######## block 1 ########
<file path="config.mk">
export PLATFORM = sky130hd
export DESIGN_NAME = updown_mod_counter
export DESIGN_NICKNAME = d
export VERILOG_FILES = /design/src/rtl/updown_mod_counter.sv
export SDC_FILE = /design/constraint.sdc
export NUM_CORES = 1
export LEC_CHECK = 0
export CAP_MARGIN = 10
export CORE_ASPECT_RATIO = 0.7
export CORE_UTILIZATION = 58
export CTS_CLUSTER_DIAMETER = 30
export DETAILED_ROUTE_END_ITERATION = 12
export PLACE_DENSITY_LB_ADDON = 0.12
export SLEW_MARGIN = 20
export SYNTH_ARGS = -nofsm -noshare
export SYNTH_HDL_FRONTEND = slang
export SYNTH_SLANG_ARGS = --single-unit
</file>
<file path="constraint.sdc">
create_clock -name clk -period 9.85 [get_ports clk]
set_input_delay 2.4625 -clock clk [delete_from_list [all_inputs] [get_ports clk]]
set_output_delay 2.4625 -clock clk [all_outputs]
set_load 0.05 [all_outputs]
</file>
<file path="src/rtl/updown_mod_counter.sv">
// updown_mod_counter: up/down counter with a programmable terminal value.
// Supports wrap or saturate at the bounds, a prescaled step enable and a
// parallel load. It produces a one-cycle terminal-count pulse and a sticky
// wrap flag.
// The count range is 0..limit. A count left above limit (for example after
// limit is lowered) is pulled back to limit or wrapped on the next step.
module updown_mod_counter #(
    parameter int WIDTH      = 8,
    parameter int PRESCALE_W = 4
) (
    input  logic                  clk,
    input  logic                  reset,
    input  logic                  enable,
    input  logic                  up_down,
    input  logic                  sat_mode,
    input  logic [WIDTH-1:0]      limit,
    input  logic [PRESCALE_W-1:0] prescale,
    input  logic                  load,
    input  logic [WIDTH-1:0]      load_value,
    input  logic                  wrap_clr,
    output logic [WIDTH-1:0]      count,
    output logic                  tc_pulse,
    output logic                  wrapped
);

    logic [WIDTH-1:0]      count_reg, count_next;
    logic [PRESCALE_W-1:0] prescaler_reg, prescaler_next;
    logic                  tc_reg, tc_next;
    logic                  wrapped_reg, wrapped_next;

    logic [WIDTH-1:0]      step_value;
    logic [WIDTH-1:0]      terminal;
    logic [WIDTH-1:0]      load_clamped;
    logic                  step_wraps;
    logic                  step;

    // A load takes priority over a step that falls due in the same cycle.
    assign step         = enable & ~load & (prescaler_reg == prescale);
    assign terminal     = up_down ? limit : '0;
    assign load_clamped = (load_value > limit) ? limit : load_value;

    // Value the counter would take on a step, and whether that step wraps.
    always_comb begin
        step_value = count_reg;
        step_wraps = 1'b0;
        if (up_down) begin
            if (count_reg < limit) begin
                step_value = count_reg + WIDTH'(1);
            end else if (sat_mode) begin
                step_value = limit;
            end else begin
                step_value = '0;
                step_wraps = 1'b1;
            end
        end else begin
            if (count_reg > limit) begin
                step_value = limit;
            end else if (count_reg != '0) begin
                step_value = count_reg - WIDTH'(1);
            end else if (!sat_mode) begin
                step_value = limit;
                step_wraps = 1'b1;
            end else begin
                step_value = '0;
            end
        end
    end

    // Next-state selection. Priority is load, then step, then hold.
    // The pulse fires only when the step moved the count onto the terminal
    // value or wrapped onto it. A saturated hold therefore does not re-pulse.
    always_comb begin
        count_next     = count_reg;
        prescaler_next = prescaler_reg;
        tc_next        = 1'b0;
        wrapped_next   = wrapped_reg;
        if (load) begin
            count_next     = load_clamped;
            prescaler_next = '0;
        end else if (enable) begin
            if (step) begin
                prescaler_next = '0;
                count_next     = step_value;
                tc_next        = (step_value == terminal) &&
                                 ((step_value != count_reg) || step_wraps);
            end else begin
                // Modulo wrap is intentional when prescale drops below
                // the running prescaler value.
                prescaler_next = prescaler_reg + PRESCALE_W'(1);
            end
        end
        if (step && step_wraps) begin
            wrapped_next = 1'b1;
        end else if (wrap_clr) begin
            wrapped_next = 1'b0;
        end
    end

    // State registers with synchronous reset.
    always_ff @(posedge clk) begin
        if (reset) begin
            count_reg     <= '0;
            prescaler_reg <= '0;
            tc_reg        <= 1'b0;
            wrapped_reg   <= 1'b0;
        end else begin
            count_reg     <= count_next;
            prescaler_reg <= prescaler_next;
            tc_reg        <= tc_next;
            wrapped_reg   <= wrapped_next;
        end
    end

    assign count    = count_reg;
    assign tc_pulse = tc_reg;
    assign wrapped  = wrapped_reg;

endmodule

</file>
Fig. 1: block 1, PDN straps and rails
Scale bar: 20 um. Pins as bars on the die edge. Tap cells in grey.
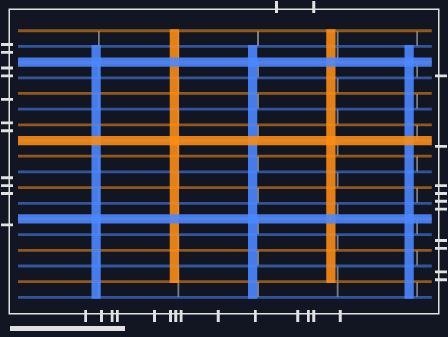
legend:
  blue:
    net: VSS
  orange:
    net: VDD
tap cells: 47
signal pins: 37
met4 straps: 5
rows: 17
met1 rails: 18
vertical extent of the die: 52.6 um
core box area: 3320 um^2
worst supply voltage drop on vdd: 0.0000825 V
Horiz. Die Dim: 74.2 um

Fig. 2: block 1, placed cells, one colour a class
Scale bar: 20 um.
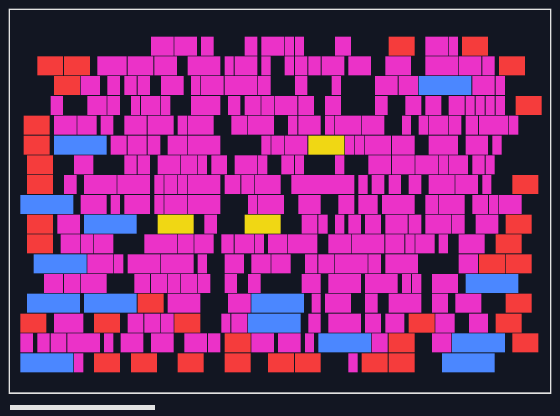
legend:
  magenta:
    class: all other logic
    cells: 248
  yellow:
    class: cells driving clock nets
    cells: 3
  red:
    class: other buffers and delay cells
    cells: 36
  blue:
    class: flip-flops
    cells: 14
Seq area share: 11.3%
post-layout instance area: 2480 um^2
num rows: 17

==> out/qor.log <==
qor: status.outcome complete, no violations
qor: sta.setup_ws 4.09 ns
qor: synthesis.yosys_register_bits 14
qor: sta.timing.slew.headroom 32.8%
qor: placed_design.dpl_worst_slack 3.93 ns
qor: power.powerDensity 107 nW/um^2
qor: global_routing.grt_max_degree 27
qor: global_routing.track_usage 37.3%
qor: floorplanning.ioPinCount 37
qor: cells_and_area.nClkBuffers 3
qor: detailed_routing.via_per_inst 6.96
qor: cts.clk_transition_reported_paths 0.07 ns
qor: worst_setup_path.r2r_end tc_pulse
qor: sta.final.setup_skew 0.00797 ns
qor: worst_setup_path.timing.critical_path.fanout_max 11
qor: job.cap_violations 0
qor: global_routing.grt_overflow 0
qor: synthesis.synth.comb.largest_family AND-OR/OR-AND gates
qor: power.power 266 uW
qor: power.swShare 44.7%
qor: detailed_routing.drt_wl_total 6780 um
qor: cts.clock.latency.late_pin 0.25 ns
power by group through the flow:
stage                     clock network (uW)  registers, uW  logic (uW)
after detailed placement                   0           71.3         140
after global placement                     0           71.5         139
after CTS                               49.8           70.0         142
after floorplan                            0           73.9        97.9
after global routing                    52.2           71.0         157
final                                   49.1           70.6         147
layer usage:
metal / up-vias / wire length, um / GRT usage, %
met5: - / 0 / 0
met2: 191 / 2790 / 55.8
met4: 0 / 160 / 7.86
met3: 16 / 881 / 7.12
met1: 1097 / 2950 / 54.8
li1: 1117 / - / -

######## block 2 ########
Fig. 3: block 2, PDN straps and rails
Scale bar: 50 um. Pins as bars on the die edge. Tap cells in grey.
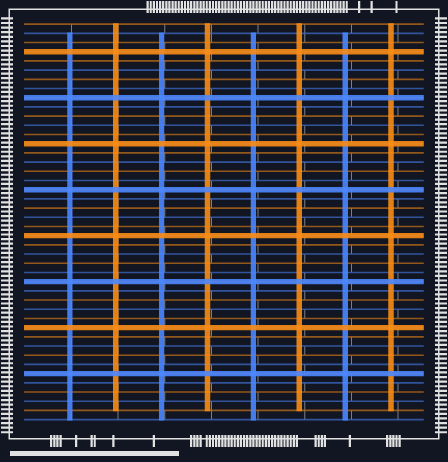
Fig. 4: block 2, placed cells, one colour a class
Scale bar: 50 um.
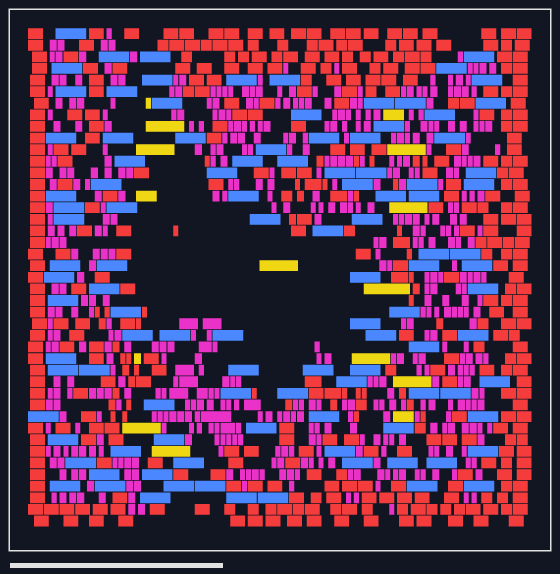
Fig. 5: block 2, clock network drawn from the DEF
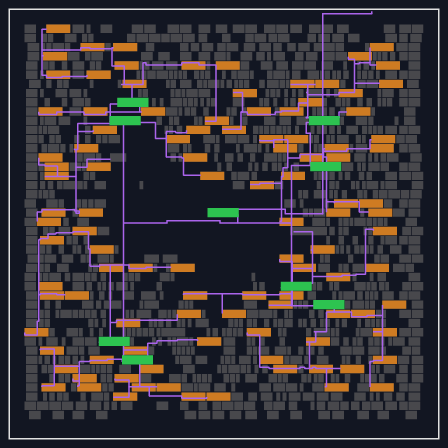
$ cat src/rtl/bus_demux2_if.sv
// bus_demux2_if: upstream request/response bus plus the two downstream target ports of bus_demux2.
interface bus_demux2_if #(
    parameter int ADDR_WIDTH = 32,
    parameter int DATA_WIDTH = 32
);
    logic                  req_valid;
    logic                  req_ready;
    logic [ADDR_WIDTH-1:0] req_addr;
    logic [DATA_WIDTH-1:0] req_wdata;
    logic                  req_we;
    logic                  rsp_valid;
    logic [DATA_WIDTH-1:0] rsp_rdata;
    logic                  rsp_err;
    logic                  zero_req_valid;
    logic                  zero_req_ready;
    logic [ADDR_WIDTH-1:0] zero_req_addr;
    logic [DATA_WIDTH-1:0] zero_req_wdata;
    logic                  zero_req_we;
    logic                  zero_rsp_valid;
    logic [DATA_WIDTH-1:0] zero_rsp_rdata;
    logic                  one_req_valid;
    logic                  one_req_ready;
    logic [ADDR_WIDTH-1:0] one_req_addr;
    logic [DATA_WIDTH-1:0] one_req_wdata;
    logic                  one_req_we;
    logic                  one_rsp_valid;
    logic [DATA_WIDTH-1:0] one_rsp_rdata;

    modport slave (
        input  req_valid, req_addr, req_wdata, req_we,
        output req_ready, rsp_valid, rsp_rdata, rsp_err,
        output zero_req_valid, zero_req_addr, zero_req_wdata, zero_req_we,
        input  zero_req_ready, zero_rsp_valid, zero_rsp_rdata,
        output one_req_valid, one_req_addr, one_req_wdata, one_req_we,
        input  one_req_ready, one_rsp_valid, one_rsp_rdata
    );

    modport master (
        output req_valid, req_addr, req_wdata, req_we,
        input  req_ready, rsp_valid, rsp_rdata, rsp_err,
        input  zero_req_valid, zero_req_addr, zero_req_wdata, zero_req_we,
        output zero_req_ready, zero_rsp_valid, zero_rsp_rdata,
        input  one_req_valid, one_req_addr, one_req_wdata, one_req_we,
        output one_req_ready, one_rsp_valid, one_rsp_rdata
    );
endinterface

$ cat src/rtl/bus_demux2.sv
// bus_demux2: registered 1-to-2 request router with in-order response merge.
// In-flight requests are confined to one target so responses need no tags.
module bus_demux2 #(
    parameter int                    ADDR_WIDTH = 32,
    parameter int                    DATA_WIDTH = 32,
    parameter logic [ADDR_WIDTH-1:0] SEL_BASE   = 'h1100_0000,
    parameter logic [ADDR_WIDTH-1:0] SEL_MASK   = 'hFF00_0000,
    parameter int                    MAX_OUT    = 2
) (
    input logic         clk,
    input logic         rst_n,
    bus_demux2_if.slave bus
);
    localparam logic [3:0] MAX_CNT = 4'(MAX_OUT);

    logic                  hold_valid;
    logic                  hold_tgt;
    logic [ADDR_WIDTH-1:0] hold_addr;
    logic [DATA_WIDTH-1:0] hold_wdata;
    logic                  hold_we;
    logic [3:0]            out_cnt;
    logic                  cur_tgt;
    logic                  rsp_valid;
    logic [DATA_WIDTH-1:0] rsp_rdata;
    logic                  rsp_err;
    logic                  issue_ok;
    logic                  fire;
    logic                  req_ready;
    logic                  acc_zero;
    logic                  acc_one;
    logic                  spurious;

    always_comb begin
        issue_ok  = hold_valid && out_cnt < MAX_CNT && (out_cnt == 4'd0 || cur_tgt == hold_tgt);
        fire      = issue_ok && (hold_tgt ? bus.one_req_ready : bus.zero_req_ready);
        req_ready = !hold_valid || fire;
        acc_zero  = bus.zero_rsp_valid && out_cnt != 4'd0 && !cur_tgt;
        acc_one   = bus.one_rsp_valid && out_cnt != 4'd0 && cur_tgt;
        spurious  = (bus.zero_rsp_valid && !acc_zero) || (bus.one_rsp_valid && !acc_one);
    end

    assign bus.req_ready      = req_ready;
    assign bus.zero_req_valid = issue_ok && !hold_tgt;
    assign bus.one_req_valid  = issue_ok && hold_tgt;
    assign bus.zero_req_addr  = hold_addr;
    assign bus.zero_req_wdata = hold_wdata;
    assign bus.zero_req_we    = hold_we;
    assign bus.one_req_addr   = hold_addr;
    assign bus.one_req_wdata  = hold_wdata;
    assign bus.one_req_we     = hold_we;
    assign bus.rsp_valid      = rsp_valid;
    assign bus.rsp_rdata      = rsp_rdata;
    assign bus.rsp_err        = rsp_err;

    always_ff @(posedge clk) begin
        if (!rst_n) begin
            hold_valid <= 1'b0;
            hold_tgt   <= 1'b0;
            hold_addr  <= '0;
            hold_wdata <= '0;
            hold_we    <= 1'b0;
            out_cnt    <= 4'd0;
            cur_tgt    <= 1'b0;
            rsp_valid  <= 1'b0;
            rsp_rdata  <= '0;
            rsp_err    <= 1'b0;
        end else begin
            if (bus.req_valid && req_ready) begin
                hold_valid <= 1'b1;
                hold_tgt   <= (bus.req_addr & SEL_MASK) == SEL_BASE;
                hold_addr  <= bus.req_addr;
                hold_wdata <= bus.req_wdata;
                hold_we    <= bus.req_we;
            end else if (fire) begin
                hold_valid <= 1'b0;
            end
            out_cnt <= out_cnt + 4'(fire) - 4'(acc_zero || acc_one);
            if (fire) cur_tgt <= hold_tgt;
            rsp_valid <= acc_zero || acc_one;
            if (acc_zero || acc_one) rsp_rdata <= acc_one ? bus.one_rsp_rdata : bus.zero_rsp_rdata;
            if (spurious) rsp_err <= 1'b1;
        end
    end
endmodule

$ cat src/flat_wrapper.sv
// flat-port wrapper written by rule: the top's interface ports become plain ports
module bus_demux2_flat 
#(
    parameter int                    ADDR_WIDTH = 32,
    parameter int                    DATA_WIDTH = 32,
    parameter logic [ADDR_WIDTH-1:0] SEL_BASE   = 'h1100_0000,
    parameter logic [ADDR_WIDTH-1:0] SEL_MASK   = 'hFF00_0000,
    parameter int                    MAX_OUT    = 2
)
  (clk, rst_n, bus_req_valid, bus_req_addr, bus_req_wdata, bus_req_we, bus_req_ready, bus_rsp_valid, bus_rsp_rdata, bus_rsp_err, bus_zero_req_valid, bus_zero_req_addr, bus_zero_req_wdata, bus_zero_req_we, bus_zero_req_ready, bus_zero_rsp_valid, bus_zero_rsp_rdata, bus_one_req_valid, bus_one_req_addr, bus_one_req_wdata, bus_one_req_we, bus_one_req_ready, bus_one_rsp_valid, bus_one_rsp_rdata);
  bus_demux2_if #(.ADDR_WIDTH(ADDR_WIDTH), .DATA_WIDTH(DATA_WIDTH)) bus_i ();
  input logic clk;
  input logic rst_n;
  input wire logic [$bits(bus_i.req_valid)-1:0] bus_req_valid;
  input wire logic [$bits(bus_i.req_addr)-1:0] bus_req_addr;
  input wire logic [$bits(bus_i.req_wdata)-1:0] bus_req_wdata;
  input wire logic [$bits(bus_i.req_we)-1:0] bus_req_we;
  output wire logic [$bits(bus_i.req_ready)-1:0] bus_req_ready;
  output wire logic [$bits(bus_i.rsp_valid)-1:0] bus_rsp_valid;
  output wire logic [$bits(bus_i.rsp_rdata)-1:0] bus_rsp_rdata;
  output wire logic [$bits(bus_i.rsp_err)-1:0] bus_rsp_err;
  output wire logic [$bits(bus_i.zero_req_valid)-1:0] bus_zero_req_valid;
  output wire logic [$bits(bus_i.zero_req_addr)-1:0] bus_zero_req_addr;
  output wire logic [$bits(bus_i.zero_req_wdata)-1:0] bus_zero_req_wdata;
  output wire logic [$bits(bus_i.zero_req_we)-1:0] bus_zero_req_we;
  input wire logic [$bits(bus_i.zero_req_ready)-1:0] bus_zero_req_ready;
  input wire logic [$bits(bus_i.zero_rsp_valid)-1:0] bus_zero_rsp_valid;
  input wire logic [$bits(bus_i.zero_rsp_rdata)-1:0] bus_zero_rsp_rdata;
  output wire logic [$bits(bus_i.one_req_valid)-1:0] bus_one_req_valid;
  output wire logic [$bits(bus_i.one_req_addr)-1:0] bus_one_req_addr;
  output wire logic [$bits(bus_i.one_req_wdata)-1:0] bus_one_req_wdata;
  output wire logic [$bits(bus_i.one_req_we)-1:0] bus_one_req_we;
  input wire logic [$bits(bus_i.one_req_ready)-1:0] bus_one_req_ready;
  input wire logic [$bits(bus_i.one_rsp_valid)-1:0] bus_one_rsp_valid;
  input wire logic [$bits(bus_i.one_rsp_rdata)-1:0] bus_one_rsp_rdata;
  assign bus_i.req_valid = bus_req_valid;
  assign bus_i.req_addr = bus_req_addr;
  assign bus_i.req_wdata = bus_req_wdata;
  assign bus_i.req_we = bus_req_we;
  assign bus_req_ready = bus_i.req_ready;
  assign bus_rsp_valid = bus_i.rsp_valid;
  assign bus_rsp_rdata = bus_i.rsp_rdata;
  assign bus_rsp_err = bus_i.rsp_err;
  assign bus_zero_req_valid = bus_i.zero_req_valid;
  assign bus_zero_req_addr = bus_i.zero_req_addr;
  assign bus_zero_req_wdata = bus_i.zero_req_wdata;
  assign bus_zero_req_we = bus_i.zero_req_we;
  assign bus_i.zero_req_ready = bus_zero_req_ready;
  assign bus_i.zero_rsp_valid = bus_zero_rsp_valid;
  assign bus_i.zero_rsp_rdata = bus_zero_rsp_rdata;
  assign bus_one_req_valid = bus_i.one_req_valid;
  assign bus_one_req_addr = bus_i.one_req_addr;
  assign bus_one_req_wdata = bus_i.one_req_wdata;
  assign bus_one_req_we = bus_i.one_req_we;
  assign bus_i.one_req_ready = bus_one_req_ready;
  assign bus_i.one_rsp_valid = bus_one_rsp_valid;
  assign bus_i.one_rsp_rdata = bus_one_rsp_rdata;
  bus_demux2 #(.ADDR_WIDTH(ADDR_WIDTH), .DATA_WIDTH(DATA_WIDTH), .SEL_BASE(SEL_BASE), .SEL_MASK(SEL_MASK), .MAX_OUT(MAX_OUT)) u_core (.clk(clk), .rst_n(rst_n), .bus(bus_i));
endmodule
$ cat config.mk
export PLATFORM = sky130hd
export DESIGN_NAME = bus_demux2_flat
export DESIGN_NICKNAME = d
export VERILOG_FILES = /design/src/rtl/bus_demux2_if.sv /design/src/rtl/bus_demux2.sv /design/src/flat_wrapper.sv
export SDC_FILE = /design/constraint.sdc
export NUM_CORES = 1
export LEC_CHECK = 0
export ABC_AREA = 1
export CORE_MARGIN = 4
export CORE_UTILIZATION = 37
export DETAILED_ROUTE_END_ITERATION = 16
export GPL_TIMING_DRIVEN = 0
export PLACE_DENSITY = 0.79
export SYNTH_ARGS = -nofsm -noshare
export SYNTH_HDL_FRONTEND = slang
export SYNTH_SLANG_ARGS = --single-unit
$ cat constraint.sdc
create_clock -name clk -period 6.5 [get_ports clk]
set_clock_uncertainty 0.2 [all_clocks]
set_input_delay 0.65 -clock clk [delete_from_list [all_inputs] [get_ports clk]]
set_output_delay 0.65 -clock clk [all_outputs]
set_load 0.01 [all_outputs]
==> out/qor.log <==
qor: synthesis.synth_cells 741
qor: worst_setup_path.delay_of_the_slowest_cell_on_the_worst_path 0.55 ns
qor: power.seq-power 834 uW
qor: synthesis.synth.yosys.seq_area_share 40.8%
qor: cells_and_area.area.sequential 2120 um^2
qor: worst_setup_path.worst-endpoint-arrival 2.43 ns
qor: floorplanning.die_area 16,000 um^2
qor: hold_path.timing.hold.worst.class flip-flop to flip-flop
qor: cells_and_area.lay_top_cells sky130_fd_sc_hd__clkdlybuf4s50_1, sky130_fd_sc_hd__nand2_1, sky130_fd_sc_hd__dfxtp_1, sky130_fd_sc_hd__a21oi_1, sky130_fd_sc_hd__inv_1
qor: power.powerDensity 261 nW/um^2
qor: placed_design.placedCellCount 1,221
qor: worst_setup_path.timing.critical_path.fanout_max 10
qor: cells_and_area.post_layout_nonfiller_instances 1,236
qor: cts.cts.sinks 106
qor: cts.post_cts.repair.setup_buffers 0
qor: cells_and_area.layout.cells.most_common sky130_fd_sc_hd__clkdlybuf4s50_1
qor: synthesis.post_synth_ao_oa_area_fraction 16.4%
qor: global_routing.global_routing_met1_resource_utilization 24.2%
qor: worst_setup_path.cp.required 5.65 ns
qor: status.outcome complete, no violations
qor: detailed_routing.detail_route.drc_violations 0
qor: cells_and_area.nonClkBufAreaFrac 43.0%
qor: synthesis.ys_sh_adder 1.59%
qor: synthesis.synth.avg_cell_area 7.02 um^2
qor: cells_and_area.layout.non_clock_buffers 417
qor: job.cap_violations 0
qor: detailed_routing.dr_wl_met3 1910 um
qor: synthesis.yosys_warnings 0
qor: cells_and_area.fillCellCount 1,261
## Picture notes: Fig. 3
legend:
  orange:
    net: VDD
  blue:
    net: VSS
met5 straps: 8
met1 rails: 44
met4 straps: 8
Horiz. Die Dim: 127 um
vertical extent of the die: 127 um
core box area: 13,800 um^2
worst supply voltage drop on vdd: 0.000142 V

## Picture notes: Fig. 4
legend:
  blue:
    class: flip-flops
    cells: 106
  magenta:
    class: all other logic
    cells: 518
  red:
    class: other buffers and delay cells
    cells: 417
  yellow:
    class: clock drivers and dummy loads
    cells: 15
post-layout instance area: 8740 um^2
Seq area share: 24.3%
final core utilization: 63.2%
num rows: 43

## Picture notes: Fig. 5
legend:
  orange:
    item: flip-flops
    count: 106
  purple:
    item: clock wires
    length: 1,390 um
  green:
    item: cells driving clock nets
    count: 9
flops lie: all over the die
routed clock nets: 10
clock network fraction of design power: 24.8%
Clock group: 567 uW
Clk Latency, worst-skew pair: 0.34 ns

registers in the layout, indices dropped and copies added (netlist names):
register	count
u_core.bus.one_req_addr	32
u_core.bus.one_req_wdata	32
u_core.bus.rsp_rdata	32
u_core.out_cnt	4
u_core.bus.one_req_we	1
u_core.bus.rsp_err	1
u_core.bus.rsp_valid	1
u_core.cur_tgt	1
u_core.hold_tgt	1
u_core.hold_valid	1
through the flow:
stage               cell area [um^2]  setup slack (ns)
floorplan                       5200              4.01
global placement                8430              3.21
detailed placement              8430              3.21
CTS                             8740              3.20
global route                    8740              3.13
finish                          8740              3.22

######## block 3 ########
Fig. 6: block 3, cell placement
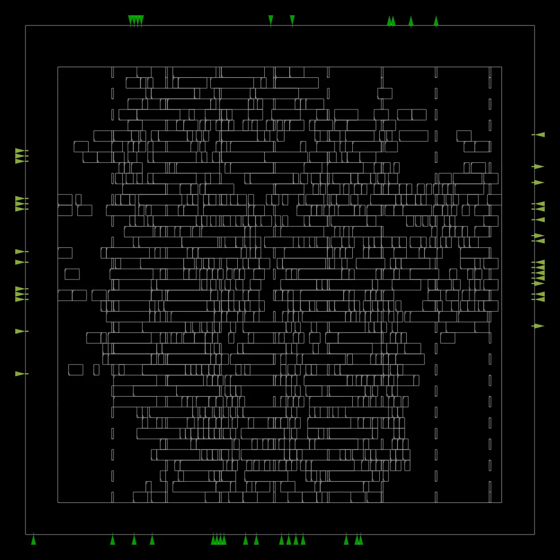
## config.mk

```make
export PLATFORM = sky130hd
export DESIGN_NAME = seg_pattern_fsm
export DESIGN_NICKNAME = d
export VERILOG_FILES = /design/src/rtl/seg_pattern_fsm.sv
export SDC_FILE = /design/constraint.sdc
export NUM_CORES = 1
export LEC_CHECK = 0
export ABC_AREA = 1
export ABC_CLOCK_PERIOD_IN_PS = 3100
export CAP_MARGIN = 20
export CORE_MARGIN = 8
export CORE_UTILIZATION = 43
export CTS_BUF_LIST = sky130_fd_sc_hd__clkbuf_16
export DETAILED_ROUTE_END_ITERATION = 6
export PLACE_DENSITY = 0.74
export SLEW_MARGIN = 30
export SYNTH_ARGS = -nofsm -noshare
export SYNTH_HDL_FRONTEND = slang
export SYNTH_SLANG_ARGS = --single-unit
```

## constraint.sdc

```tcl
create_clock -name clk -period 3.1 [get_ports clk]
set_input_delay 0.465 -clock clk [delete_from_list [all_inputs] [get_ports clk]]
set_output_delay 0.465 -clock clk [all_outputs]
set_load 0.005 [all_outputs]
```

## src/rtl/seg_pattern_fsm.sv

```systemverilog
// seg_pattern_fsm: programmable string-pattern recogniser.
// Each \0-delimited string is checked against a runtime-loaded program of up
// to NSEG segments (class mask + min..max repeat count). One-cycle match/err
// pulses report the verdict; seg/run_cnt expose the matcher position.
// Optional build macro: SEG_PATTERN_CHAIN_EN (a terminating \0 also opens the
// next string instead of returning to IDLE).
module seg_pattern_fsm #(
    parameter int unsigned NSEG  = 4,
    parameter int unsigned CNT_W = 4,
    parameter int unsigned NCLS  = 14
) (
    input  logic                     clk,
    input  logic                     rst,
    input  logic [NCLS-1:0]          cls,
    input  logic                     valid,
    input  logic                     error_verify,
    input  logic                     cfg_we,
    input  logic [$clog2(NSEG)-1:0]  cfg_idx,
    input  logic [NCLS-1:0]          cfg_mask,
    input  logic [CNT_W-1:0]         cfg_min,
    input  logic [CNT_W-1:0]         cfg_max,
    input  logic                     cfg_len_we,
    input  logic [$clog2(NSEG):0]    cfg_len,
    output logic                     match,
    output logic                     err,
    output logic                     busy,
    output logic [$clog2(NSEG)-1:0]  seg,
    output logic [CNT_W-1:0]         run_cnt
);

    localparam int unsigned SEG_W = $clog2(NSEG);
    localparam int unsigned LEN_W = SEG_W + 1;

    typedef enum logic [1:0] {
        ST_IDLE   = 2'd0,
        ST_ACTIVE = 2'd1,
        ST_ERROR  = 2'd2
    } state_t;

    // Where a terminating \0 leads: straight into the next string, or IDLE.
`ifdef SEG_PATTERN_CHAIN_EN
    localparam state_t EOS_STATE = ST_ACTIVE;
`else
    localparam state_t EOS_STATE = ST_IDLE;
`endif
    localparam logic EOS_BUSY = (EOS_STATE != ST_IDLE);

    // Segment program
    logic [NCLS-1:0]  r_mask [NSEG];
    logic [CNT_W-1:0] r_min  [NSEG];
    logic [CNT_W-1:0] r_max  [NSEG];
    logic [LEN_W-1:0] r_len;

    // Matcher state and registered outputs
    state_t           r_state;
    logic [SEG_W-1:0] r_seg;
    logic [CNT_W-1:0] r_run;
    logic             r_match;
    logic             r_err;
    logic             r_busy;

    // Decoded character / program conditions
    logic             w_eos;
    logic [SEG_W-1:0] w_seg_nxt;
    logic             w_hit_cur;
    logic             w_hit_nxt;
    logic             w_last;
    logic             w_min_ok;
    logic             w_below_max;

    // Normalised configuration values
    logic [NCLS-1:0]  w_cfg_mask;
    logic [CNT_W-1:0] w_cfg_min;
    logic [CNT_W-1:0] w_cfg_max;
    logic             w_len_ok;

    assign w_eos       = valid & cls[0];
    assign w_seg_nxt   = r_seg + SEG_W'(1);
    assign w_hit_cur   = |(cls & r_mask[r_seg]);
    assign w_hit_nxt   = |(cls & r_mask[w_seg_nxt]);
    assign w_last      = ({1'b0, r_seg} == (r_len - LEN_W'(1)));
    assign w_min_ok    = (r_run >= r_min[r_seg]);
    assign w_below_max = (r_run < r_max[r_seg]);

    // Bit 0 (start_stop) never takes part in segment hits.
    assign w_cfg_mask  = cfg_mask & ~NCLS'(1);
    assign w_cfg_min   = (cfg_min == '0) ? CNT_W'(1) : cfg_min;
    assign w_cfg_max   = (cfg_max < w_cfg_min) ? w_cfg_min : cfg_max;
    assign w_len_ok    = (cfg_len >= LEN_W'(1)) && (cfg_len <= LEN_W'(NSEG));

    // Program storage: default vowel/consonant{2,3}/vowel, writable in IDLE only
    always_ff @(posedge clk) begin
        if (rst) begin
            for (int unsigned i = 0; i < NSEG; i++) begin
                r_mask[i] <= '0;
                r_min[i]  <= CNT_W'(1);
                r_max[i]  <= CNT_W'(1);
            end
            r_mask[0] <= NCLS'(1) << 11;
            r_mask[1] <= NCLS'(1) << 12;
            r_min[1]  <= CNT_W'(2);
            r_max[1]  <= CNT_W'(3);
            r_mask[2] <= NCLS'(1) << 11;
            r_len     <= LEN_W'(3);
        end else if (r_state == ST_IDLE) begin
            if (cfg_we) begin
                r_mask[cfg_idx] <= w_cfg_mask;
                r_min[cfg_idx]  <= w_cfg_min;
                r_max[cfg_idx]  <= w_cfg_max;
            end
            if (cfg_len_we && w_len_ok) begin
                r_len <= cfg_len;
            end
        end
    end

    // Recogniser FSM with registered pulses and position
    always_ff @(posedge clk) begin
        if (rst) begin
            r_state <= ST_IDLE;
            r_seg   <= '0;
            r_run   <= '0;
            r_match <= 1'b0;
            r_err   <= 1'b0;
            r_busy  <= 1'b0;
        end else begin
            r_match <= 1'b0;
            r_err   <= 1'b0;
            case (r_state)
                ST_IDLE: begin
                    if (w_eos) begin
                        r_state <= ST_ACTIVE;
                        r_seg   <= '0;
                        r_run   <= '0;
                        r_busy  <= 1'b1;
                    end
                end
                ST_ACTIVE: begin
                    if (w_eos) begin
                        if (w_last && w_min_ok) begin
                            r_match <= 1'b1;
                        end else begin
                            r_err   <= 1'b1;
                        end
                        r_state <= EOS_STATE;
                        r_seg   <= '0;
                        r_run   <= '0;
                        r_busy  <= EOS_BUSY;
                    end else if (valid) begin
                        // Greedy: staying in the current segment wins over advancing.
                        if (w_hit_cur && w_below_max) begin
                            r_run <= r_run + CNT_W'(1);
                        end else if (w_min_ok && !w_last && w_hit_nxt) begin
                            r_seg <= w_seg_nxt;
                            r_run <= CNT_W'(1);
                        end else begin
                            r_state <= ST_ERROR;
                            r_err   <= 1'b1;
                        end
                    end
                end
                ST_ERROR: begin
                    if (error_verify) begin
                        r_state <= ST_IDLE;
                        r_seg   <= '0;
                        r_run   <= '0;
                        r_busy  <= 1'b0;
                    end else if (w_eos) begin
                        r_state <= EOS_STATE;
                        r_seg   <= '0;
                        r_run   <= '0;
                        r_busy  <= EOS_BUSY;
                    end
                end
                default: begin
                    r_state <= ST_IDLE;
                    r_seg   <= '0;
                    r_run   <= '0;
                    r_busy  <= 1'b0;
                end
            endcase
        end
    end

    assign match   = r_match;
    assign err     = r_err;
    assign busy    = r_busy;
    assign seg     = r_seg;
    assign run_cnt = r_run;

endmodule
```

==> out/qor.log <==
qor: cts.tritoncts_clock_tree yes
qor: cells_and_area.layout.non_clock_buffers 75
qor: status.outcome complete, no violations
qor: power.total_leakage_power 0.00297 uW
qor: worst_setup_path.cp_num_cells 15
qor: worst_setup_path.r2r_end run_cnt[2]
qor: global_routing.grt_overflow 0
qor: worst_setup_path.rrSetupSlack 0.50 ns
qor: detailed_routing.final_antenna_net_count 0
qor: sta.final-hold-violation-count 0
qor: worst_setup_path.crit_path_start_kind flip-flop
qor: synthesis.synth.cellmix.xorXnorShare 0.624%
qor: worst_setup_path.crit_type flip-flop to flip-flop
qor: cells_and_area.comb_share 35.3%
qor: worst_setup_path.timing.critical_path.fanout_max 35
qor: cts.clk_transition_reported_paths 0.07 ns
qor: sta.whs 0.460 ns
## Picture notes: Fig. 6
number of tap cells added at floorplan: 172
num rows: 41
filler cell count in the final layout: 1,198
seq_cells: 100
final instance count without filler cells: 952

[registers in the layout, indices dropped and copies added (netlist names), named ones only]
name	cells
busy	1
err	1
match	1
r_len	3
r_mask	52
r_max	16
r_min	16
r_state	2
run_cnt	4
seg	2
[layer usage]
layer	global-route usage [%]	wire [um]	vias up
met5	0	0	-
met4	6.63	259	0
met3	2.61	917	21
met2	27.8	6620	145
met1	22.5	6330	2145
li1	-	-	2415
[where the power goes]
group          switching (uW)  internal (uW)
sequential               45.6           1520
clock                     529            558
combinational             432            255

######## block 4 ########
Fig. 7: block 4, PDN straps and rails
Scale bar: 20 um. Pins as bars on the die edge. Tap cells in grey.
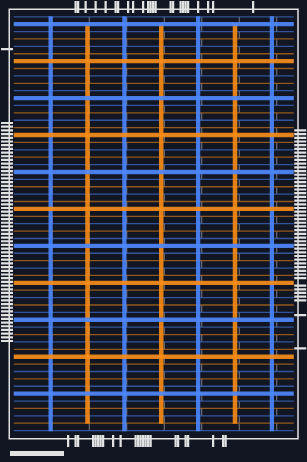
Fig. 8: block 4, placed cells, one colour a class
Scale bar: 20 um.
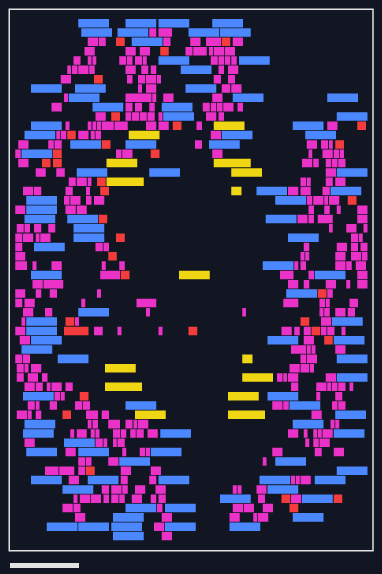
===== src/rtl/hazard_ctrl.sv =====
// Pipeline hazard controller: load-use stalls, taken-branch flushes and halt sequencing
// for the PC, IF/ID and ID/EX registers, plus saturating performance counters.
module hazard_ctrl #(
  parameter int unsigned LU_CYCLES = 1,
  parameter int unsigned HALT_CODE = 10,
  parameter int unsigned CNT_W     = 32
) (
  input  logic             clk,
  input  logic             rst_n,
  input  logic [4:0]       i_id_rs,
  input  logic [4:0]       i_id_rt,
  input  logic             i_id_uses_rs,
  input  logic             i_id_uses_rt,
  input  logic [4:0]       i_ex_wreg,
  input  logic             i_ex_ld,
  input  logic             i_ex_regwrite,
  input  logic             i_ex_taken,
  input  logic             i_ex_syscall,
  input  logic [31:0]      i_ex_v0,
  output logic             o_pc_en,
  output logic             o_ifid_en,
  output logic             o_idex_en,
  output logic             o_ifid_flush,
  output logic             o_idex_flush,
  output logic             o_halted,
  output logic [CNT_W-1:0] o_stall_cnt,
  output logic [CNT_W-1:0] o_flush_cnt,
  output logic [CNT_W-1:0] o_cycle_cnt
);

  typedef enum logic [1:0] {StRun, StLuStall, StHalt} state_e;

  localparam logic [CNT_W-1:0] CntOne  = CNT_W'(1);
  localparam logic [3:0]       LuStart = 4'(LU_CYCLES - 1);

  state_e           r_state, w_state_nxt;
  logic [3:0]       r_lu_left, w_lu_left_nxt;
  logic [CNT_W-1:0] r_stall_cnt, r_flush_cnt, r_cycle_cnt;
  logic             w_lu_hit, w_halt_hit;
  logic             w_stall_inc, w_flush_inc, w_cycle_inc;

  assign w_lu_hit = i_ex_ld & i_ex_regwrite & (i_ex_wreg != 5'd0) &
                    ((i_id_uses_rs & (i_id_rs == i_ex_wreg)) |
                     (i_id_uses_rt & (i_id_rt == i_ex_wreg)));
  assign w_halt_hit = i_ex_syscall & (i_ex_v0 == 32'(HALT_CODE));

  always_ff @(posedge clk or negedge rst_n) begin
    if (!rst_n) begin
      r_state   <= StRun;
      r_lu_left <= 4'd0;
    end else begin
      r_state   <= w_state_nxt;
      r_lu_left <= w_lu_left_nxt;
    end
  end

  always_comb begin
    w_state_nxt   = r_state;
    w_lu_left_nxt = r_lu_left;
    w_stall_inc   = 1'b0;
    w_flush_inc   = 1'b0;
    w_cycle_inc   = (r_state != StHalt);
    case (r_state)
      StRun: begin
        if (w_halt_hit) begin
          w_state_nxt = StHalt;
        end else if (i_ex_taken) begin
          w_flush_inc = 1'b1;
        end else if (w_lu_hit) begin
          w_stall_inc = 1'b1;
          if (LU_CYCLES > 1) begin
            w_state_nxt   = StLuStall;
            w_lu_left_nxt = LuStart;
          end
        end
      end
      StLuStall: begin
        // EX holds a bubble here, so taken/halt inputs are meaningless and ignored
        w_stall_inc   = 1'b1;
        w_lu_left_nxt = r_lu_left - 4'd1;
        if (r_lu_left == 4'd1) w_state_nxt = StRun;
      end
      default: ;
    endcase
  end

  always_comb begin
    o_pc_en      = 1'b0;
    o_ifid_en    = 1'b0;
    o_idex_en    = 1'b0;
    o_ifid_flush = 1'b0;
    o_idex_flush = 1'b0;
    o_halted     = 1'b0;
    case (r_state)
      StRun: begin
        if (w_halt_hit || (!i_ex_taken && w_lu_hit)) begin
          o_idex_en    = 1'b1;
          o_idex_flush = 1'b1;
        end else begin
          o_pc_en      = 1'b1;
          o_ifid_en    = 1'b1;
          o_idex_en    = 1'b1;
          o_ifid_flush = i_ex_taken;
          o_idex_flush = i_ex_taken;
        end
      end
      StLuStall: begin
        o_idex_en    = 1'b1;
        o_idex_flush = 1'b1;
      end
      StHalt:  o_halted = 1'b1;
      default: ;
    endcase
    // Reset forces every pipeline register to hold while it is asserted
    if (!rst_n) begin
      o_pc_en      = 1'b0;
      o_ifid_en    = 1'b0;
      o_idex_en    = 1'b0;
      o_ifid_flush = 1'b0;
      o_idex_flush = 1'b0;
      o_halted     = 1'b0;
    end
  end

  always_ff @(posedge clk or negedge rst_n) begin
    if (!rst_n) begin
      r_stall_cnt <= '0;
      r_flush_cnt <= '0;
      r_cycle_cnt <= '0;
    end else begin
      if (w_stall_inc && (r_stall_cnt != '1)) r_stall_cnt <= r_stall_cnt + CntOne;
      if (w_flush_inc && (r_flush_cnt != '1)) r_flush_cnt <= r_flush_cnt + CntOne;
      if (w_cycle_inc && (r_cycle_cnt != '1)) r_cycle_cnt <= r_cycle_cnt + CntOne;
    end
  end

  assign o_stall_cnt = r_stall_cnt;
  assign o_flush_cnt = r_flush_cnt;
  assign o_cycle_cnt = r_cycle_cnt;

endmodule


===== config.mk =====
export PLATFORM = sky130hd
export DESIGN_NAME = hazard_ctrl
export DESIGN_NICKNAME = d
export VERILOG_FILES = /design/src/rtl/hazard_ctrl.sv
export SDC_FILE = /design/constraint.sdc
export NUM_CORES = 1
export LEC_CHECK = 0
export CAP_MARGIN = 20
export CORE_ASPECT_RATIO = 1.5
export CORE_UTILIZATION = 30
export CTS_CLUSTER_DIAMETER = 120
export CTS_CLUSTER_SIZE = 8
export DETAILED_ROUTE_END_ITERATION = 6
export DONT_BUFFER_PORTS = 1
export MAX_ROUTING_LAYER = met4
export SLEW_MARGIN = 20
export SYNTH_ARGS = -nofsm -noshare
export SYNTH_HDL_FRONTEND = slang
export SYNTH_SLANG_ARGS = --single-unit

===== constraint.sdc =====
create_clock -name clk -period 3.7 [get_ports clk]
set_clock_uncertainty 0.2 [all_clocks]
set_input_delay 0.925 -clock clk [delete_from_list [all_inputs] [get_ports clk]]
set_output_delay 0.925 -clock clk [all_outputs]
set_load 0.05 [all_outputs]

==> out/qor.log <==
qor: status.outcome complete, no violations
qor: cts.cts_max_path_buffers 2
qor: cts.clk_transition_reported_paths 0.07 ns
qor: cts.clock.latency.late_pin 0.34 ns
qor: global_routing.grt_antenna_before_repair 0
qor: synthesis.synth.top_cell.area_share 50.2%
qor: floorplanning.ioPinCount 157
qor: cells_and_area.comb_area 2360 um^2
qor: sta.timing.slew.headroom 49.6%
qor: detailed_routing.dr.first_iter.drc_count 98
qor: placed_design.hpwlAfterDp 9290 um
qor: synthesis.synth.yosys.num_cells 463
qor: power.p_int 1800 uW
qor: power.powerDensity 390 nW/um^2
qor: cells_and_area.nClkBuffers 9
qor: synthesis.synth.cellmix.xorXnorShare 18.1%
qor: worst_setup_path.cp.buffers_inverters 1
qor: cells_and_area.seq_cells 97
qor: power.power 2230 uW
qor: synthesis.synth.comb.largest_family simple AND/OR/NAND/NOR gates
qor: synthesis.mappedNetlistNets 521
qor: cts.clockRootBuffer sky130_fd_sc_hd__clkbuf_16
qor: detailed_routing.wl_per_cell 17.4 um
qor: synthesis.mappedNetlistArea 4840 um^2
Notes on Fig. 7 above:
legend:
  blue:
    net: VSS
  orange:
    net: VDD
signal pins: 157
met5 straps: 11
rows: 56
met4 straps: 7
core box area: 15,700 um^2
Horiz. Die Dim: 106 um
vertical extent of the die: 158 um
worst supply voltage drop on vdd: 0.000185 V

Notes on Fig. 8 above:
legend:
  yellow:
    class: clock drivers and dummy loads
    cells: 15
  blue:
    class: flip-flops
    cells: 97
  magenta:
    class: all other logic
    cells: 360
  red:
    class: other buffers and delay cells
    cells: 34
final core utilization: 36.4%
Seq area share: 42.5%
num rows: 56
post-layout instance area: 5710 um^2

==> per-layer routing <==
| layer | part of all wire [%] | GRT usage (%) | up-vias | wire length [um] |
|---|---|---|---|---|
| met5 | 0 | - | - | 0 |
| met1 | 39 | 16.0 | 1816 | 4830 |
| met4 | 1.4 | 5.22 | 0 | 176 |
| li1 | - | - | 1723 | - |
| met3 | 6.7 | 4.35 | 10 | 828 |
| met2 | 53 | 28.5 | 143 | 6510 |
==> state kept, by name, indices dropped and copies added (netlist names) <==
signal and flops:
r_state 1, o_stall_cnt 32, o_cycle_cnt 32, o_flush_cnt 32

######## block 5 ########
Fig. 9: block 5, PDN straps and rails
Scale bar: 20 um. Pins as bars on the die edge. Tap cells in grey.
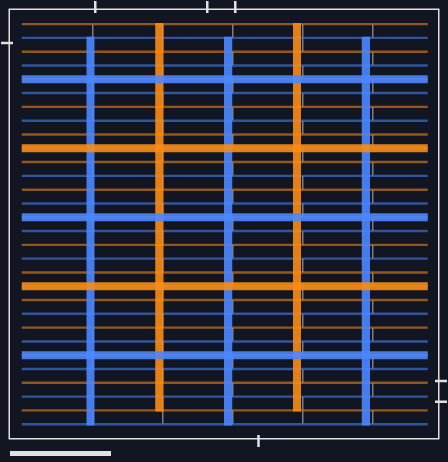
Fig. 10: block 5, placed cells, one colour a class
Scale bar: 20 um.
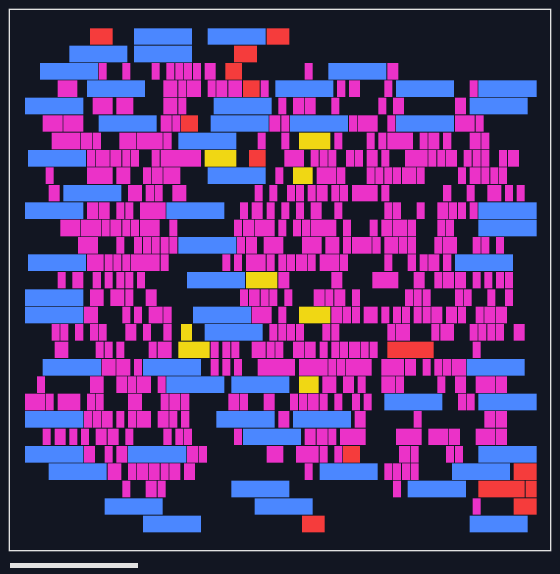
### config.mk
export PLATFORM = sky130hd
export DESIGN_NAME = button_debounce
export DESIGN_NICKNAME = d
export VERILOG_FILES = /design/src/rtl/ui_pkg.sv /design/src/rtl/sync_2ff.sv /design/src/rtl/button_debounce.sv
export SDC_FILE = /design/constraint.sdc
export NUM_CORES = 1
export LEC_CHECK = 0
export ABC_AREA = 1
export CAP_MARGIN = 40
export CORE_MARGIN = 2
export CORE_UTILIZATION = 55
export CTS_CLUSTER_SIZE = 16
export DETAILED_ROUTE_END_ITERATION = 16
export PLACE_DENSITY_LB_ADDON = 0.2
export SYNTH_ARGS = -nofsm -noshare
export SYNTH_HDL_FRONTEND = slang
export SYNTH_SLANG_ARGS = --single-unit
### constraint.sdc
create_clock -name sysClk -period 2.1 [get_ports sysClk]
set_clock_uncertainty 0.15 [all_clocks]
set_input_delay 0.42 -clock sysClk [delete_from_list [all_inputs] [get_ports sysClk]]
set_output_delay 0.42 -clock sysClk [all_outputs]
set_load 0.03 [all_outputs]
### src/rtl/ui_pkg.sv
`default_nettype none
// ============================================================================
// Module   : ui_pkg
// Purpose  : Shared definitions for user-I/O blocks (buttons, LEDs, ...).
//            Holds the debouncer state encoding, default timing constants
//            and a counter-width helper.
// Ports    : none (package)
// Revision : 1.0  initial release
// ============================================================================
package ui_pkg;

  // Default timing at a 100 MHz system clock.
  localparam int unsigned DEFAULT_DEBOUNCE_CYCLES = 1_000_000;  // 10 ms
  localparam int unsigned DEFAULT_LONG_CYCLES     = 100_000_000; // 1 s

  typedef enum logic [1:0] {
    IDLE         = 2'd0,
    PRESS_WAIT   = 2'd1,
    PRESSED      = 2'd2,
    RELEASE_WAIT = 2'd3
  } btn_state_e;

  // clog2 with a floor of one bit so a count of 1 still gives a legal vector.
  function automatic int unsigned cnt_width(input int unsigned n);
    return (n > 1) ? $clog2(n) : 1;
  endfunction

endpackage : ui_pkg
`default_nettype wire

### src/rtl/sync_2ff.sv
`default_nettype none
// ============================================================================
// Module   : sync_2ff
// Purpose  : 1-bit two-flop synchronizer for an asynchronous input.
// Ports    : clk    - destination clock
//            rst_n  - asynchronous active-low reset (both flops -> RESET_VAL)
//            d      - asynchronous input
//            q      - synchronized output
// Revision : 1.0  initial release
// ============================================================================
module sync_2ff #(
  parameter bit RESET_VAL = 1'b0
) (
  input  logic clk,
  input  logic rst_n,
  input  logic d,
  output logic q
);

  logic meta_q;
  logic sync_q;

  always_ff @(posedge clk or negedge rst_n) begin
    if (!rst_n) begin
      meta_q <= RESET_VAL;
      sync_q <= RESET_VAL;
    end else begin
      meta_q <= d;
      sync_q <= meta_q;
    end
  end

  assign q = sync_q;

endmodule : sync_2ff
`default_nettype wire

### src/rtl/button_debounce.sv
`default_nettype none
// ============================================================================
// Module   : button_debounce
// Purpose  : Debounces a raw push-button pin and produces a clean level plus
//            press, release and long-press strobes.
// Ports    : sysClk       - system clock, rising edge
//            rstN         - asynchronous active-low reset
//            btnIn        - raw asynchronous, bouncing button pin
//            btnLevel     - debounced level, 1 = pressed
//            pressPulse   - one-cycle strobe on accepted press
//            releasePulse - one-cycle strobe on accepted release
//            longPress    - one-cycle strobe, at most once per accepted press
// Revision : 1.0  initial release
// ============================================================================
module button_debounce
  import ui_pkg::*;
#(
  parameter int unsigned DEBOUNCE_CYCLES = DEFAULT_DEBOUNCE_CYCLES,
  parameter int unsigned LONG_CYCLES     = DEFAULT_LONG_CYCLES,
  parameter bit          ACTIVE_LOW      = 1'b1
) (
  input  logic sysClk,
  input  logic rstN,
  input  logic btnIn,
  output logic btnLevel,
  output logic pressPulse,
  output logic releasePulse,
  output logic longPress
);

  localparam int unsigned CNT_W  = cnt_width(DEBOUNCE_CYCLES);
  localparam int unsigned LONG_W = cnt_width(LONG_CYCLES);

  localparam logic [CNT_W-1:0]  CNT_LAST  = CNT_W'(DEBOUNCE_CYCLES - 1);
  localparam logic [LONG_W-1:0] LONG_LAST = LONG_W'(LONG_CYCLES - 1);

  // Normalise so that 1 always means pressed before crossing into sysClk.
  logic btn_norm;
  logic s;

  assign btn_norm = ACTIVE_LOW ? ~btnIn : btnIn;

  sync_2ff #(
    .RESET_VAL (1'b0)
  ) u_sync (
    .clk   (sysClk),
    .rst_n (rstN),
    .d     (btn_norm),
    .q     (s)
  );

  btn_state_e        state_q,         state_d;
  logic [CNT_W-1:0]  cnt_q,           cnt_d;
  logic [LONG_W-1:0] long_cnt_q,      long_cnt_d;
  logic              long_done_q,     long_done_d;
  logic              btn_level_q,     btn_level_d;
  logic              press_pulse_q,   press_pulse_d;
  logic              release_pulse_q, release_pulse_d;
  logic              long_press_q,    long_press_d;

  always_comb begin
    state_d         = state_q;
    cnt_d           = cnt_q;
    long_cnt_d      = long_cnt_q;
    long_done_d     = long_done_q;
    press_pulse_d   = 1'b0;
    release_pulse_d = 1'b0;
    long_press_d    = 1'b0;

    case (state_q)
      IDLE: begin
        if (s) begin
          state_d = PRESS_WAIT;
          cnt_d   = '0;
        end
      end

      PRESS_WAIT: begin
        if (!s) begin
          state_d = IDLE;
          cnt_d   = '0;
        end else if (cnt_q == CNT_LAST) begin
          state_d       = PRESSED;
          cnt_d         = '0;
          press_pulse_d = 1'b1;
          long_cnt_d    = '0;
          long_done_d   = 1'b0;
        end else begin
          cnt_d = cnt_q + 1'b1;
        end
      end

      PRESSED: begin
        if (!s) begin
          state_d = RELEASE_WAIT;
          cnt_d   = '0;
        end
      end

      RELEASE_WAIT: begin
        if (s) begin
          state_d = PRESSED;
          cnt_d   = '0;
        end else if (cnt_q == CNT_LAST) begin
          state_d         = IDLE;
          cnt_d           = '0;
          release_pulse_d = 1'b1;
        end else begin
          cnt_d = cnt_q + 1'b1;
        end
      end

      default: begin
        state_d = IDLE;
        cnt_d   = '0;
      end
    endcase

    // The hold timer runs through release bounces too, so a brief glitch
    // while held does not restart it. It saturates at the threshold and
    // long_done blocks a second strobe for the same press.
    if (state_q == PRESSED || state_q == RELEASE_WAIT) begin
      if (long_cnt_q == LONG_LAST) begin
        if (!long_done_q) begin
          long_press_d = 1'b1;
          long_done_d  = 1'b1;
        end
      end else begin
        long_cnt_d = long_cnt_q + 1'b1;
      end
    end

    // Registered from the next state so the level rises with pressPulse.
    btn_level_d = (state_d == PRESSED) || (state_d == RELEASE_WAIT);
  end

  always_ff @(posedge sysClk or negedge rstN) begin
    if (!rstN) begin
      state_q         <= IDLE;
      cnt_q           <= '0;
      long_cnt_q      <= '0;
      long_done_q     <= 1'b0;
      btn_level_q     <= 1'b0;
      press_pulse_q   <= 1'b0;
      release_pulse_q <= 1'b0;
      long_press_q    <= 1'b0;
    end else begin
      state_q         <= state_d;
      cnt_q           <= cnt_d;
      long_cnt_q      <= long_cnt_d;
      long_done_q     <= long_done_d;
      btn_level_q     <= btn_level_d;
      press_pulse_q   <= press_pulse_d;
      release_pulse_q <= release_pulse_d;
      long_press_q    <= long_press_d;
    end
  end

  assign btnLevel     = btn_level_q;
  assign pressPulse   = press_pulse_q;
  assign releasePulse = release_pulse_q;
  assign longPress    = long_press_q;

endmodule : button_debounce
`default_nettype wire

==> out/qor.log <==
qor: cts.cts_max_path_buffers 2
qor: job.cap_violations 0
qor: synthesis.yosys_warnings 0
qor: power.p_int 1370 uW
qor: worst_setup_path.crit_path_start_kind flip-flop
qor: sta.tightestPinTransition 0.462 ns
qor: status.outcome complete, no violations
qor: cells_and_area.antenna-diode-count 0
qor: synthesis.synth.comb.largest_family simple AND/OR/NAND/NOR gates
qor: sta.timing.slew.headroom 68.9%
qor: cells_and_area.largest_register_ff_count 27
qor: worst_setup_path.timing.critical_path.fanout_max 16
qor: placed_design.hpwlAfterDp 5890 um
qor: hold_path.timing.hold.worst.class flip-flop to flip-flop
qor: cells_and_area.final-clk-cell-share 2.39%
qor: cells_and_area.layout.cells.most_common sky130_fd_sc_hd__nand2_1
qor: cells_and_area.area.sequential 1400 um^2
qor: worst_setup_path.crit_top_cell sky130_fd_sc_hd__nor2_4
qor: detailed_routing.dr_total_vias 3,171
qor: synthesis.flop_cell sky130_fd_sc_hd__dfrtp_1
## Picture notes: Fig. 9
legend:
  blue:
    net: VSS
  orange:
    net: VDD
rows: 29
met5 straps: 5
tap cells: 77
met1 rails: 30
signal pins: 7
Horiz. Die Dim: 84.4 um
vertical extent of the die: 84.4 um
core box area: 6310 um^2

## Picture notes: Fig. 10
legend:
  blue:
    class: flip-flops
    cells: 56
  red:
    class: other buffers and delay cells
    cells: 14
  yellow:
    class: clock drivers and dummy loads
    cells: 8
  magenta:
    class: all other logic
    cells: 431
final core utilization: 60.6%
post-layout instance area: 3820 um^2
Seq area share: 36.6%
num rows: 29

## path summary, 6_finish.rpt
kind / startpoint / endpoint / slack [ns]
setup / recovery: long_cnt_q[0] / long_cnt_q[6] / 0.14
hold / removal: u_sync.meta_q / u_sync.q / 0.21
setup reg to reg: long_cnt_q[0] / long_cnt_q[6] / 0.14
hold reg to reg: u_sync.meta_q / u_sync.q / 0.21
max in group asynchronous: rstN / long_cnt_q[4] / 1.06
min in group asynchronous: rstN / long_cnt_q[7] / 0.46

######## block 6 ########
Fig. 11: block 6, PDN straps and rails
Scale bar: 20 um. Pins as bars on the die edge. Tap cells in grey.
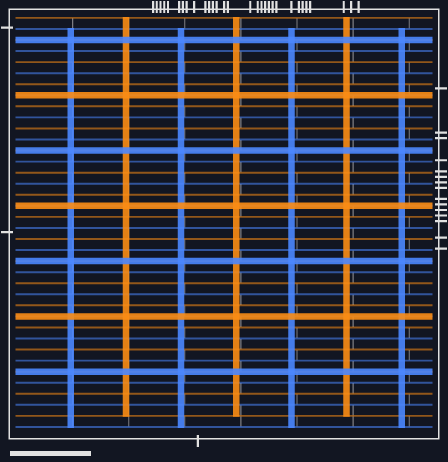
Fig. 12: block 6, placed cells, one colour a class
Scale bar: 20 um.
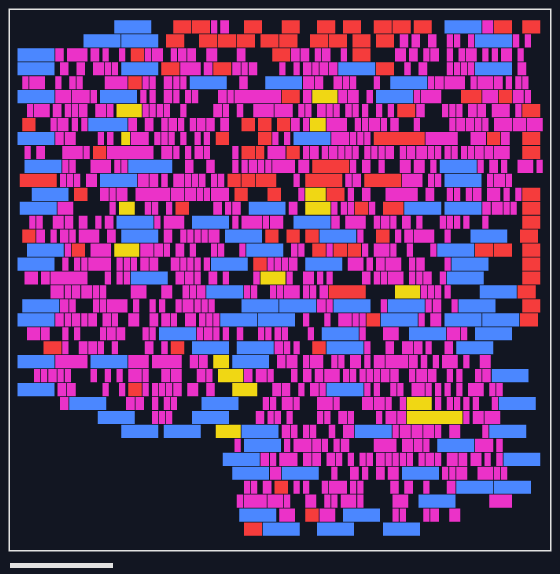
Fig. 13: block 6, clock network drawn from the DEF
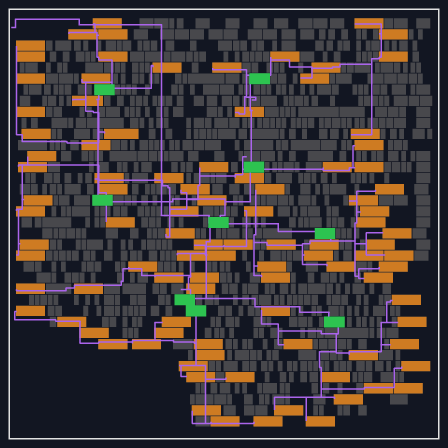
<file path="src/rtl/time_set_multi.sv">
// time_set_multi: digit-by-digit BCD MM:SS / HH:MM:SS editor.
// Ports: clk, reset (sync, active-high), enable (edit mode), btn_u/d/l/r
// (debounced levels), preset (BCD loaded on entry), num (BCD value),
// sel (one-hot digit), blank (blink mask), finish (one-cycle end pulse).
module time_set_multi #(
  parameter int FIELDS       = 2,
  parameter int HOUR_MAX     = 23,
  parameter int REPEAT_DELAY = 50_000_000,
  parameter int REPEAT_RATE  = 10_000_000,
  parameter int BLINK_HALF   = 25_000_000
) (
  input  logic                clk,
  input  logic                reset,
  input  logic                enable,
  input  logic                btn_u,
  input  logic                btn_d,
  input  logic                btn_l,
  input  logic                btn_r,
  input  logic [8*FIELDS-1:0] preset,
  output logic [8*FIELDS-1:0] num,
  output logic [2*FIELDS-1:0] sel,
  output logic [2*FIELDS-1:0] blank,
  output logic                finish
);

  localparam int D = 2 * FIELDS;
  localparam int W = 4 * D;
  localparam logic [3:0] HT = 4'(HOUR_MAX / 10);
  localparam logic [3:0] HU = 4'(HOUR_MAX % 10);
  localparam logic [31:0] RD = 32'(REPEAT_DELAY);
  localparam logic [31:0] RR = 32'(REPEAT_RATE);
  localparam logic [31:0] BH = 32'(BLINK_HALF);

  typedef enum logic [1:0] {IDLE, EDIT, FINISH} state_t;

  state_t state, state_n;

  logic [W-1:0]  num_n, pre_ok;
  logic [D-1:0]  sel_n, blank_n, sel_l, sel_r;
  logic          fin_n;
  logic [3:0]    btn, btn_q, prs;
  logic          rep_act, rep_act_n;
  logic          rep_on, rep_on_n;
  logic [31:0]   rep_cnt, rep_cnt_n;
  logic [31:0]   blk_cnt, blk_cnt_n;
  logic          phase, phase_n;
  logic          ud_hold, ud_prs, rep_fire;
  logic          step_u, step_d, mv_l, mv_r, evt;
  logic [3:0]    pre_ht, v, mx;

  // Largest legal value of digit k; hour units depend on hour tens.
  function automatic logic [3:0] dmax(input int k, input logic [3:0] tens);
    if (FIELDS == 3 && k == D - 1) return HT;
    if (FIELDS == 3 && k == D - 2) return (tens == HT) ? HU : 4'd9;
    if (k % 2 == 1) return 4'd5;
    return 4'd9;
  endfunction

  assign btn = {btn_u, btn_d, btn_l, btn_r};
  assign prs = btn & ~btn_q;

  assign ud_hold = btn_u ^ btn_d;
  assign ud_prs  = ud_hold & (btn_u ? prs[3] : prs[2]);
  // Repeat only continues a hold that began with a press in edit mode.
  assign rep_fire = ud_hold & ~ud_prs & rep_act &
                    (rep_on ? (rep_cnt == RR) : (rep_cnt == RD));
  assign step_u = btn_u & ~btn_d & (ud_prs | rep_fire);
  assign step_d = btn_d & ~btn_u & (ud_prs | rep_fire);
  assign mv_l   = prs[1] & ~prs[0];
  assign mv_r   = prs[0] & ~prs[1];
  assign evt    = (|prs) | rep_fire;

  assign sel_l = {sel[D-2:0], sel[D-1]};
  assign sel_r = {sel[0], sel[D-1:1]};

  // Preset sanitised MSD first so hour units see the legal hour tens.
  always_comb begin
    pre_ok = '0;
    pre_ht = (preset[4*(D-1) +: 4] > HT) ? 4'd0 : preset[4*(D-1) +: 4];
    for (int k = 0; k < D; k++) begin
      if (preset[4*k +: 4] <= dmax(k, pre_ht))
        pre_ok[4*k +: 4] = preset[4*k +: 4];
    end
  end

  always_comb begin
    state_n   = state;
    num_n     = num;
    sel_n     = sel;
    fin_n     = 1'b0;
    rep_act_n = 1'b0;
    rep_on_n  = 1'b0;
    rep_cnt_n = '0;
    blk_cnt_n = '0;
    phase_n   = 1'b0;
    v         = '0;
    mx        = '0;
    unique case (state)
      IDLE: begin
        if (enable) begin
          state_n      = EDIT;
          num_n        = pre_ok;
          sel_n        = '0;
          sel_n[D-1]   = 1'b1;
        end
      end
      EDIT: begin
        if (!enable) begin
          state_n = FINISH;
          sel_n   = '0;
        end else begin
          if (ud_hold) begin
            if (ud_prs) begin
              rep_act_n = 1'b1;
              rep_cnt_n = 32'd1;
            end else if (rep_fire) begin
              rep_act_n = 1'b1;
              rep_on_n  = 1'b1;
              rep_cnt_n = 32'd1;
            end else if (rep_act) begin
              rep_act_n = 1'b1;
              rep_on_n  = rep_on;
              rep_cnt_n = rep_cnt + 32'd1;
            end
          end
          for (int k = 0; k < D; k++) begin
            if (sel[k]) begin
              v  = num[4*k +: 4];
              mx = dmax(k, num[4*(D-1) +: 4]);
              if (step_u)
                v = (v == mx) ? 4'd0 : v + 4'd1;
              else if (step_d)
                v = (v == 4'd0) ? mx : v - 4'd1;
              num_n[4*k +: 4] = v;
            end
          end
          // Hour tens reaching its max may push the hour past HOUR_MAX.
          if (FIELDS == 3 && sel[D-1] && (step_u | step_d) &&
              num_n[4*(D-1) +: 4] == HT && num[4*(D-2) +: 4] > HU)
            num_n[4*(D-2) +: 4] = HU;
          if (mv_l)
            sel_n = sel_l;
          else if (mv_r)
            sel_n = sel_r;
          if (evt) begin
            blk_cnt_n = '0;
            phase_n   = 1'b0;
          end else if (blk_cnt == BH - 32'd1) begin
            blk_cnt_n = '0;
            phase_n   = ~phase;
          end else begin
            blk_cnt_n = blk_cnt + 32'd1;
            phase_n   = phase;
          end
        end
      end
      FINISH: begin
        state_n = IDLE;
        fin_n   = 1'b1;
      end
      default: state_n = IDLE;
    endcase
    blank_n = (state_n == EDIT && phase_n) ? sel_n : '0;
  end

  always_ff @(posedge clk) begin
    if (reset) begin
      state   <= IDLE;
      num     <= '0;
      sel     <= '0;
      blank   <= '0;
      finish  <= 1'b0;
      btn_q   <= '0;
      rep_act <= 1'b0;
      rep_on  <= 1'b0;
      rep_cnt <= '0;
      blk_cnt <= '0;
      phase   <= 1'b0;
    end else begin
      state   <= state_n;
      num     <= num_n;
      sel     <= sel_n;
      blank   <= blank_n;
      finish  <= fin_n;
      btn_q   <= btn;
      rep_act <= rep_act_n;
      rep_on  <= rep_on_n;
      rep_cnt <= rep_cnt_n;
      blk_cnt <= blk_cnt_n;
      phase   <= phase_n;
    end
  end

endmodule

</file>
<file path="config.mk">
export PLATFORM = sky130hd
export DESIGN_NAME = time_set_multi
export DESIGN_NICKNAME = d
export VERILOG_FILES = /design/src/rtl/time_set_multi.sv
export SDC_FILE = /design/constraint.sdc
export NUM_CORES = 1
export LEC_CHECK = 0
export ABC_AREA = 1
export CORE_UTILIZATION = 53
export CTS_CLUSTER_SIZE = 20
export DETAILED_ROUTE_END_ITERATION = 6
export PLACE_DENSITY = 0.79
export SYNTH_ARGS = -nofsm -noshare
export SYNTH_HDL_FRONTEND = slang
export SYNTH_SLANG_ARGS = --single-unit
</file>
<file path="constraint.sdc">
create_clock -name clk -period 2 [get_ports clk]
set_input_delay 0.5 -clock clk [delete_from_list [all_inputs] [get_ports clk]]
set_output_delay 0.5 -clock clk [all_outputs]
set_load 0.005 [all_outputs]
</file>
==> out/qor.log <==
qor: status.outcome complete, no violations
qor: detailed_routing.detail_route.drc_violations 0
qor: power.power 4010 uW
qor: worst_setup_path.crit_chain clkdlybuf4s50_1
qor: synthesis.synth-async-reset-ratio 0%
qor: cells_and_area.nonClkBufAreaFrac 12.9%
qor: synthesis.synth_cells 858
qor: detailed_routing.final_antenna_net_count 0
qor: synthesis.yosys_register_bits 98
qor: detailed_routing.maxUsedRoutingLayer met4
qor: synthesis.top_area_cell sky130_fd_sc_hd__dfxtp_1
qor: sta.timing.slew.headroom 53.8%
qor: cells_and_area.comb_share 47.8%
qor: synthesis.synth.yosys.seq_area_share 34.7%
qor: synthesis.synthDistinctLibCells 43
## Picture notes: Fig. 11
legend:
  blue:
    net: VSS
  orange:
    net: VDD
tap cells: 136
met1 rails: 38
Horiz. Die Dim: 105 um
core box area: 10,300 um^2
vertical extent of the die: 105 um
worst supply voltage drop on vdd: 0.000358 V

## Picture notes: Fig. 12
legend:
  yellow:
    class: clock drivers and dummy loads
    cells: 16
  red:
    class: other buffers and delay cells
    cells: 92
  magenta:
    class: all other logic
    cells: 743
  blue:
    class: flip-flops
    cells: 98
final core utilization: 67.6%
num rows: 37
Seq area share: 28.2%
post-layout instance area: 6980 um^2

## Picture notes: Fig. 13
legend:
  orange:
    item: flip-flops
    count: 98
  green:
    item: cells driving clock nets
    count: 9
  purple:
    item: clock wires
    length: 1,190 um
routed clock nets: 10
Clock group: 1360 uW
Clock Skew: 0.0106 ns
clock network fraction of design power: 33.9%

-- final timing paths --
path	from	end	cells past startpoint
worst max-delay path	sel[1]	sel[1]	1
worst min-delay path	blk_cnt[0]	blk_cnt[0]	1
worst max register to register	rep_cnt[0]	rep_cnt[22]	13
worst min register to register	blk_cnt[0]	blk_cnt[0]	1
-- layer usage --
layer | track usage [%] | vias to the layer above
met5 | 0 | -
met4 | 7.65 | 0
met3 | 4.08 | 18
met2 | 40.9 | 115
met1 | 31.3 | 2563
li1 | - | 2951
-- report_power, final --
part	internal, uW	switching [uW]	total [uW]
combinational	294	316	610
clock	628	731	1360
sequential	1990	48.9	2040

######## block 7 ########
**src/rtl/up_counter_capture_if.sv**
```systemverilog
// Bundle of the counter-observer signals between a driver (master) and up_counter_capture (slave).
// The cap_wraps timestamp field exists only when UP_COUNTER_CAPTURE_TSTAMP_EN is defined.
interface up_counter_capture_if #(
    parameter int WIDTH = 4,
    parameter int CMP_W = 8
);
    logic [WIDTH-1:0] q_in;
    logic [WIDTH-1:0] cmp_val;
    logic             cap_req;
    logic             cap_ready;
    logic             stat_clr;
    logic [WIDTH-1:0] cap_data;
    logic             cap_valid;
    logic             wrap_pulse;
    logic             match_pulse;
    logic [CMP_W-1:0] wrap_cnt;
    logic             overrun;
`ifdef UP_COUNTER_CAPTURE_TSTAMP_EN
    logic [CMP_W-1:0] cap_wraps;
`endif

    modport master (
        output q_in, cmp_val, cap_req, cap_ready, stat_clr,
`ifdef UP_COUNTER_CAPTURE_TSTAMP_EN
        input  cap_wraps,
`endif
        input  cap_data, cap_valid, wrap_pulse, match_pulse, wrap_cnt, overrun
    );

    modport slave (
        input  q_in, cmp_val, cap_req, cap_ready, stat_clr,
`ifdef UP_COUNTER_CAPTURE_TSTAMP_EN
        output cap_wraps,
`endif
        output cap_data, cap_valid, wrap_pulse, match_pulse, wrap_cnt, overrun
    );
endinterface

```
**src/rtl/up_counter_capture.sv**
```systemverilog
// Observes a free-running up counter: wrap/match pulses, saturating wrap tally, and a
// valid/ready capture slot. Define UP_COUNTER_CAPTURE_TSTAMP_EN to add the cap_wraps timestamp.
module up_counter_capture #(
    parameter int WIDTH = 4,
    parameter int CMP_W = 8
) (
    input  logic                   clk,
    input  logic                   rst,
    up_counter_capture_if.slave    bus
);
    localparam logic [WIDTH-1:0] Q_MAX   = {WIDTH{1'b1}};
    localparam logic [CMP_W-1:0] CNT_MAX = {CMP_W{1'b1}};
    localparam logic [CMP_W-1:0] CNT_ONE = {{(CMP_W-1){1'b0}}, 1'b1};

    typedef enum logic {IDLE = 1'b0, HOLD = 1'b1} state_t;

    state_t           state_q, state_d;
    logic [WIDTH-1:0] q_prev_q;
    logic [WIDTH-1:0] cap_data_q;
    logic             wrap_pulse_q;
    logic             match_pulse_q;
    logic [CMP_W-1:0] wrap_cnt_q, wrap_cnt_d;
    logic             overrun_q, overrun_d;
    logic             cap_load;
    logic             overrun_set;
    logic             wrap_evt;
    logic             match_evt;

    // q_prev starts at 0, so the first post-reset sample can never look like max->0.
    assign wrap_evt  = (q_prev_q == Q_MAX) && (bus.q_in == '0);
    assign match_evt = (bus.q_in == bus.cmp_val) && (bus.q_in != q_prev_q);

    always_comb begin
        state_d     = state_q;
        cap_load    = 1'b0;
        overrun_set = 1'b0;
        unique case (state_q)
            IDLE: begin
                if (bus.cap_req) begin
                    cap_load = 1'b1;
                    state_d  = HOLD;
                end
            end
            HOLD: begin
                if (bus.cap_ready) begin
                    cap_load = bus.cap_req;
                    state_d  = bus.cap_req ? HOLD : IDLE;
                end else if (bus.cap_req) begin
                    overrun_set = 1'b1;
                end
            end
            default: state_d = IDLE;
        endcase
    end

    always_comb begin
        wrap_cnt_d = wrap_cnt_q;
        if (bus.stat_clr)
            wrap_cnt_d = '0;
        else if (wrap_evt && (wrap_cnt_q != CNT_MAX))
            wrap_cnt_d = wrap_cnt_q + CNT_ONE;
    end

    // A fresh drop outranks a coincident clear so no overrun is ever lost.
    always_comb begin
        overrun_d = overrun_q;
        if (overrun_set)
            overrun_d = 1'b1;
        else if (bus.stat_clr)
            overrun_d = 1'b0;
    end

    always_ff @(posedge clk or posedge rst) begin
        if (rst) begin
            state_q       <= IDLE;
            q_prev_q      <= '0;
            cap_data_q    <= '0;
            wrap_pulse_q  <= 1'b0;
            match_pulse_q <= 1'b0;
            wrap_cnt_q    <= '0;
            overrun_q     <= 1'b0;
        end else begin
            state_q       <= state_d;
            q_prev_q      <= bus.q_in;
            wrap_pulse_q  <= wrap_evt;
            match_pulse_q <= match_evt;
            wrap_cnt_q    <= wrap_cnt_d;
            overrun_q     <= overrun_d;
            if (cap_load)
                cap_data_q <= bus.q_in;
        end
    end

`ifdef UP_COUNTER_CAPTURE_TSTAMP_EN
    logic [CMP_W-1:0] cap_wraps_q;

    // Loads the pre-increment tally, so a wrap on the capture edge is not yet counted.
    always_ff @(posedge clk or posedge rst) begin
        if (rst)
            cap_wraps_q <= '0;
        else if (cap_load)
            cap_wraps_q <= wrap_cnt_q;
    end

    assign bus.cap_wraps = cap_wraps_q;
`endif

    assign bus.cap_data    = cap_data_q;
    assign bus.cap_valid   = (state_q == HOLD);
    assign bus.wrap_pulse  = wrap_pulse_q;
    assign bus.match_pulse = match_pulse_q;
    assign bus.wrap_cnt    = wrap_cnt_q;
    assign bus.overrun     = overrun_q;
endmodule

```
**src/flat_wrapper.sv**
```systemverilog
// flat-port wrapper written by rule: the top's interface ports become plain ports
module up_counter_capture_flat 
#(
    parameter int WIDTH = 4,
    parameter int CMP_W = 8
)
  (clk, rst, bus_q_in, bus_cmp_val, bus_cap_req, bus_cap_ready, bus_stat_clr, bus_cap_data, bus_cap_valid, bus_wrap_pulse, bus_match_pulse, bus_wrap_cnt, bus_overrun);
  up_counter_capture_if #(.WIDTH(WIDTH), .CMP_W(CMP_W)) bus_i ();
  input  logic clk;
  input  logic rst;
  input wire logic [$bits(bus_i.q_in)-1:0] bus_q_in;
  input wire logic [$bits(bus_i.cmp_val)-1:0] bus_cmp_val;
  input wire logic [$bits(bus_i.cap_req)-1:0] bus_cap_req;
  input wire logic [$bits(bus_i.cap_ready)-1:0] bus_cap_ready;
  input wire logic [$bits(bus_i.stat_clr)-1:0] bus_stat_clr;
  output wire logic [$bits(bus_i.cap_data)-1:0] bus_cap_data;
  output wire logic [$bits(bus_i.cap_valid)-1:0] bus_cap_valid;
  output wire logic [$bits(bus_i.wrap_pulse)-1:0] bus_wrap_pulse;
  output wire logic [$bits(bus_i.match_pulse)-1:0] bus_match_pulse;
  output wire logic [$bits(bus_i.wrap_cnt)-1:0] bus_wrap_cnt;
  output wire logic [$bits(bus_i.overrun)-1:0] bus_overrun;
  assign bus_i.q_in = bus_q_in;
  assign bus_i.cmp_val = bus_cmp_val;
  assign bus_i.cap_req = bus_cap_req;
  assign bus_i.cap_ready = bus_cap_ready;
  assign bus_i.stat_clr = bus_stat_clr;
  assign bus_cap_data = bus_i.cap_data;
  assign bus_cap_valid = bus_i.cap_valid;
  assign bus_wrap_pulse = bus_i.wrap_pulse;
  assign bus_match_pulse = bus_i.match_pulse;
  assign bus_wrap_cnt = bus_i.wrap_cnt;
  assign bus_overrun = bus_i.overrun;
  up_counter_capture #(.WIDTH(WIDTH), .CMP_W(CMP_W)) u_core (.clk(clk), .rst(rst), .bus(bus_i));
endmodule
```
**config.mk**
```make
export PLATFORM = sky130hd
export DESIGN_NAME = up_counter_capture_flat
export DESIGN_NICKNAME = d
export VERILOG_FILES = /design/src/rtl/up_counter_capture_if.sv /design/src/rtl/up_counter_capture.sv /design/src/flat_wrapper.sv
export SDC_FILE = /design/constraint.sdc
export NUM_CORES = 1
export LEC_CHECK = 0
export CELL_PAD_IN_SITES_DETAIL_PLACEMENT = 0
export CELL_PAD_IN_SITES_GLOBAL_PLACEMENT = 2
export CORE_ASPECT_RATIO = 0.9
export CORE_MARGIN = 4
export CORE_UTILIZATION = 27
export CTS_BUF_LIST = sky130_fd_sc_hd__clkbuf_8
export DETAILED_ROUTE_END_ITERATION = 16
export PLACE_DENSITY_LB_ADDON = 0.1
export SYNTH_ARGS = -nofsm -noshare
export SYNTH_HDL_FRONTEND = slang
export SYNTH_SLANG_ARGS = --single-unit
```
**constraint.sdc**
```tcl
create_clock -name clk -period 1.6 [get_ports clk]
set_input_delay 0.16 -clock clk [delete_from_list [all_inputs] [get_ports clk]]
set_output_delay 0.16 -clock clk [all_outputs]
set_load 0.005 [all_outputs]
```
Fig. 14: block 7, PDN straps and rails
Scale bar: 20 um. Pins as bars on the die edge. Tap cells in grey.
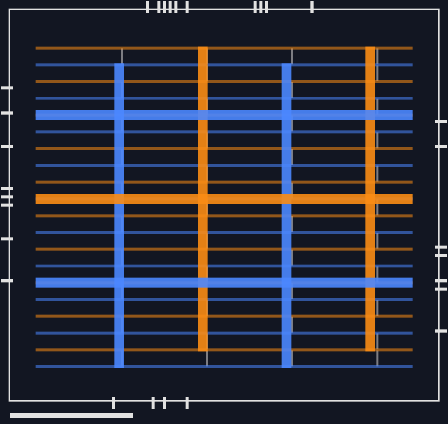
legend:
  orange:
    net: VDD
  blue:
    net: VSS
met1 rails: 20
signal pins: 29
met4 straps: 4
vertical extent of the die: 63.3 um
Horiz. Die Dim: 69.4 um
core box area: 3160 um^2
worst supply voltage drop on vdd: 0.000499 V

-- cell usage in the layout (no fill, tap or decap), drive strengths merged, types with 2 or more instances in the layout --
master	instances
dlymetal6s2s	2
xnor2	8
o211ai	2
clkdlybuf4s50	25
nand2	4
o21ai	3
mux2	4
nand4	2
inv	4
nand3	4
dfrtp	20
clkbuf	4
a21oi	6
o31ai	3
nor2	2
or4	3
or3	3
buf	17
-- power groups by stage --
stage                     sequential, uW  clock, uW  combinational, uW
after CTS                            544        391                163
after detailed placement             553          0                160
final                                543        375                160
after floorplan                      555          0               55.9
after global routing                 548        412                175
after global placement               553          0                160
==> out/qor.log <==
qor: synthesis.yosys.cell_count.top_type sky130_fd_sc_hd__dfrtp_1
qor: sta.fin_tns_setup 0 ns
qor: worst_setup_path.crit_family simple AND/OR/NAND/NOR gates
qor: synthesis.synth.top_cell.area_share 54.6%
qor: cells_and_area.seq_cells 20
qor: synthesis.synth-async-reset-ratio 100%
qor: sta.finalSetupViolCount 0
qor: synthesis.top_area_cell sky130_fd_sc_hd__dfrtp_1
qor: status.outcome complete, no violations
qor: worst_setup_path.crit_type flip-flop to flip-flop
qor: synthesis.edf_count 0
qor: sta.period_used_share 97.1%
qor: synthesis.synthDistinctLibCells 26
qor: floorplanning.tap_cells 42
qor: worst_setup_path.cp.required 1.78 ns
qor: cts.clockRootBuffer sky130_fd_sc_hd__clkbuf_8
qor: detailed_routing.detail_route.drc_violations 0
qor: synthesis.synth.cellmix.xorXnorShare 8.59%
qor: cells_and_area.dominant_cells registers
qor: cells_and_area.comb_area 420 um^2
qor: power.swShare 21.1%
qor: global_routing.grt_pass1_vias 805
qor: synthesis.post_synth_mux_area_share 6.00%
qor: placed_design.io_buffer_count 28

######## block 8 ########
Fig. 15: block 8, PDN straps and rails
Scale bar: 20 um. Pins as bars on the die edge. Tap cells in grey.
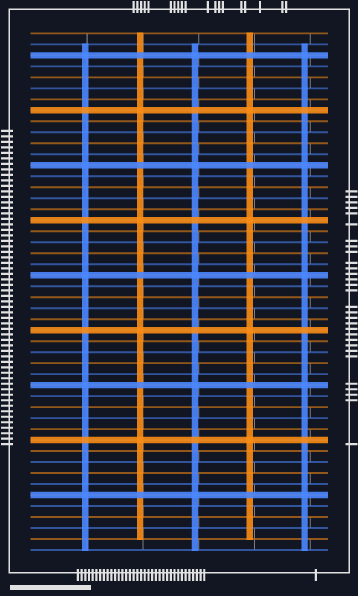
Fig. 16: block 8, placed cells, one colour a class
Scale bar: 20 um.
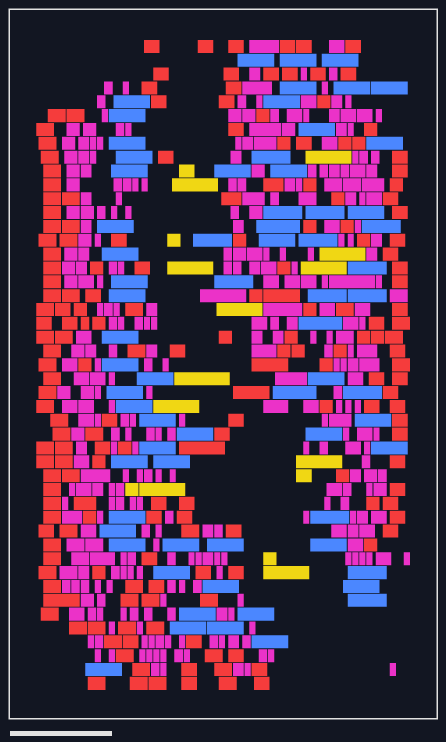
<file path="config.mk">
export PLATFORM = sky130hd
export DESIGN_NAME = inst_encoder
export DESIGN_NICKNAME = d
export VERILOG_FILES = /design/src/rtl/inst_enc_pkg.sv /design/src/rtl/inst_pack.sv /design/src/rtl/inst_encoder.sv
export SDC_FILE = /design/constraint.sdc
export NUM_CORES = 1
export LEC_CHECK = 0
export ABC_AREA = 0
export CAP_MARGIN = 15
export CORE_ASPECT_RATIO = 1.75
export CORE_MARGIN = 5
export CORE_UTILIZATION = 35
export DETAILED_ROUTE_END_ITERATION = 8
export GPL_ROUTABILITY_DRIVEN = 0
export PLACE_DENSITY = 0.8
export SLEW_MARGIN = 20
export SYNTH_ARGS = -nofsm -noshare
export SYNTH_HDL_FRONTEND = slang
export SYNTH_HIERARCHICAL = 1
export SYNTH_SLANG_ARGS = --single-unit
export TNS_END_PERCENT = 50
</file>
<file path="constraint.sdc">
create_clock -name clk -period 1.4 [get_ports clk]
set_input_delay 0.21 -clock clk [delete_from_list [all_inputs] [get_ports clk]]
set_output_delay 0.21 -clock clk [all_outputs]
set_load 0.02 [all_outputs]
</file>
<file path="src/rtl/inst_enc_pkg.sv">
// inst_enc_pkg -- shared types and constants for the instruction assembler.
//   inst_fmt_e : instruction format codes carried on in_fmt (6 and 7 are reserved)
//   OPC_*      : RV32I base opcodes, for use by producers of field bundles
//   IMM_*      : signed immediate limits applied when INST_ENC_RANGE_CHECK_EN is defined
package inst_enc_pkg;

  typedef enum logic [2:0] {
    FMT_R = 3'd0,
    FMT_I = 3'd1,
    FMT_S = 3'd2,
    FMT_B = 3'd3,
    FMT_U = 3'd4,
    FMT_J = 3'd5
  } inst_fmt_e;

  localparam logic [6:0] OPC_LUI    = 7'h37;
  localparam logic [6:0] OPC_AUIPC  = 7'h17;
  localparam logic [6:0] OPC_JAL    = 7'h6F;
  localparam logic [6:0] OPC_JALR   = 7'h67;
  localparam logic [6:0] OPC_BRANCH = 7'h63;
  localparam logic [6:0] OPC_LOAD   = 7'h03;
  localparam logic [6:0] OPC_STORE  = 7'h23;
  localparam logic [6:0] OPC_OPIMM  = 7'h13;
  localparam logic [6:0] OPC_OP     = 7'h33;

  // I- and S-type share one 12-bit signed field.
  localparam int IMM_IS_MIN = -2048;
  localparam int IMM_IS_MAX = 2047;
  // B and J are even byte offsets; the max is the largest even value.
  localparam int IMM_B_MIN  = -4096;
  localparam int IMM_B_MAX  = 4094;
  localparam int IMM_J_MIN  = -(1 << 20);
  localparam int IMM_J_MAX  = (1 << 20) - 2;

endpackage

</file>
<file path="src/rtl/inst_pack.sv">
// inst_pack -- combinational RV32I packer and immediate checker.
//   fmt_i                    : format code (inst_fmt_e), reserved codes rejected
//   opcode_i, rd_i, rs1_i,
//   rs2_i, funct3_i, funct7_i: instruction fields
//   imm_i                    : signed immediate (byte offset for B/J, full value for U)
//   inst_o                   : packed 32-bit instruction
//   reject_o                 : bundle must be dropped
// Optional feature: INST_ENC_RANGE_CHECK_EN enables immediate range/alignment
// rejection; without it immediates are truncated to their field bits.
module inst_pack (
  input  logic [2:0]  fmt_i,
  input  logic [6:0]  opcode_i,
  input  logic [4:0]  rd_i,
  input  logic [4:0]  rs1_i,
  input  logic [4:0]  rs2_i,
  input  logic [2:0]  funct3_i,
  input  logic [6:0]  funct7_i,
  input  logic [31:0] imm_i,
  output logic [31:0] inst_o,
  output logic        reject_o
);
  import inst_enc_pkg::*;

  logic fmt_bad;
  logic range_bad;

  always_comb begin
    inst_o  = '0;
    fmt_bad = 1'b0;
    case (fmt_i)
      FMT_R: inst_o = {funct7_i, rs2_i, rs1_i, funct3_i, rd_i, opcode_i};
      FMT_I: inst_o = {imm_i[11:0], rs1_i, funct3_i, rd_i, opcode_i};
      FMT_S: inst_o = {imm_i[11:5], rs2_i, rs1_i, funct3_i, imm_i[4:0], opcode_i};
      FMT_B: inst_o = {imm_i[12], imm_i[10:5], rs2_i, rs1_i, funct3_i,
                       imm_i[4:1], imm_i[11], opcode_i};
      FMT_U: inst_o = {imm_i[31:12], rd_i, opcode_i};
      FMT_J: inst_o = {imm_i[20], imm_i[10:1], imm_i[11], imm_i[19:12], rd_i, opcode_i};
      default: fmt_bad = 1'b1;
    endcase
  end

`ifdef INST_ENC_RANGE_CHECK_EN
  logic signed [31:0] imm_s;
  assign imm_s = $signed(imm_i);

  always_comb begin
    range_bad = 1'b0;
    case (fmt_i)
      FMT_I, FMT_S: range_bad = (imm_s < IMM_IS_MIN) || (imm_s > IMM_IS_MAX);
      FMT_B:        range_bad = (imm_s < IMM_B_MIN) || (imm_s > IMM_B_MAX) || imm_i[0];
      FMT_J:        range_bad = (imm_s < IMM_J_MIN) || (imm_s > IMM_J_MAX) || imm_i[0];
      FMT_U:        range_bad = (imm_i[11:0] != '0);
      default:      range_bad = 1'b0;
    endcase
  end
`else
  assign range_bad = 1'b0;
`endif

  assign reject_o = fmt_bad || range_bad;

endmodule

</file>
<file path="src/rtl/inst_encoder.sv">
// inst_encoder -- assembles decoded instruction fields into RV32I words and
// streams them with an auto-incrementing byte address for IMEM preload.
//   clk, rst_n (sync, active low), clr (sync clear of address/counters/output)
//   in_valid/in_ready + in_fmt, in_opcode, in_rd, in_rs1, in_rs2,
//   in_funct3, in_funct7, in_imm : field bundle handshake
//   out_valid/out_ready + out_inst, out_addr : packed word stream
//   inst_count : words emitted since reset/clear (wraps)
//   err, err_count : sticky reject flag, saturating reject count
// Optional feature: INST_ENC_RANGE_CHECK_EN (immediate range checks in inst_pack).
module inst_encoder #(
  parameter int unsigned           ADDR_W    = 12,
  parameter logic [ADDR_W-1:0]     BASE_ADDR = '0
) (
  input  logic              clk,
  input  logic              rst_n,
  input  logic              clr,
  input  logic              in_valid,
  output logic              in_ready,
  input  logic [2:0]        in_fmt,
  input  logic [6:0]        in_opcode,
  input  logic [4:0]        in_rd,
  input  logic [4:0]        in_rs1,
  input  logic [4:0]        in_rs2,
  input  logic [2:0]        in_funct3,
  input  logic [6:0]        in_funct7,
  input  logic [31:0]       in_imm,
  output logic              out_valid,
  input  logic              out_ready,
  output logic [31:0]       out_inst,
  output logic [ADDR_W-1:0] out_addr,
  output logic [15:0]       inst_count,
  output logic              err,
  output logic [7:0]        err_count
);
  import inst_enc_pkg::*;

  logic [31:0]       pack_inst;
  logic              pack_reject;

  logic              valid_q, valid_d;
  logic [31:0]       inst_q, inst_d;
  logic [ADDR_W-1:0] addr_q, addr_d;
  logic [15:0]       cnt_q, cnt_d;
  logic              err_q, err_d;
  logic [7:0]        errc_q, errc_d;

  logic accept;
  logic out_fire;

  inst_pack u_pack (
    .fmt_i    (in_fmt),
    .opcode_i (in_opcode),
    .rd_i     (in_rd),
    .rs1_i    (in_rs1),
    .rs2_i    (in_rs2),
    .funct3_i (in_funct3),
    .funct7_i (in_funct7),
    .imm_i    (in_imm),
    .inst_o   (pack_inst),
    .reject_o (pack_reject)
  );

  assign in_ready = !valid_q || out_ready;
  assign accept   = in_valid && in_ready;
  assign out_fire = valid_q && out_ready;

  // The address register names the held word, so it advances only when that
  // word leaves; a same-cycle accept reloads the word at the new address.
  always_comb begin
    valid_d = valid_q;
    inst_d  = inst_q;
    addr_d  = addr_q;
    cnt_d   = cnt_q;
    err_d   = err_q;
    errc_d  = errc_q;
    if (out_fire) begin
      valid_d = 1'b0;
      addr_d  = addr_q + ADDR_W'(4);
      cnt_d   = cnt_q + 16'd1;
    end
    if (accept) begin
      if (pack_reject) begin
        err_d = 1'b1;
        if (errc_q != '1) errc_d = errc_q + 8'd1;
      end else begin
        valid_d = 1'b1;
        inst_d  = pack_inst;
      end
    end
  end

  always_ff @(posedge clk) begin
    if (!rst_n || clr) begin
      valid_q <= 1'b0;
      inst_q  <= '0;
      addr_q  <= BASE_ADDR;
      cnt_q   <= '0;
      err_q   <= 1'b0;
      errc_q  <= '0;
    end else begin
      valid_q <= valid_d;
      inst_q  <= inst_d;
      addr_q  <= addr_d;
      cnt_q   <= cnt_d;
      err_q   <= err_d;
      errc_q  <= errc_d;
    end
  end

  assign out_valid  = valid_q;
  assign out_inst   = inst_q;
  assign out_addr   = addr_q;
  assign inst_count = cnt_q;
  assign err        = err_q;
  assign err_count  = errc_q;

endmodule

</file>
==> out/qor.log <==
qor: worst_setup_path.cp.buffers_inverters 1
qor: worst_setup_path.critical-path-slowest-cell sky130_fd_sc_hd__or4_1
qor: sta.setup_ws -0.0783 ns
qor: synthesis.edf_count 0
qor: worst_setup_path.crit_path_start out_valid
qor: power.powerDensity 906 nW/um^2
qor: cts.cts_max_path_buffers 2
qor: status.violated_checks setup timing
qor: job.stage_log_warnings 29
qor: sta.layout_min_cycle_time 1.48 ns
qor: status.outcome finished, violations left
qor: cts.tritoncts_clock_tree yes
qor: cells_and_area.post_layout_nonfiller_instances 711
qor: sta.finalSetupViolCount 6
qor: global_routing.track_usage 17.0%
qor: synthesis.yosys_register_bits 68
Notes on Fig. 15 above:
legend:
  blue:
    net: VSS
  orange:
    net: VDD
tap cells: 122
met4 straps: 5
signal pins: 143
met5 straps: 9
rows: 47
worst supply voltage drop on vdd: 0.000706 V
Horiz. Die Dim: 83.8 um
vertical extent of the die: 139 um

Notes on Fig. 16 above:
legend:
  yellow:
    class: clock drivers and dummy loads
    cells: 16
  blue:
    class: flip-flops
    cells: 68
  red:
    class: other buffers and delay cells
    cells: 184
  magenta:
    class: all other logic
    cells: 321
core box area: 9410 um^2
num rows: 47
final core utilization: 58.8%
Seq area share: 25.1%

area by class of cell:
type / count / area (um^2) / area share, %
clock buffers: 10 / 250 / 4.53
clock inverters: 6 / 70.1 / 1.27
inverters: 12 / 47.5 / 0.860
multi-input cells: 309 / 1900 / 34.4
flip-flops and latches: 68 / 1390 / 25.1
well taps: 122 / 153 / 2.76
repair buffers: 184 / 1720 / 31.1
per-layer routing:
layer  routed length [um]  vias up  GRT usage, %
met4                  308        0          10.3
met1                 3750     1702          16.8
met2                 5870      131          32.1
li1                     -     1774             -
met3                  607       19          3.15
met5                    0        -             0

######## block 9 ########
Fig. 17: block 9, PDN straps and rails
Scale bar: 20 um. Pins as bars on the die edge. Tap cells in grey.
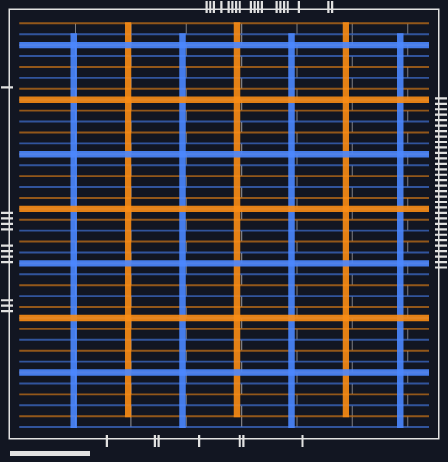
Fig. 18: block 9, placed cells, one colour a class
Scale bar: 20 um.
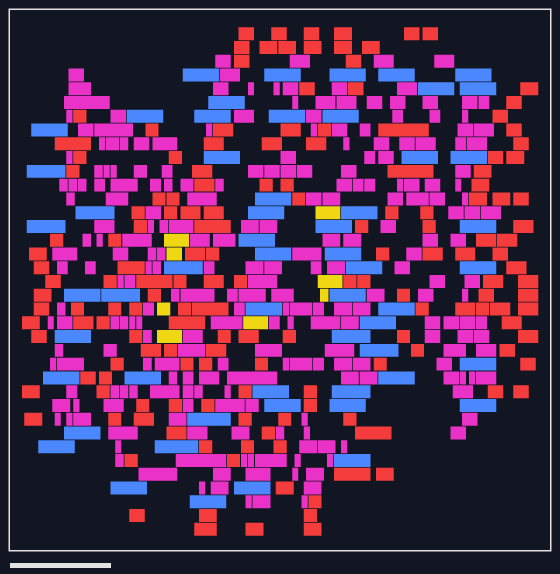
Fig. 19: block 9, clock network drawn from the DEF
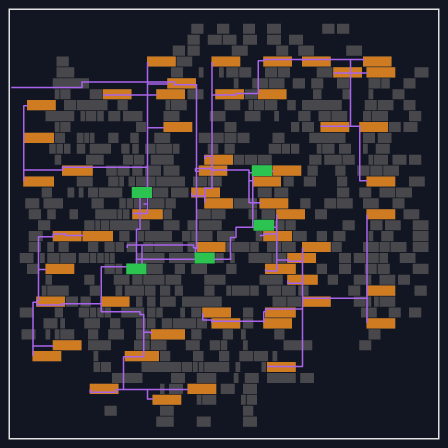
File: config.mk
export PLATFORM = sky130hd
export DESIGN_NAME = password_store_ctrl
export DESIGN_NICKNAME = d
export VERILOG_FILES = /design/src/rtl/password_store_ctrl.sv
export SDC_FILE = /design/constraint.sdc
export NUM_CORES = 1
export LEC_CHECK = 0
export CAP_MARGIN = 20
export CELL_PAD_IN_SITES_DETAIL_PLACEMENT = 0
export CELL_PAD_IN_SITES_GLOBAL_PLACEMENT = 2
export CORE_MARGIN = 2
export CORE_UTILIZATION = 26
export DETAILED_ROUTE_END_ITERATION = 7
export PLACE_DENSITY = 0.75
export SLEW_MARGIN = 20
export SYNTH_ARGS = -nofsm -noshare
export SYNTH_HDL_FRONTEND = slang
export SYNTH_SLANG_ARGS = --single-unit
File: constraint.sdc
create_clock -name clock -period 1.4 [get_ports clock]
set_input_delay 0.28 -clock clock [delete_from_list [all_inputs] [get_ports clock]]
set_output_delay 0.28 -clock clock [all_outputs]
set_load 0.02 [all_outputs]
File: src/rtl/password_store_ctrl.sv
// password_store_ctrl: owns the password memory and arbitrates access to it.
// The access checker reads password slots through rd_req/rd_valid. A
// reconfiguration captures a new 4-digit BCD password from the switches,
// writes it to the selected slot, then reads the slot back to verify the
// write.
module password_store_ctrl #(
  parameter int DATA_W = 16,
  parameter int ADDR_W = 2,
  parameter int RD_LAT = 2
) (
  input  logic              clock,
  input  logic              reset,
  input  logic              rd_req,
  input  logic [ADDR_W-1:0] rd_slot,
  output logic              rd_valid,
  output logic [DATA_W-1:0] rd_data,
  input  logic              reconfig,
  input  logic [ADDR_W-1:0] wr_slot,
  input  logic [3:0]        digit,
  input  logic              digit_enter,
  output logic [ADDR_W-1:0] mem_addr,
  output logic [DATA_W-1:0] mem_wdata,
  output logic              mem_we,
  input  logic [DATA_W-1:0] mem_rdata,
  output logic              busy,
  output logic              capturing,
  output logic              wr_done,
  output logic              wr_ok,
  output logic              bad_digit
);

  localparam int NDIG  = DATA_W / 4;
  localparam int IDX_W = (NDIG > 1) ? $clog2(NDIG) : 1;
  localparam logic [IDX_W-1:0] LAST_IDX = IDX_W'(NDIG - 1);
  localparam logic [2:0] READ_CNT_INIT   = 3'(RD_LAT);
  localparam logic [2:0] VERIFY_CNT_INIT = 3'(RD_LAT - 1);

  typedef enum logic [2:0] {
    IDLE,
    CAPTURE,
    READ_WAIT,
    WRITE,
    VERIFY_WAIT,
    VERIFY
  } state_t;

  state_t            state_q, state_d;
  logic              ret_cap_q, ret_cap_d;
  logic [2:0]        cnt_q, cnt_d;
  logic [ADDR_W-1:0] mem_addr_q, mem_addr_d;
  logic [ADDR_W-1:0] slot_q, slot_d;
  logic [DATA_W-1:0] rd_data_q, rd_data_d;
  logic              rd_valid_q, rd_valid_d;
  logic [IDX_W-1:0]  idx_q, idx_d;
  logic [DATA_W-1:0] word_q, word_d;
  logic              pend_q, pend_d;
  logic              buf_valid_q, buf_valid_d;
  logic [3:0]        buf_digit_q, buf_digit_d;
  logic              capturing_q, capturing_d;
  logic              wr_done_q, wr_done_d;
  logic              wr_ok_q, wr_ok_d;
  logic              bad_digit_q, bad_digit_d;

  logic              take_digit;
  logic [3:0]        digit_val;
  logic              read_ok;

  // State and datapath registers with synchronous active-low reset.
  always_ff @(posedge clock) begin
    if (!reset) begin
      state_q     <= IDLE;
      ret_cap_q   <= 1'b0;
      cnt_q       <= '0;
      mem_addr_q  <= '0;
      slot_q      <= '0;
      rd_data_q   <= '0;
      rd_valid_q  <= 1'b0;
      idx_q       <= '0;
      word_q      <= '0;
      pend_q      <= 1'b0;
      buf_valid_q <= 1'b0;
      buf_digit_q <= '0;
      capturing_q <= 1'b0;
      wr_done_q   <= 1'b0;
      wr_ok_q     <= 1'b0;
      bad_digit_q <= 1'b0;
    end else begin
      state_q     <= state_d;
      ret_cap_q   <= ret_cap_d;
      cnt_q       <= cnt_d;
      mem_addr_q  <= mem_addr_d;
      slot_q      <= slot_d;
      rd_data_q   <= rd_data_d;
      rd_valid_q  <= rd_valid_d;
      idx_q       <= idx_d;
      word_q      <= word_d;
      pend_q      <= pend_d;
      buf_valid_q <= buf_valid_d;
      buf_digit_q <= buf_digit_d;
      capturing_q <= capturing_d;
      wr_done_q   <= wr_done_d;
      wr_ok_q     <= wr_ok_d;
      bad_digit_q <= bad_digit_d;
    end
  end

  // Next-state and datapath update; a read is never accepted in the rd_valid
  // cycle so a requester that drops rd_req on rd_valid gets exactly one read.
  always_comb begin
    state_d     = state_q;
    ret_cap_d   = ret_cap_q;
    cnt_d       = cnt_q;
    mem_addr_d  = mem_addr_q;
    slot_d      = slot_q;
    rd_data_d   = rd_data_q;
    rd_valid_d  = 1'b0;
    idx_d       = idx_q;
    word_d      = word_q;
    pend_d      = pend_q;
    buf_valid_d = buf_valid_q;
    buf_digit_d = buf_digit_q;
    capturing_d = capturing_q;
    wr_done_d   = 1'b0;
    wr_ok_d     = wr_ok_q;
    bad_digit_d = 1'b0;
    take_digit  = 1'b0;
    digit_val   = digit;
    read_ok     = rd_req && !rd_valid_q;

    case (state_q)
      IDLE: begin
        if (reconfig) begin
          slot_d = wr_slot;
        end
        if (read_ok) begin
          mem_addr_d = rd_slot;
          ret_cap_d  = 1'b0;
          cnt_d      = READ_CNT_INIT;
          state_d    = READ_WAIT;
          if (reconfig) begin
            pend_d = 1'b1;
          end
        end else if (reconfig || pend_q) begin
          state_d     = CAPTURE;
          pend_d      = 1'b0;
          idx_d       = '0;
          word_d      = '0;
          buf_valid_d = 1'b0;
          capturing_d = 1'b1;
        end
      end

      CAPTURE: begin
        if (reconfig || pend_q) begin
          if (reconfig) begin
            slot_d = wr_slot;
          end
          pend_d      = 1'b0;
          idx_d       = '0;
          word_d      = '0;
          buf_valid_d = 1'b0;
        end else begin
          if (buf_valid_q) begin
            take_digit  = 1'b1;
            digit_val   = buf_digit_q;
            buf_valid_d = 1'b0;
          end else if (digit_enter) begin
            take_digit = 1'b1;
          end
          if (take_digit) begin
            if (digit_val > 4'd9) begin
              bad_digit_d = 1'b1;
              idx_d       = '0;
              word_d      = '0;
            end else begin
              for (int n = 0; n < NDIG; n++) begin
                if (idx_q == IDX_W'(n)) begin
                  word_d[DATA_W-1-4*n -: 4] = digit_val;
                end
              end
              if (idx_q == LAST_IDX) begin
                idx_d      = '0;
                mem_addr_d = slot_q;
                state_d    = WRITE;
              end else begin
                idx_d = idx_q + 1'b1;
              end
            end
          end
        end
        if (state_d == CAPTURE && read_ok) begin
          mem_addr_d = rd_slot;
          ret_cap_d  = 1'b1;
          cnt_d      = READ_CNT_INIT;
          state_d    = READ_WAIT;
        end
      end

      READ_WAIT: begin
        if (reconfig) begin
          pend_d = 1'b1;
          slot_d = wr_slot;
        end
        if (digit_enter && ret_cap_q && !buf_valid_q) begin
          buf_valid_d = 1'b1;
          buf_digit_d = digit;
        end
        if (cnt_q == 3'd0) begin
          rd_data_d  = mem_rdata;
          rd_valid_d = 1'b1;
          state_d    = ret_cap_q ? CAPTURE : IDLE;
        end else begin
          cnt_d = cnt_q - 3'd1;
        end
      end

      WRITE: begin
        capturing_d = 1'b0;
        cnt_d       = VERIFY_CNT_INIT;
        state_d     = VERIFY_WAIT;
      end

      VERIFY_WAIT: begin
        if (cnt_q == 3'd0) begin
          state_d = VERIFY;
        end else begin
          cnt_d = cnt_q - 3'd1;
        end
      end

      VERIFY: begin
        wr_ok_d   = (mem_rdata == word_q);
        wr_done_d = 1'b1;
        state_d   = IDLE;
      end

      default: begin
        state_d = IDLE;
      end
    endcase
  end

  // Outputs; the memory write strobe exists only in the WRITE state.
  always_comb begin
    mem_we    = (state_q == WRITE);
    mem_wdata = mem_we ? word_q : '0;
    busy      = (state_q != IDLE);
    mem_addr  = mem_addr_q;
    rd_valid  = rd_valid_q;
    rd_data   = rd_data_q;
    capturing = capturing_q;
    wr_done   = wr_done_q;
    wr_ok     = wr_ok_q;
    bad_digit = bad_digit_q;
  end

endmodule

==> out/qor.log <==
qor: sta.setup_ws -0.254 ns
qor: sta.finalMaxSlewViolations 0
qor: sta.finalSetupViolCount 64
qor: status.violated_checks setup timing
qor: cts.cts_hold_repair.buffers 0
qor: status.outcome finished, violations left
qor: power.powerDensity 868 nW/um^2
qor: power.pg_comb 1640 uW
qor: worst_setup_path.worst-endpoint-arrival 1.37 ns
qor: power.sequential_share_of_power 40.7%
qor: cells_and_area.post_layout_nonfiller_instances 601
qor: cells_and_area.fillCellCount 1,015
qor: floorplanning.core 10,300 um^2
qor: global_routing.grt_max_degree 19
qor: job.cap_violations 0
qor: power.seq-power 1770 uW
## Picture notes: Fig. 17
legend:
  blue:
    net: VSS
  orange:
    net: VDD
met1 rails: 38
signal pins: 70
met4 straps: 7
rows: 37
Horiz. Die Dim: 107 um
vertical extent of the die: 107 um

## Picture notes: Fig. 18
legend:
  magenta:
    class: all other logic
    cells: 242
  blue:
    class: flip-flops
    cells: 56
  yellow:
    class: clock drivers and dummy loads
    cells: 8
  red:
    class: other buffers and delay cells
    cells: 159
Seq area share: 22.8%
num rows: 37

## Picture notes: Fig. 19
legend:
  green:
    item: cells driving clock nets
    count: 5
  orange:
    item: flip-flops
    count: 56
  purple:
    item: clock wires
    length: 785 um
flops lie: all over the die
Clock group: 938 uW
Clk Latency, worst-skew pair: 0.31 ns
Clock Skew: 0.0150 ns
clock network fraction of design power: 21.6%

layout by cell type, fill, tap and decap left out, drive strengths merged, types with 4 or more instances in the layout:
| cell type | instances |
|---|---|
| clkbuf | 6 |
| a32o | 16 |
| nor4 | 4 |
| nor3 | 7 |
| a21oi | 24 |
| inv | 6 |
| dfxtp | 56 |
| nand2 | 40 |
| nand2b | 6 |
| and2 | 21 |
| nand3 | 11 |
| dlygate4sd2 | 28 |
| buf | 107 |
| nor2 | 28 |
| ha | 6 |
| clkdlybuf4s50 | 22 |
| mux2i | 9 |
| o21ai | 14 |
| xor2 | 16 |

######## block 10 ########
Fig. 20: block 10, PDN straps and rails
Scale bar: 100 um. Pins as bars on the die edge. Tap cells in grey.
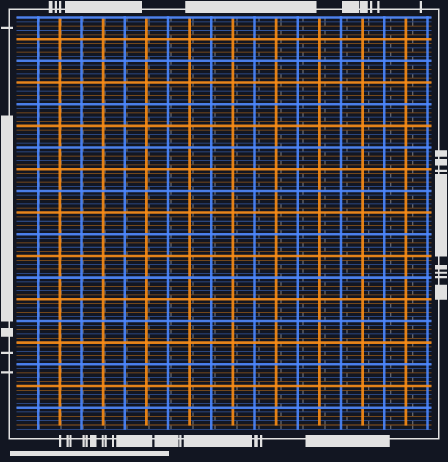
Fig. 21: block 10, placed cells, one colour a class
Scale bar: 100 um.
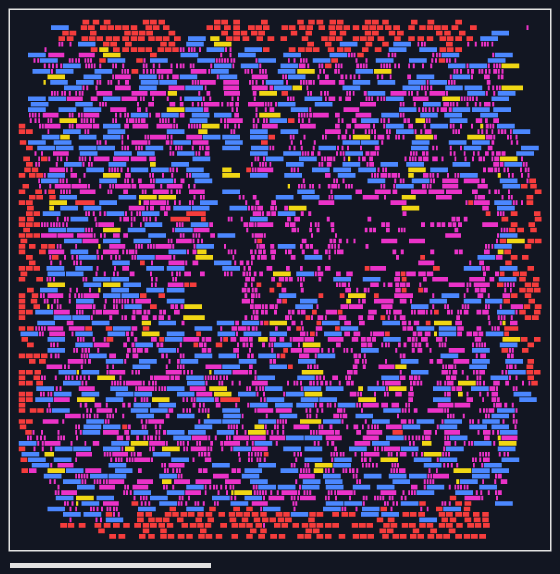
--- src/rtl/rle_expand_32.sv ---
// rle_expand_32: replays one compacted zero-run block as 32 serial coefficients; define RLE_EXPAND_ERR_EN to build the length-mismatch flag
module rle_expand_32 #(
  parameter int COEF_W = 8,
  parameter int RUN_W = 6,
  parameter int N_COEF = 32
) (
  input  logic clk,
  input  logic rst,
  input  logic in_valid,
  output logic in_ready,
  input  logic [4:0] in_left,
  input  logic [4:0] in_right,
  input  logic in_flag,
  input  logic [N_COEF*(RUN_W+COEF_W)-1:0] in_array,
  input  logic [5:0] in_size,
  output logic out_valid,
  input  logic out_ready,
  output logic [COEF_W-1:0] out_data,
  output logic out_last,
  output logic out_err
);
  localparam int EW = RUN_W + COEF_W;
  localparam int IW = $clog2(N_COEF);
  localparam int CW = RUN_W > 5 ? RUN_W : 5;
  typedef enum logic [2:0] {IDLE, LEAD, RUN, VAL, TRAIL, PAD} state_t;
  state_t state, st_p, en_p, nx_p;
  logic [CW-1:0] cnt, st_c, en_c, nx_c;
  logic [IW-1:0] idx, s_idx, e_idx, nx_i;
  logic [4:0] right_r;
  logic [5:0] size_c, size_r, beat;
  logic [N_COEF*EW-1:0] arr_r;
  logic [RUN_W-1:0] run_i [N_COEF];
  logic [RUN_W-1:0] run_r [N_COEF];
  logic [COEF_W-1:0] val_i [N_COEF];
  logic [COEF_W-1:0] val_r [N_COEF];
  logic has_e, err_c, err_r;
  always_comb
    for (int k = 0; k < N_COEF; k++) begin
      {run_i[k], val_i[k]} = in_array[EW*k +: EW];
      {run_r[k], val_r[k]} = arr_r[EW*k +: EW];
    end
  // state/cnt/idx always describe the beat currently on out_*, so empty phases are skipped when entered
  always_comb begin
    size_c = in_size > 6'(N_COEF) ? 6'(N_COEF) : in_size;
    s_idx = IW'(size_c - 6'd1);
    st_p = !in_flag ? PAD : in_left != 5'd0 ? LEAD : size_c == 6'd0 ? (in_right != 5'd0 ? TRAIL : PAD) : run_i[s_idx] != '0 ? RUN : VAL;
    st_c = st_p == LEAD ? CW'(in_left) : st_p == RUN ? CW'(run_i[s_idx]) : CW'(in_right);
  end
  always_comb begin
    has_e = state == VAL ? idx != '0 : size_r != 6'd0;
    e_idx = state == VAL ? idx - 1'b1 : IW'(size_r - 6'd1);
    en_p = !has_e ? (right_r != 5'd0 ? TRAIL : PAD) : run_r[e_idx] != '0 ? RUN : VAL;
    en_c = has_e ? CW'(run_r[e_idx]) : CW'(right_r);
    nx_p = (state == LEAD || state == RUN || state == TRAIL) && cnt > CW'(1) ? state : state == RUN ? VAL : (state == TRAIL || state == PAD) ? PAD : en_p;
    nx_c = nx_p == state ? cnt - 1'b1 : en_c;
    nx_i = state == RUN ? idx : e_idx;
  end
`ifdef RLE_EXPAND_ERR_EN
  logic [15:0] len;
  always_comb begin
    len = 16'(in_left) + 16'(in_right);
    for (int k = 0; k < N_COEF; k++)
      if (k < int'(size_c)) len = len + 16'(run_i[k]) + 16'd1;
    err_c = in_flag && (len != 16'(N_COEF) || in_size > 6'(N_COEF));
  end
`else
  assign err_c = 1'b0;
`endif
  always_ff @(posedge clk or posedge rst)
    if (rst) begin
      state <= IDLE;
      in_ready <= 1'b0;
      out_valid <= 1'b0;
      out_data <= '0;
      out_last <= 1'b0;
      out_err <= 1'b0;
      cnt <= '0;
      idx <= '0;
      beat <= '0;
      right_r <= '0;
      size_r <= '0;
      arr_r <= '0;
      err_r <= 1'b0;
    end else if (state == IDLE) begin
      in_ready <= !(in_valid && in_ready);
      if (in_valid && in_ready) begin
        state <= st_p;
        cnt <= st_c;
        idx <= s_idx;
        beat <= '0;
        right_r <= in_right;
        size_r <= size_c;
        arr_r <= in_array;
        err_r <= err_c;
        out_valid <= 1'b1;
        out_data <= st_p == VAL ? val_i[s_idx] : '0;
        out_last <= 1'b0;
        out_err <= 1'b0;
      end
    end else if (out_ready) begin
      if (out_last) begin
        state <= IDLE;
        in_ready <= 1'b1;
        out_valid <= 1'b0;
        out_data <= '0;
        out_last <= 1'b0;
        out_err <= 1'b0;
      end else begin
        state <= nx_p;
        cnt <= nx_c;
        idx <= nx_i;
        beat <= beat + 6'd1;
        out_data <= nx_p == VAL ? val_r[nx_i] : '0;
        out_last <= beat == 6'(N_COEF - 2);
        out_err <= err_r && beat == 6'(N_COEF - 2);
      end
    end
endmodule

--- config.mk ---
export PLATFORM = sky130hd
export DESIGN_NAME = rle_expand_32
export DESIGN_NICKNAME = d
export VERILOG_FILES = /design/src/rtl/rle_expand_32.sv
export SDC_FILE = /design/constraint.sdc
export NUM_CORES = 2
export LEC_CHECK = 0
export CAP_MARGIN = 20
export CORE_MARGIN = 4
export CORE_UTILIZATION = 40
export DETAILED_ROUTE_END_ITERATION = 10
export PLACE_DENSITY_LB_ADDON = 0.12
export SYNTH_ARGS = -nofsm -noshare
export SYNTH_HDL_FRONTEND = slang
export SYNTH_SLANG_ARGS = --single-unit
export TNS_END_PERCENT = 1
--- constraint.sdc ---
create_clock -name clk -period 16.05 [get_ports clk]
set_clock_uncertainty 0.05 [all_clocks]
set_input_delay 1.605 -clock clk [delete_from_list [all_inputs] [get_ports clk]]
set_output_delay 1.605 -clock clk [all_outputs]
set_load 0.02 [all_outputs]
==> out/qor.log <==
qor: synthesis.mappedNetlistArea 27,200 um^2
qor: detailed_routing.wl_per_cell 26.2 um
qor: sta.finalMaxSlewViolations 0
qor: status.outcome complete, no violations
qor: cts.clockRootBuffer sky130_fd_sc_hd__clkbuf_16
qor: floorplanning.tap_cells 873
qor: synthesis.post_synth_mux_area_share 17.1%
qor: floorplanning.fp_util 40.4%
qor: global_routing.global_routing_met1_resource_utilization 39.4%
qor: detailed_routing.met1Wirelength 43,300 um
qor: sta.timing.slew.headroom 24.5%
qor: cells_and_area.inverters_excl_clock 13
qor: worst_setup_path.cp_num_cells 15
qor: hold_path.timing.hold.worst_path_depth 2
qor: cts.postCtsResizedCells 0
qor: detailed_routing.drt_wl_total 113,000 um
qor: worst_setup_path.crit_path_start_kind primary input
## Picture notes: Fig. 20
legend:
  blue:
    net: VSS
  orange:
    net: VDD
signal pins: 481
tap cells: 873
met1 rails: 96
met5 straps: 19
Horiz. Die Dim: 269 um
worst supply voltage drop on vdd: 0.000144 V
vertical extent of the die: 269 um

## Picture notes: Fig. 21
legend:
  red:
    class: other buffers and delay cells
    cells: 528
  magenta:
    class: all other logic
    cells: 2,323
  blue:
    class: flip-flops
    cells: 490
  yellow:
    class: clock drivers and dummy loads
    cells: 105
post-layout instance area: 34,700 um^2
num rows: 95
final core utilization: 51.6%
Seq area share: 35.3%
core box area: 67,300 um^2

==> cell families after synthesis <==
family	count (synthesis)
xor+xnor	12
other cells	1
simple gates	1772
mux	233
flops	490
fa+ha+maj	6
compound gates	286
buf+inv	227
==> power breakdown <==
group          total (uW)  internal (uW)  switching (uW)
Sequential           1980           1690             287
Clock                1360            805             559
Combinational        3150           1250            1900
Total                6490           3740            2750
==> registers in the layout (all words and copies together) (netlist names) <==
register and cells:
out_data 8, cnt 6, arr_r 448, state 3, size_r 6, out_last 1, right_r 5, in_ready 1
beat 6, idx 5, out_valid 1

######## block 11 ########
## src/rtl/regfile_arbiter_if.sv

```systemverilog
// Bundle between the two register-file clients, the register file itself and
// the arbiter: request/grant handshakes, write/read ports and the read response.
interface regfile_arbiter_if #(
    parameter int AW   = 3,
    parameter int DW   = 8,
    parameter int NREG = 8
);
    logic            a_req;
    logic            a_we;
    logic [AW-1:0]   a_addr;
    logic [DW-1:0]   a_wdata;
    logic            a_gnt;

    logic            b_req;
    logic            b_we;
    logic [AW-1:0]   b_addr;
    logic [DW-1:0]   b_wdata;
    logic            b_gnt;

    logic [NREG-1:0] rf_we;
    logic [DW-1:0]   rf_wdata;
    logic [AW-1:0]   rf_raddr;
    logic [DW-1:0]   rf_rdata;

    logic            rd_valid;
    logic            rd_owner;
    logic [DW-1:0]   rd_data;

    // Client and register-file side.
    modport master (
        output a_req, a_we, a_addr, a_wdata,
        output b_req, b_we, b_addr, b_wdata,
        output rf_rdata,
        input  a_gnt, b_gnt, rf_we, rf_wdata, rf_raddr,
        input  rd_valid, rd_owner, rd_data
    );

    // Arbiter side.
    modport slave (
        input  a_req, a_we, a_addr, a_wdata,
        input  b_req, b_we, b_addr, b_wdata,
        input  rf_rdata,
        output a_gnt, b_gnt, rf_we, rf_wdata, rf_raddr,
        output rd_valid, rd_owner, rd_data
    );
endinterface

```

## src/rtl/regfile_arbiter.sv

```systemverilog
// Two-client round-robin access controller for an NREG x DW register file:
// one access per cycle, writes go straight to the enables, reads return next cycle.
module regfile_arbiter #(
    parameter int AW   = 3,
    parameter int DW   = 8,
    parameter int NREG = 8
) (
    input  logic               clk,
    input  logic               reset,
    regfile_arbiter_if.slave   bus
);
    logic          last_gnt_reg, last_gnt_next;
    logic          rd_valid_reg, rd_valid_next;
    logic          rd_owner_reg, rd_owner_next;
    logic [DW-1:0] rd_data_reg,  rd_data_next;

    logic          pick_b;
    logic          a_gnt_c, b_gnt_c, any_gnt;
    logic          sel_we;
    logic [AW-1:0] sel_addr;
    logic [DW-1:0] sel_wdata;
    logic          wr_gnt, rd_gnt;

    // B wins only if A is idle or A was the previous winner.
    always_comb begin
        pick_b    = bus.b_req && (!bus.a_req || !last_gnt_reg);
        a_gnt_c   = !reset && bus.a_req && !pick_b;
        b_gnt_c   = !reset && pick_b;
        any_gnt   = a_gnt_c || b_gnt_c;
        sel_we    = 1'b0;
        sel_addr  = '0;
        sel_wdata = '0;
        // Only the granted client's fields are looked at, so junk on an idle client stays out.
        if (a_gnt_c) begin
            sel_we    = bus.a_we;
            sel_addr  = bus.a_addr;
            sel_wdata = bus.a_wdata;
        end else if (b_gnt_c) begin
            sel_we    = bus.b_we;
            sel_addr  = bus.b_addr;
            sel_wdata = bus.b_wdata;
        end
        wr_gnt = any_gnt && sel_we;
        rd_gnt = any_gnt && !sel_we;
    end

    generate
        for (genvar gi = 0; gi < NREG; gi++) begin : g_we
            assign bus.rf_we[gi] = wr_gnt && (sel_addr == AW'(gi));
        end
    endgenerate

    assign bus.rf_wdata = wr_gnt ? sel_wdata : '0;
    assign bus.rf_raddr = rd_gnt ? sel_addr  : '0;
    assign bus.a_gnt    = a_gnt_c;
    assign bus.b_gnt    = b_gnt_c;

    always_comb begin
        last_gnt_next = last_gnt_reg;
        rd_valid_next = rd_gnt;
        rd_owner_next = rd_owner_reg;
        rd_data_next  = rd_data_reg;
        if (any_gnt) begin
            last_gnt_next = b_gnt_c;
        end
        if (rd_gnt) begin
            rd_owner_next = b_gnt_c;
            rd_data_next  = bus.rf_rdata;
        end
    end

    always_ff @(posedge clk) begin
        if (reset) begin
            last_gnt_reg <= 1'b1;
            rd_valid_reg <= 1'b0;
            rd_owner_reg <= 1'b0;
            rd_data_reg  <= '0;
        end else begin
            last_gnt_reg <= last_gnt_next;
            rd_valid_reg <= rd_valid_next;
            rd_owner_reg <= rd_owner_next;
            rd_data_reg  <= rd_data_next;
        end
    end

    assign bus.rd_valid = rd_valid_reg;
    assign bus.rd_owner = rd_owner_reg;
    assign bus.rd_data  = rd_data_reg;
endmodule

```

## src/flat_wrapper.sv

```systemverilog
// flat-port wrapper written by rule: the top's interface ports become plain ports
module regfile_arbiter_flat 
#(
    parameter int AW   = 3,
    parameter int DW   = 8,
    parameter int NREG = 8
)
  (clk, reset, bus_a_req, bus_a_we, bus_a_addr, bus_a_wdata, bus_b_req, bus_b_we, bus_b_addr, bus_b_wdata, bus_rf_rdata, bus_a_gnt, bus_b_gnt, bus_rf_we, bus_rf_wdata, bus_rf_raddr, bus_rd_valid, bus_rd_owner, bus_rd_data);
  regfile_arbiter_if #(.AW(AW), .DW(DW), .NREG(NREG)) bus_i ();
  input  logic clk;
  input  logic reset;
  input wire logic [$bits(bus_i.a_req)-1:0] bus_a_req;
  input wire logic [$bits(bus_i.a_we)-1:0] bus_a_we;
  input wire logic [$bits(bus_i.a_addr)-1:0] bus_a_addr;
  input wire logic [$bits(bus_i.a_wdata)-1:0] bus_a_wdata;
  input wire logic [$bits(bus_i.b_req)-1:0] bus_b_req;
  input wire logic [$bits(bus_i.b_we)-1:0] bus_b_we;
  input wire logic [$bits(bus_i.b_addr)-1:0] bus_b_addr;
  input wire logic [$bits(bus_i.b_wdata)-1:0] bus_b_wdata;
  input wire logic [$bits(bus_i.rf_rdata)-1:0] bus_rf_rdata;
  output wire logic [$bits(bus_i.a_gnt)-1:0] bus_a_gnt;
  output wire logic [$bits(bus_i.b_gnt)-1:0] bus_b_gnt;
  output wire logic [$bits(bus_i.rf_we)-1:0] bus_rf_we;
  output wire logic [$bits(bus_i.rf_wdata)-1:0] bus_rf_wdata;
  output wire logic [$bits(bus_i.rf_raddr)-1:0] bus_rf_raddr;
  output wire logic [$bits(bus_i.rd_valid)-1:0] bus_rd_valid;
  output wire logic [$bits(bus_i.rd_owner)-1:0] bus_rd_owner;
  output wire logic [$bits(bus_i.rd_data)-1:0] bus_rd_data;
  assign bus_i.a_req = bus_a_req;
  assign bus_i.a_we = bus_a_we;
  assign bus_i.a_addr = bus_a_addr;
  assign bus_i.a_wdata = bus_a_wdata;
  assign bus_i.b_req = bus_b_req;
  assign bus_i.b_we = bus_b_we;
  assign bus_i.b_addr = bus_b_addr;
  assign bus_i.b_wdata = bus_b_wdata;
  assign bus_i.rf_rdata = bus_rf_rdata;
  assign bus_a_gnt = bus_i.a_gnt;
  assign bus_b_gnt = bus_i.b_gnt;
  assign bus_rf_we = bus_i.rf_we;
  assign bus_rf_wdata = bus_i.rf_wdata;
  assign bus_rf_raddr = bus_i.rf_raddr;
  assign bus_rd_valid = bus_i.rd_valid;
  assign bus_rd_owner = bus_i.rd_owner;
  assign bus_rd_data = bus_i.rd_data;
  regfile_arbiter #(.AW(AW), .DW(DW), .NREG(NREG)) u_core (.clk(clk), .reset(reset), .bus(bus_i));
endmodule
```

## config.mk

```make
export PLATFORM = sky130hd
export DESIGN_NAME = regfile_arbiter_flat
export DESIGN_NICKNAME = d
export VERILOG_FILES = /design/src/rtl/regfile_arbiter_if.sv /design/src/rtl/regfile_arbiter.sv /design/src/flat_wrapper.sv
export SDC_FILE = /design/constraint.sdc
export NUM_CORES = 1
export LEC_CHECK = 0
export ABC_AREA = 1
export CELL_PAD_IN_SITES_DETAIL_PLACEMENT = 0
export CELL_PAD_IN_SITES_GLOBAL_PLACEMENT = 1
export CORE_ASPECT_RATIO = 1.4
export CORE_MARGIN = 3
export CORE_UTILIZATION = 23
export CTS_BUF_LIST = sky130_fd_sc_hd__clkbuf_2 sky130_fd_sc_hd__clkbuf_4 sky130_fd_sc_hd__clkbuf_8
export DETAILED_ROUTE_END_ITERATION = 7
export PLACE_DENSITY = 0.95
export SLEW_MARGIN = 15
export SYNTH_ARGS = -nofsm -noshare
export SYNTH_HDL_FRONTEND = slang
export SYNTH_SLANG_ARGS = --single-unit
```

## constraint.sdc

```tcl
create_clock -name clk -period 3.75 [get_ports clk]
set_clock_uncertainty 0.1 [all_clocks]
set_input_delay 0.75 -clock clk [delete_from_list [all_inputs] [get_ports clk]]
set_output_delay 0.75 -clock clk [all_outputs]
set_load 0.01 [all_outputs]
```

Fig. 22: block 11, PDN straps and rails
Scale bar: 20 um. Pins as bars on the die edge. Tap cells in grey.
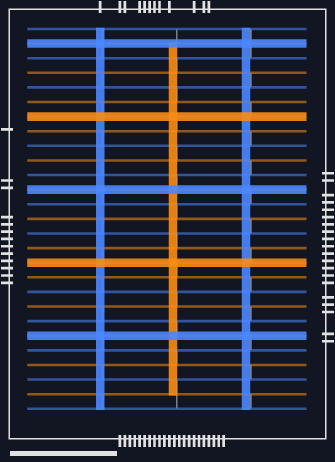
legend:
  orange:
    net: VDD
  blue:
    net: VSS
met4 straps: 3
met5 straps: 5
tap cells: 42
rows: 26
vertical extent of the die: 79.7 um
core box area: 3680 um^2
Horiz. Die Dim: 58.6 um
worst supply voltage drop on vdd: 0.000157 V

==> out/qor.log <==
qor: cells_and_area.logic_gates 103
qor: floorplanning.ioPinCount 67
qor: cells_and_area.area.sequential 220 um^2
qor: detailed_routing.final_antenna_net_count 0
qor: worst_setup_path.r2r_end u_core.bus.rd_owner
qor: synthesis.synth.avg_cell_area 5.58 um^2
qor: worst_setup_path.crit_path_start bus_a_req
qor: worst_setup_path.rrSetupSlack 2.32 ns
qor: placed_design.gp_congestion 0.750
qor: synthesis.flop_cell sky130_fd_sc_hd__dfxtp_1
qor: detailed_routing.detail_route.drc_violations 0
qor: worst_setup_path.setup.worst_path.end bus_rf_we[6]
qor: synthesis.yosys_warnings 0
qor: synthesis.mappedNetlistArea 892 um^2
qor: power.pg_clk 122 uW
qor: cells_and_area.fillCellCount 391
qor: detailed_routing.via_per_inst 4.11
qor: status.outcome complete, no violations
qor: worst_setup_path.cp.buffers_inverters 3
qor: worst_setup_path.crit_family buffers and inverters
qor: hold_path.timing.hold.worst_endpoint u_core.bus.rd_owner
qor: cells_and_area.drive_gt1_share 11.3%
qor: cts.htree_num_levels 1
qor: hold_path.timing.hold.worst_path_depth 2
qor: cells_and_area.seq_cells 11
qor: power.power.combinational.fraction 36.4%
qor: synthesis.synth.comb.largest_family simple AND/OR/NAND/NOR gates
qor: power.p_int 290 uW
qor: worst_setup_path.worst-endpoint-arrival 2.67 ns
qor: hold_path.min-delay-start u_core.bus.rd_owner
Fig. 23: block 11, placed cells, one colour a class
Scale bar: 20 um.
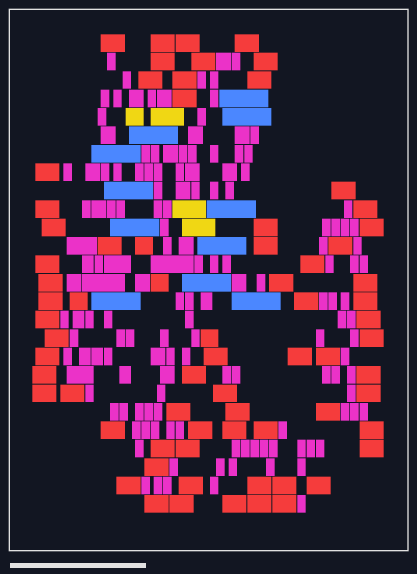
legend:
  yellow:
    class: clock drivers and dummy loads
    cells: 4
  red:
    class: other buffers and delay cells
    cells: 70
  blue:
    class: flip-flops
    cells: 11
  magenta:
    class: all other logic
    cells: 146
post-layout instance area: 1660 um^2
final core utilization: 45.3%
num rows: 26

==> per-stage QoR <==
stage          setup slack [ns]  total power (uW)  std cells
2_1_floorplan              1.33               203        160
3_3_place_gp              0.206               282        269
3_5_place_dp              0.193               283        269
4_1_cts                   0.192               407        273
5_1_grt                  0.0542               431        273
6_report                  0.234               401        273
==> per-layer routing <==
metal / global-route usage (%) / vias to the layer above
li1: - / 604
met1: 12.6 / 470
met2: 22.5 / 43
met3: 1.78 / 6
met4: 4.99 / 0
met5: 0 / -


==> screenshots <==
Signal wires by layer.
(a)
Scale bar: 20 um. Only two layers are drawn.
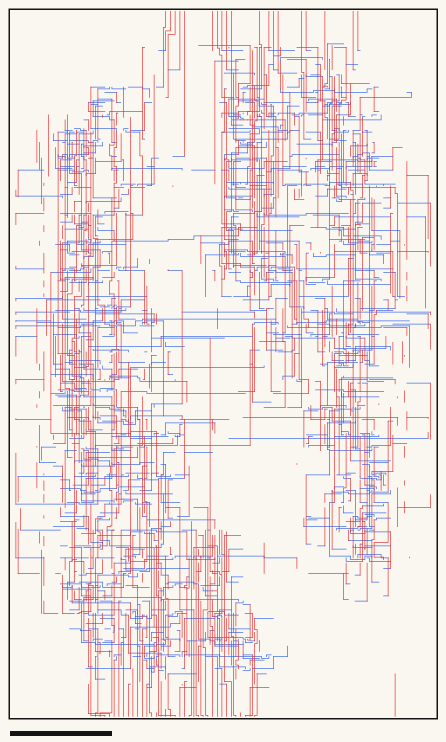
(b)
Scale bar: 100 um. Only two layers are drawn.
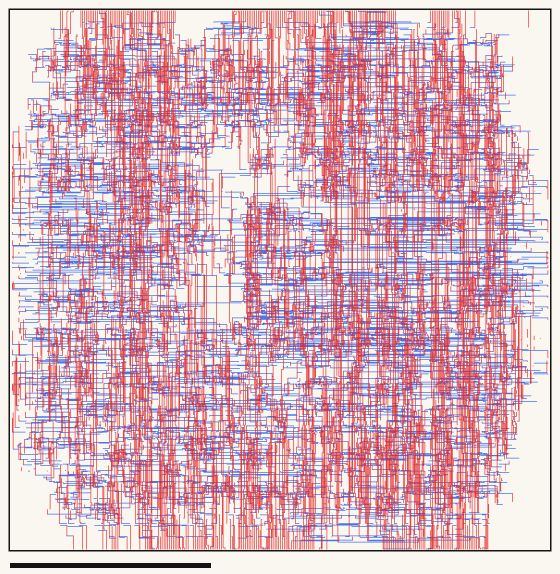
(c)
Scale bar: 20 um. Only two layers are drawn.
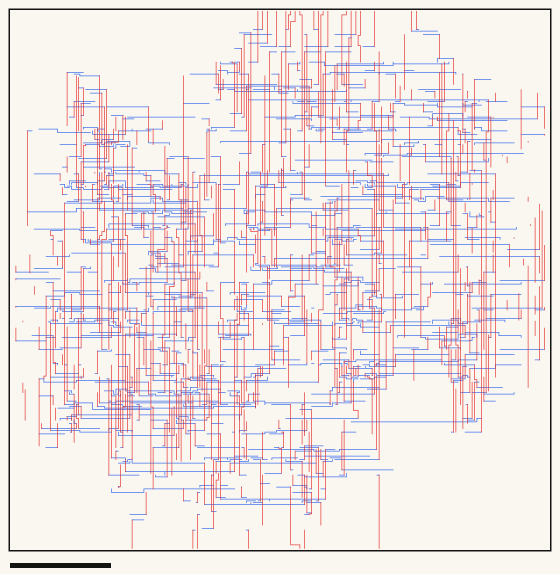
(d)
Scale bar: 20 um. Only two layers are drawn.
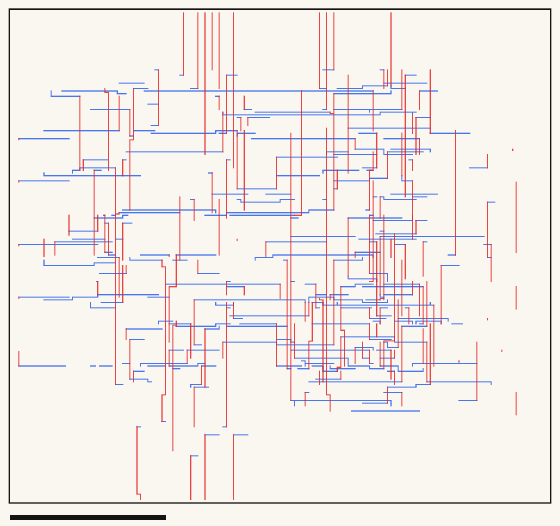
(e)
Scale bar: 20 um. Only two layers are drawn.
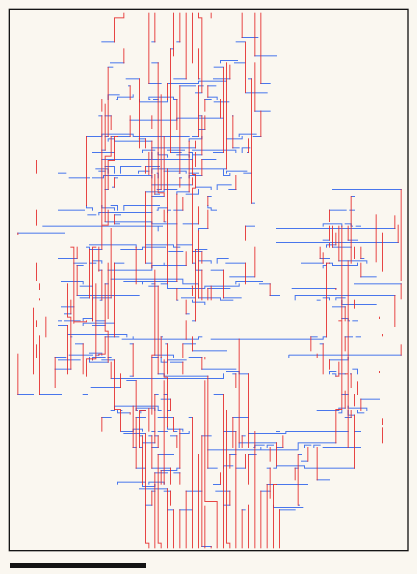
(f)
Scale bar: 20 um. Only two layers are drawn.
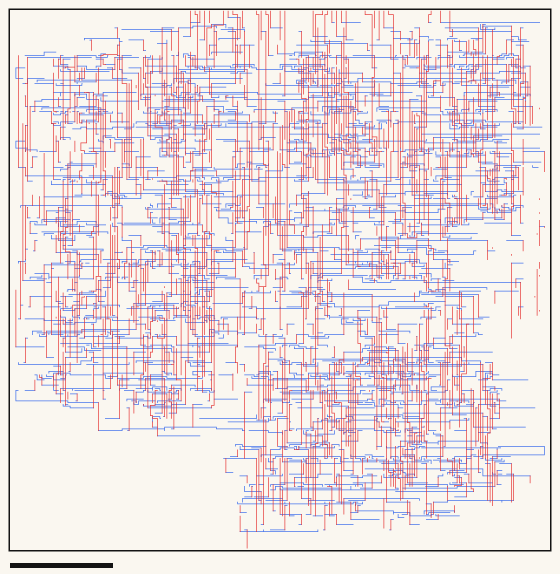
- most wire: (b)
| from | picture |
|---|---|
| block 10 | (b) |
| block 11 | (e) |
| block 8 | (a) |
| block 9 | (c) |
| block 7 | (d) |
| block 6 | (f) |


==> gallery <==
Signal wires by layer.
panel A
Scale bar: 20 um. Only two layers are drawn.
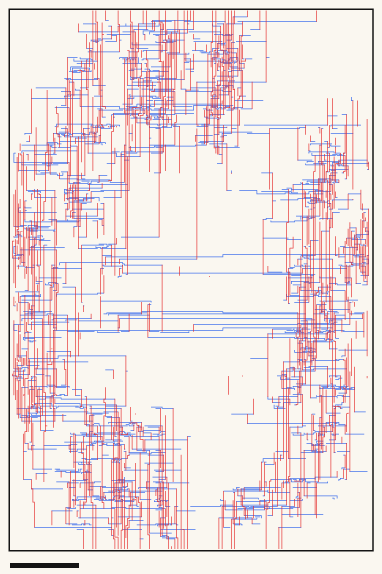
panel B
Scale bar: 50 um. Only two layers are drawn.
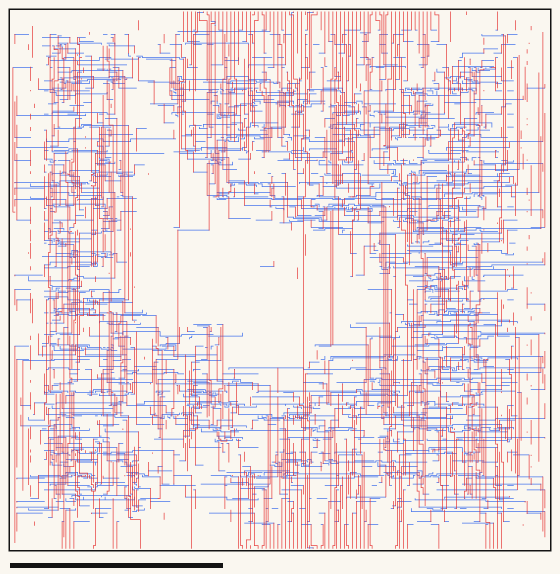
panel C
Scale bar: 20 um. Only two layers are drawn.
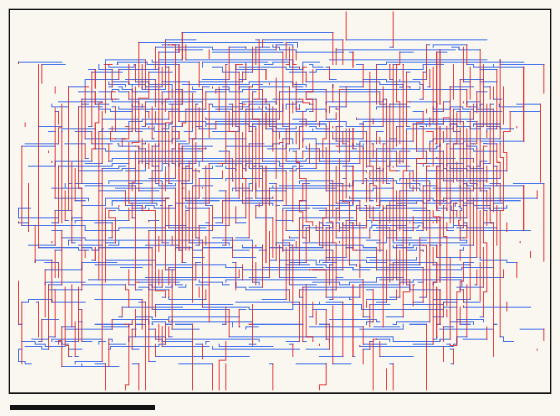
panel D
Scale bar: 50 um. Only two layers are drawn.
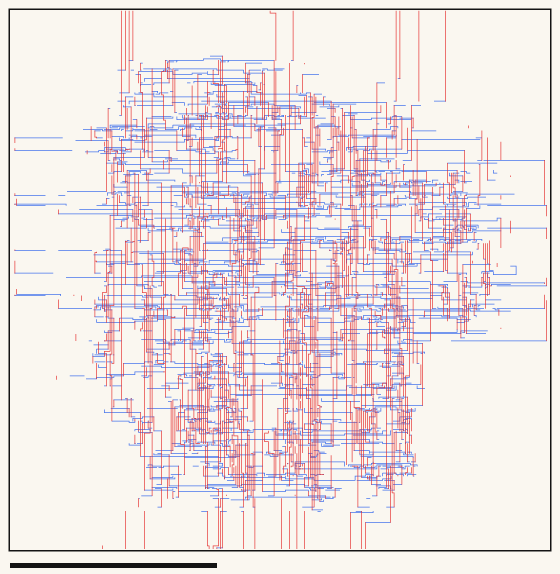
panel E
Scale bar: 20 um. Only two layers are drawn.
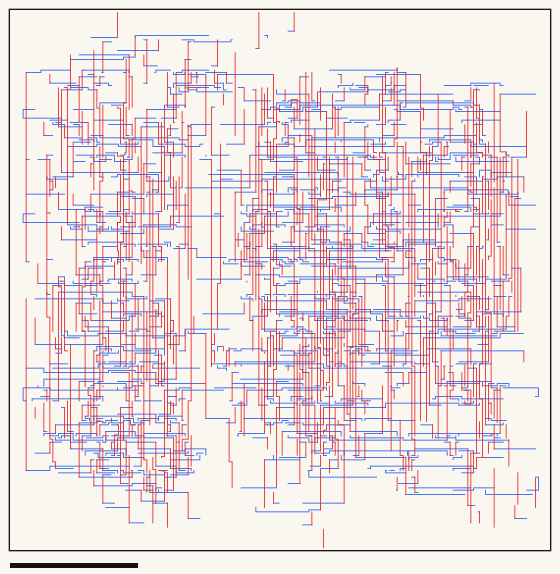
- smallest die: panel C
Panel E comes from block 5.
Panel B comes from block 2.
Panel D comes from block 3.
Panel A comes from block 4.
Panel C comes from block 1.

Key to panel D:
legend:
  blue:
    layer: met1
    wire_length: 6,330 um
  red:
    layer: met2
    wire_length: 6,620 um

Power is estimated from default activity; no workload was simulated.
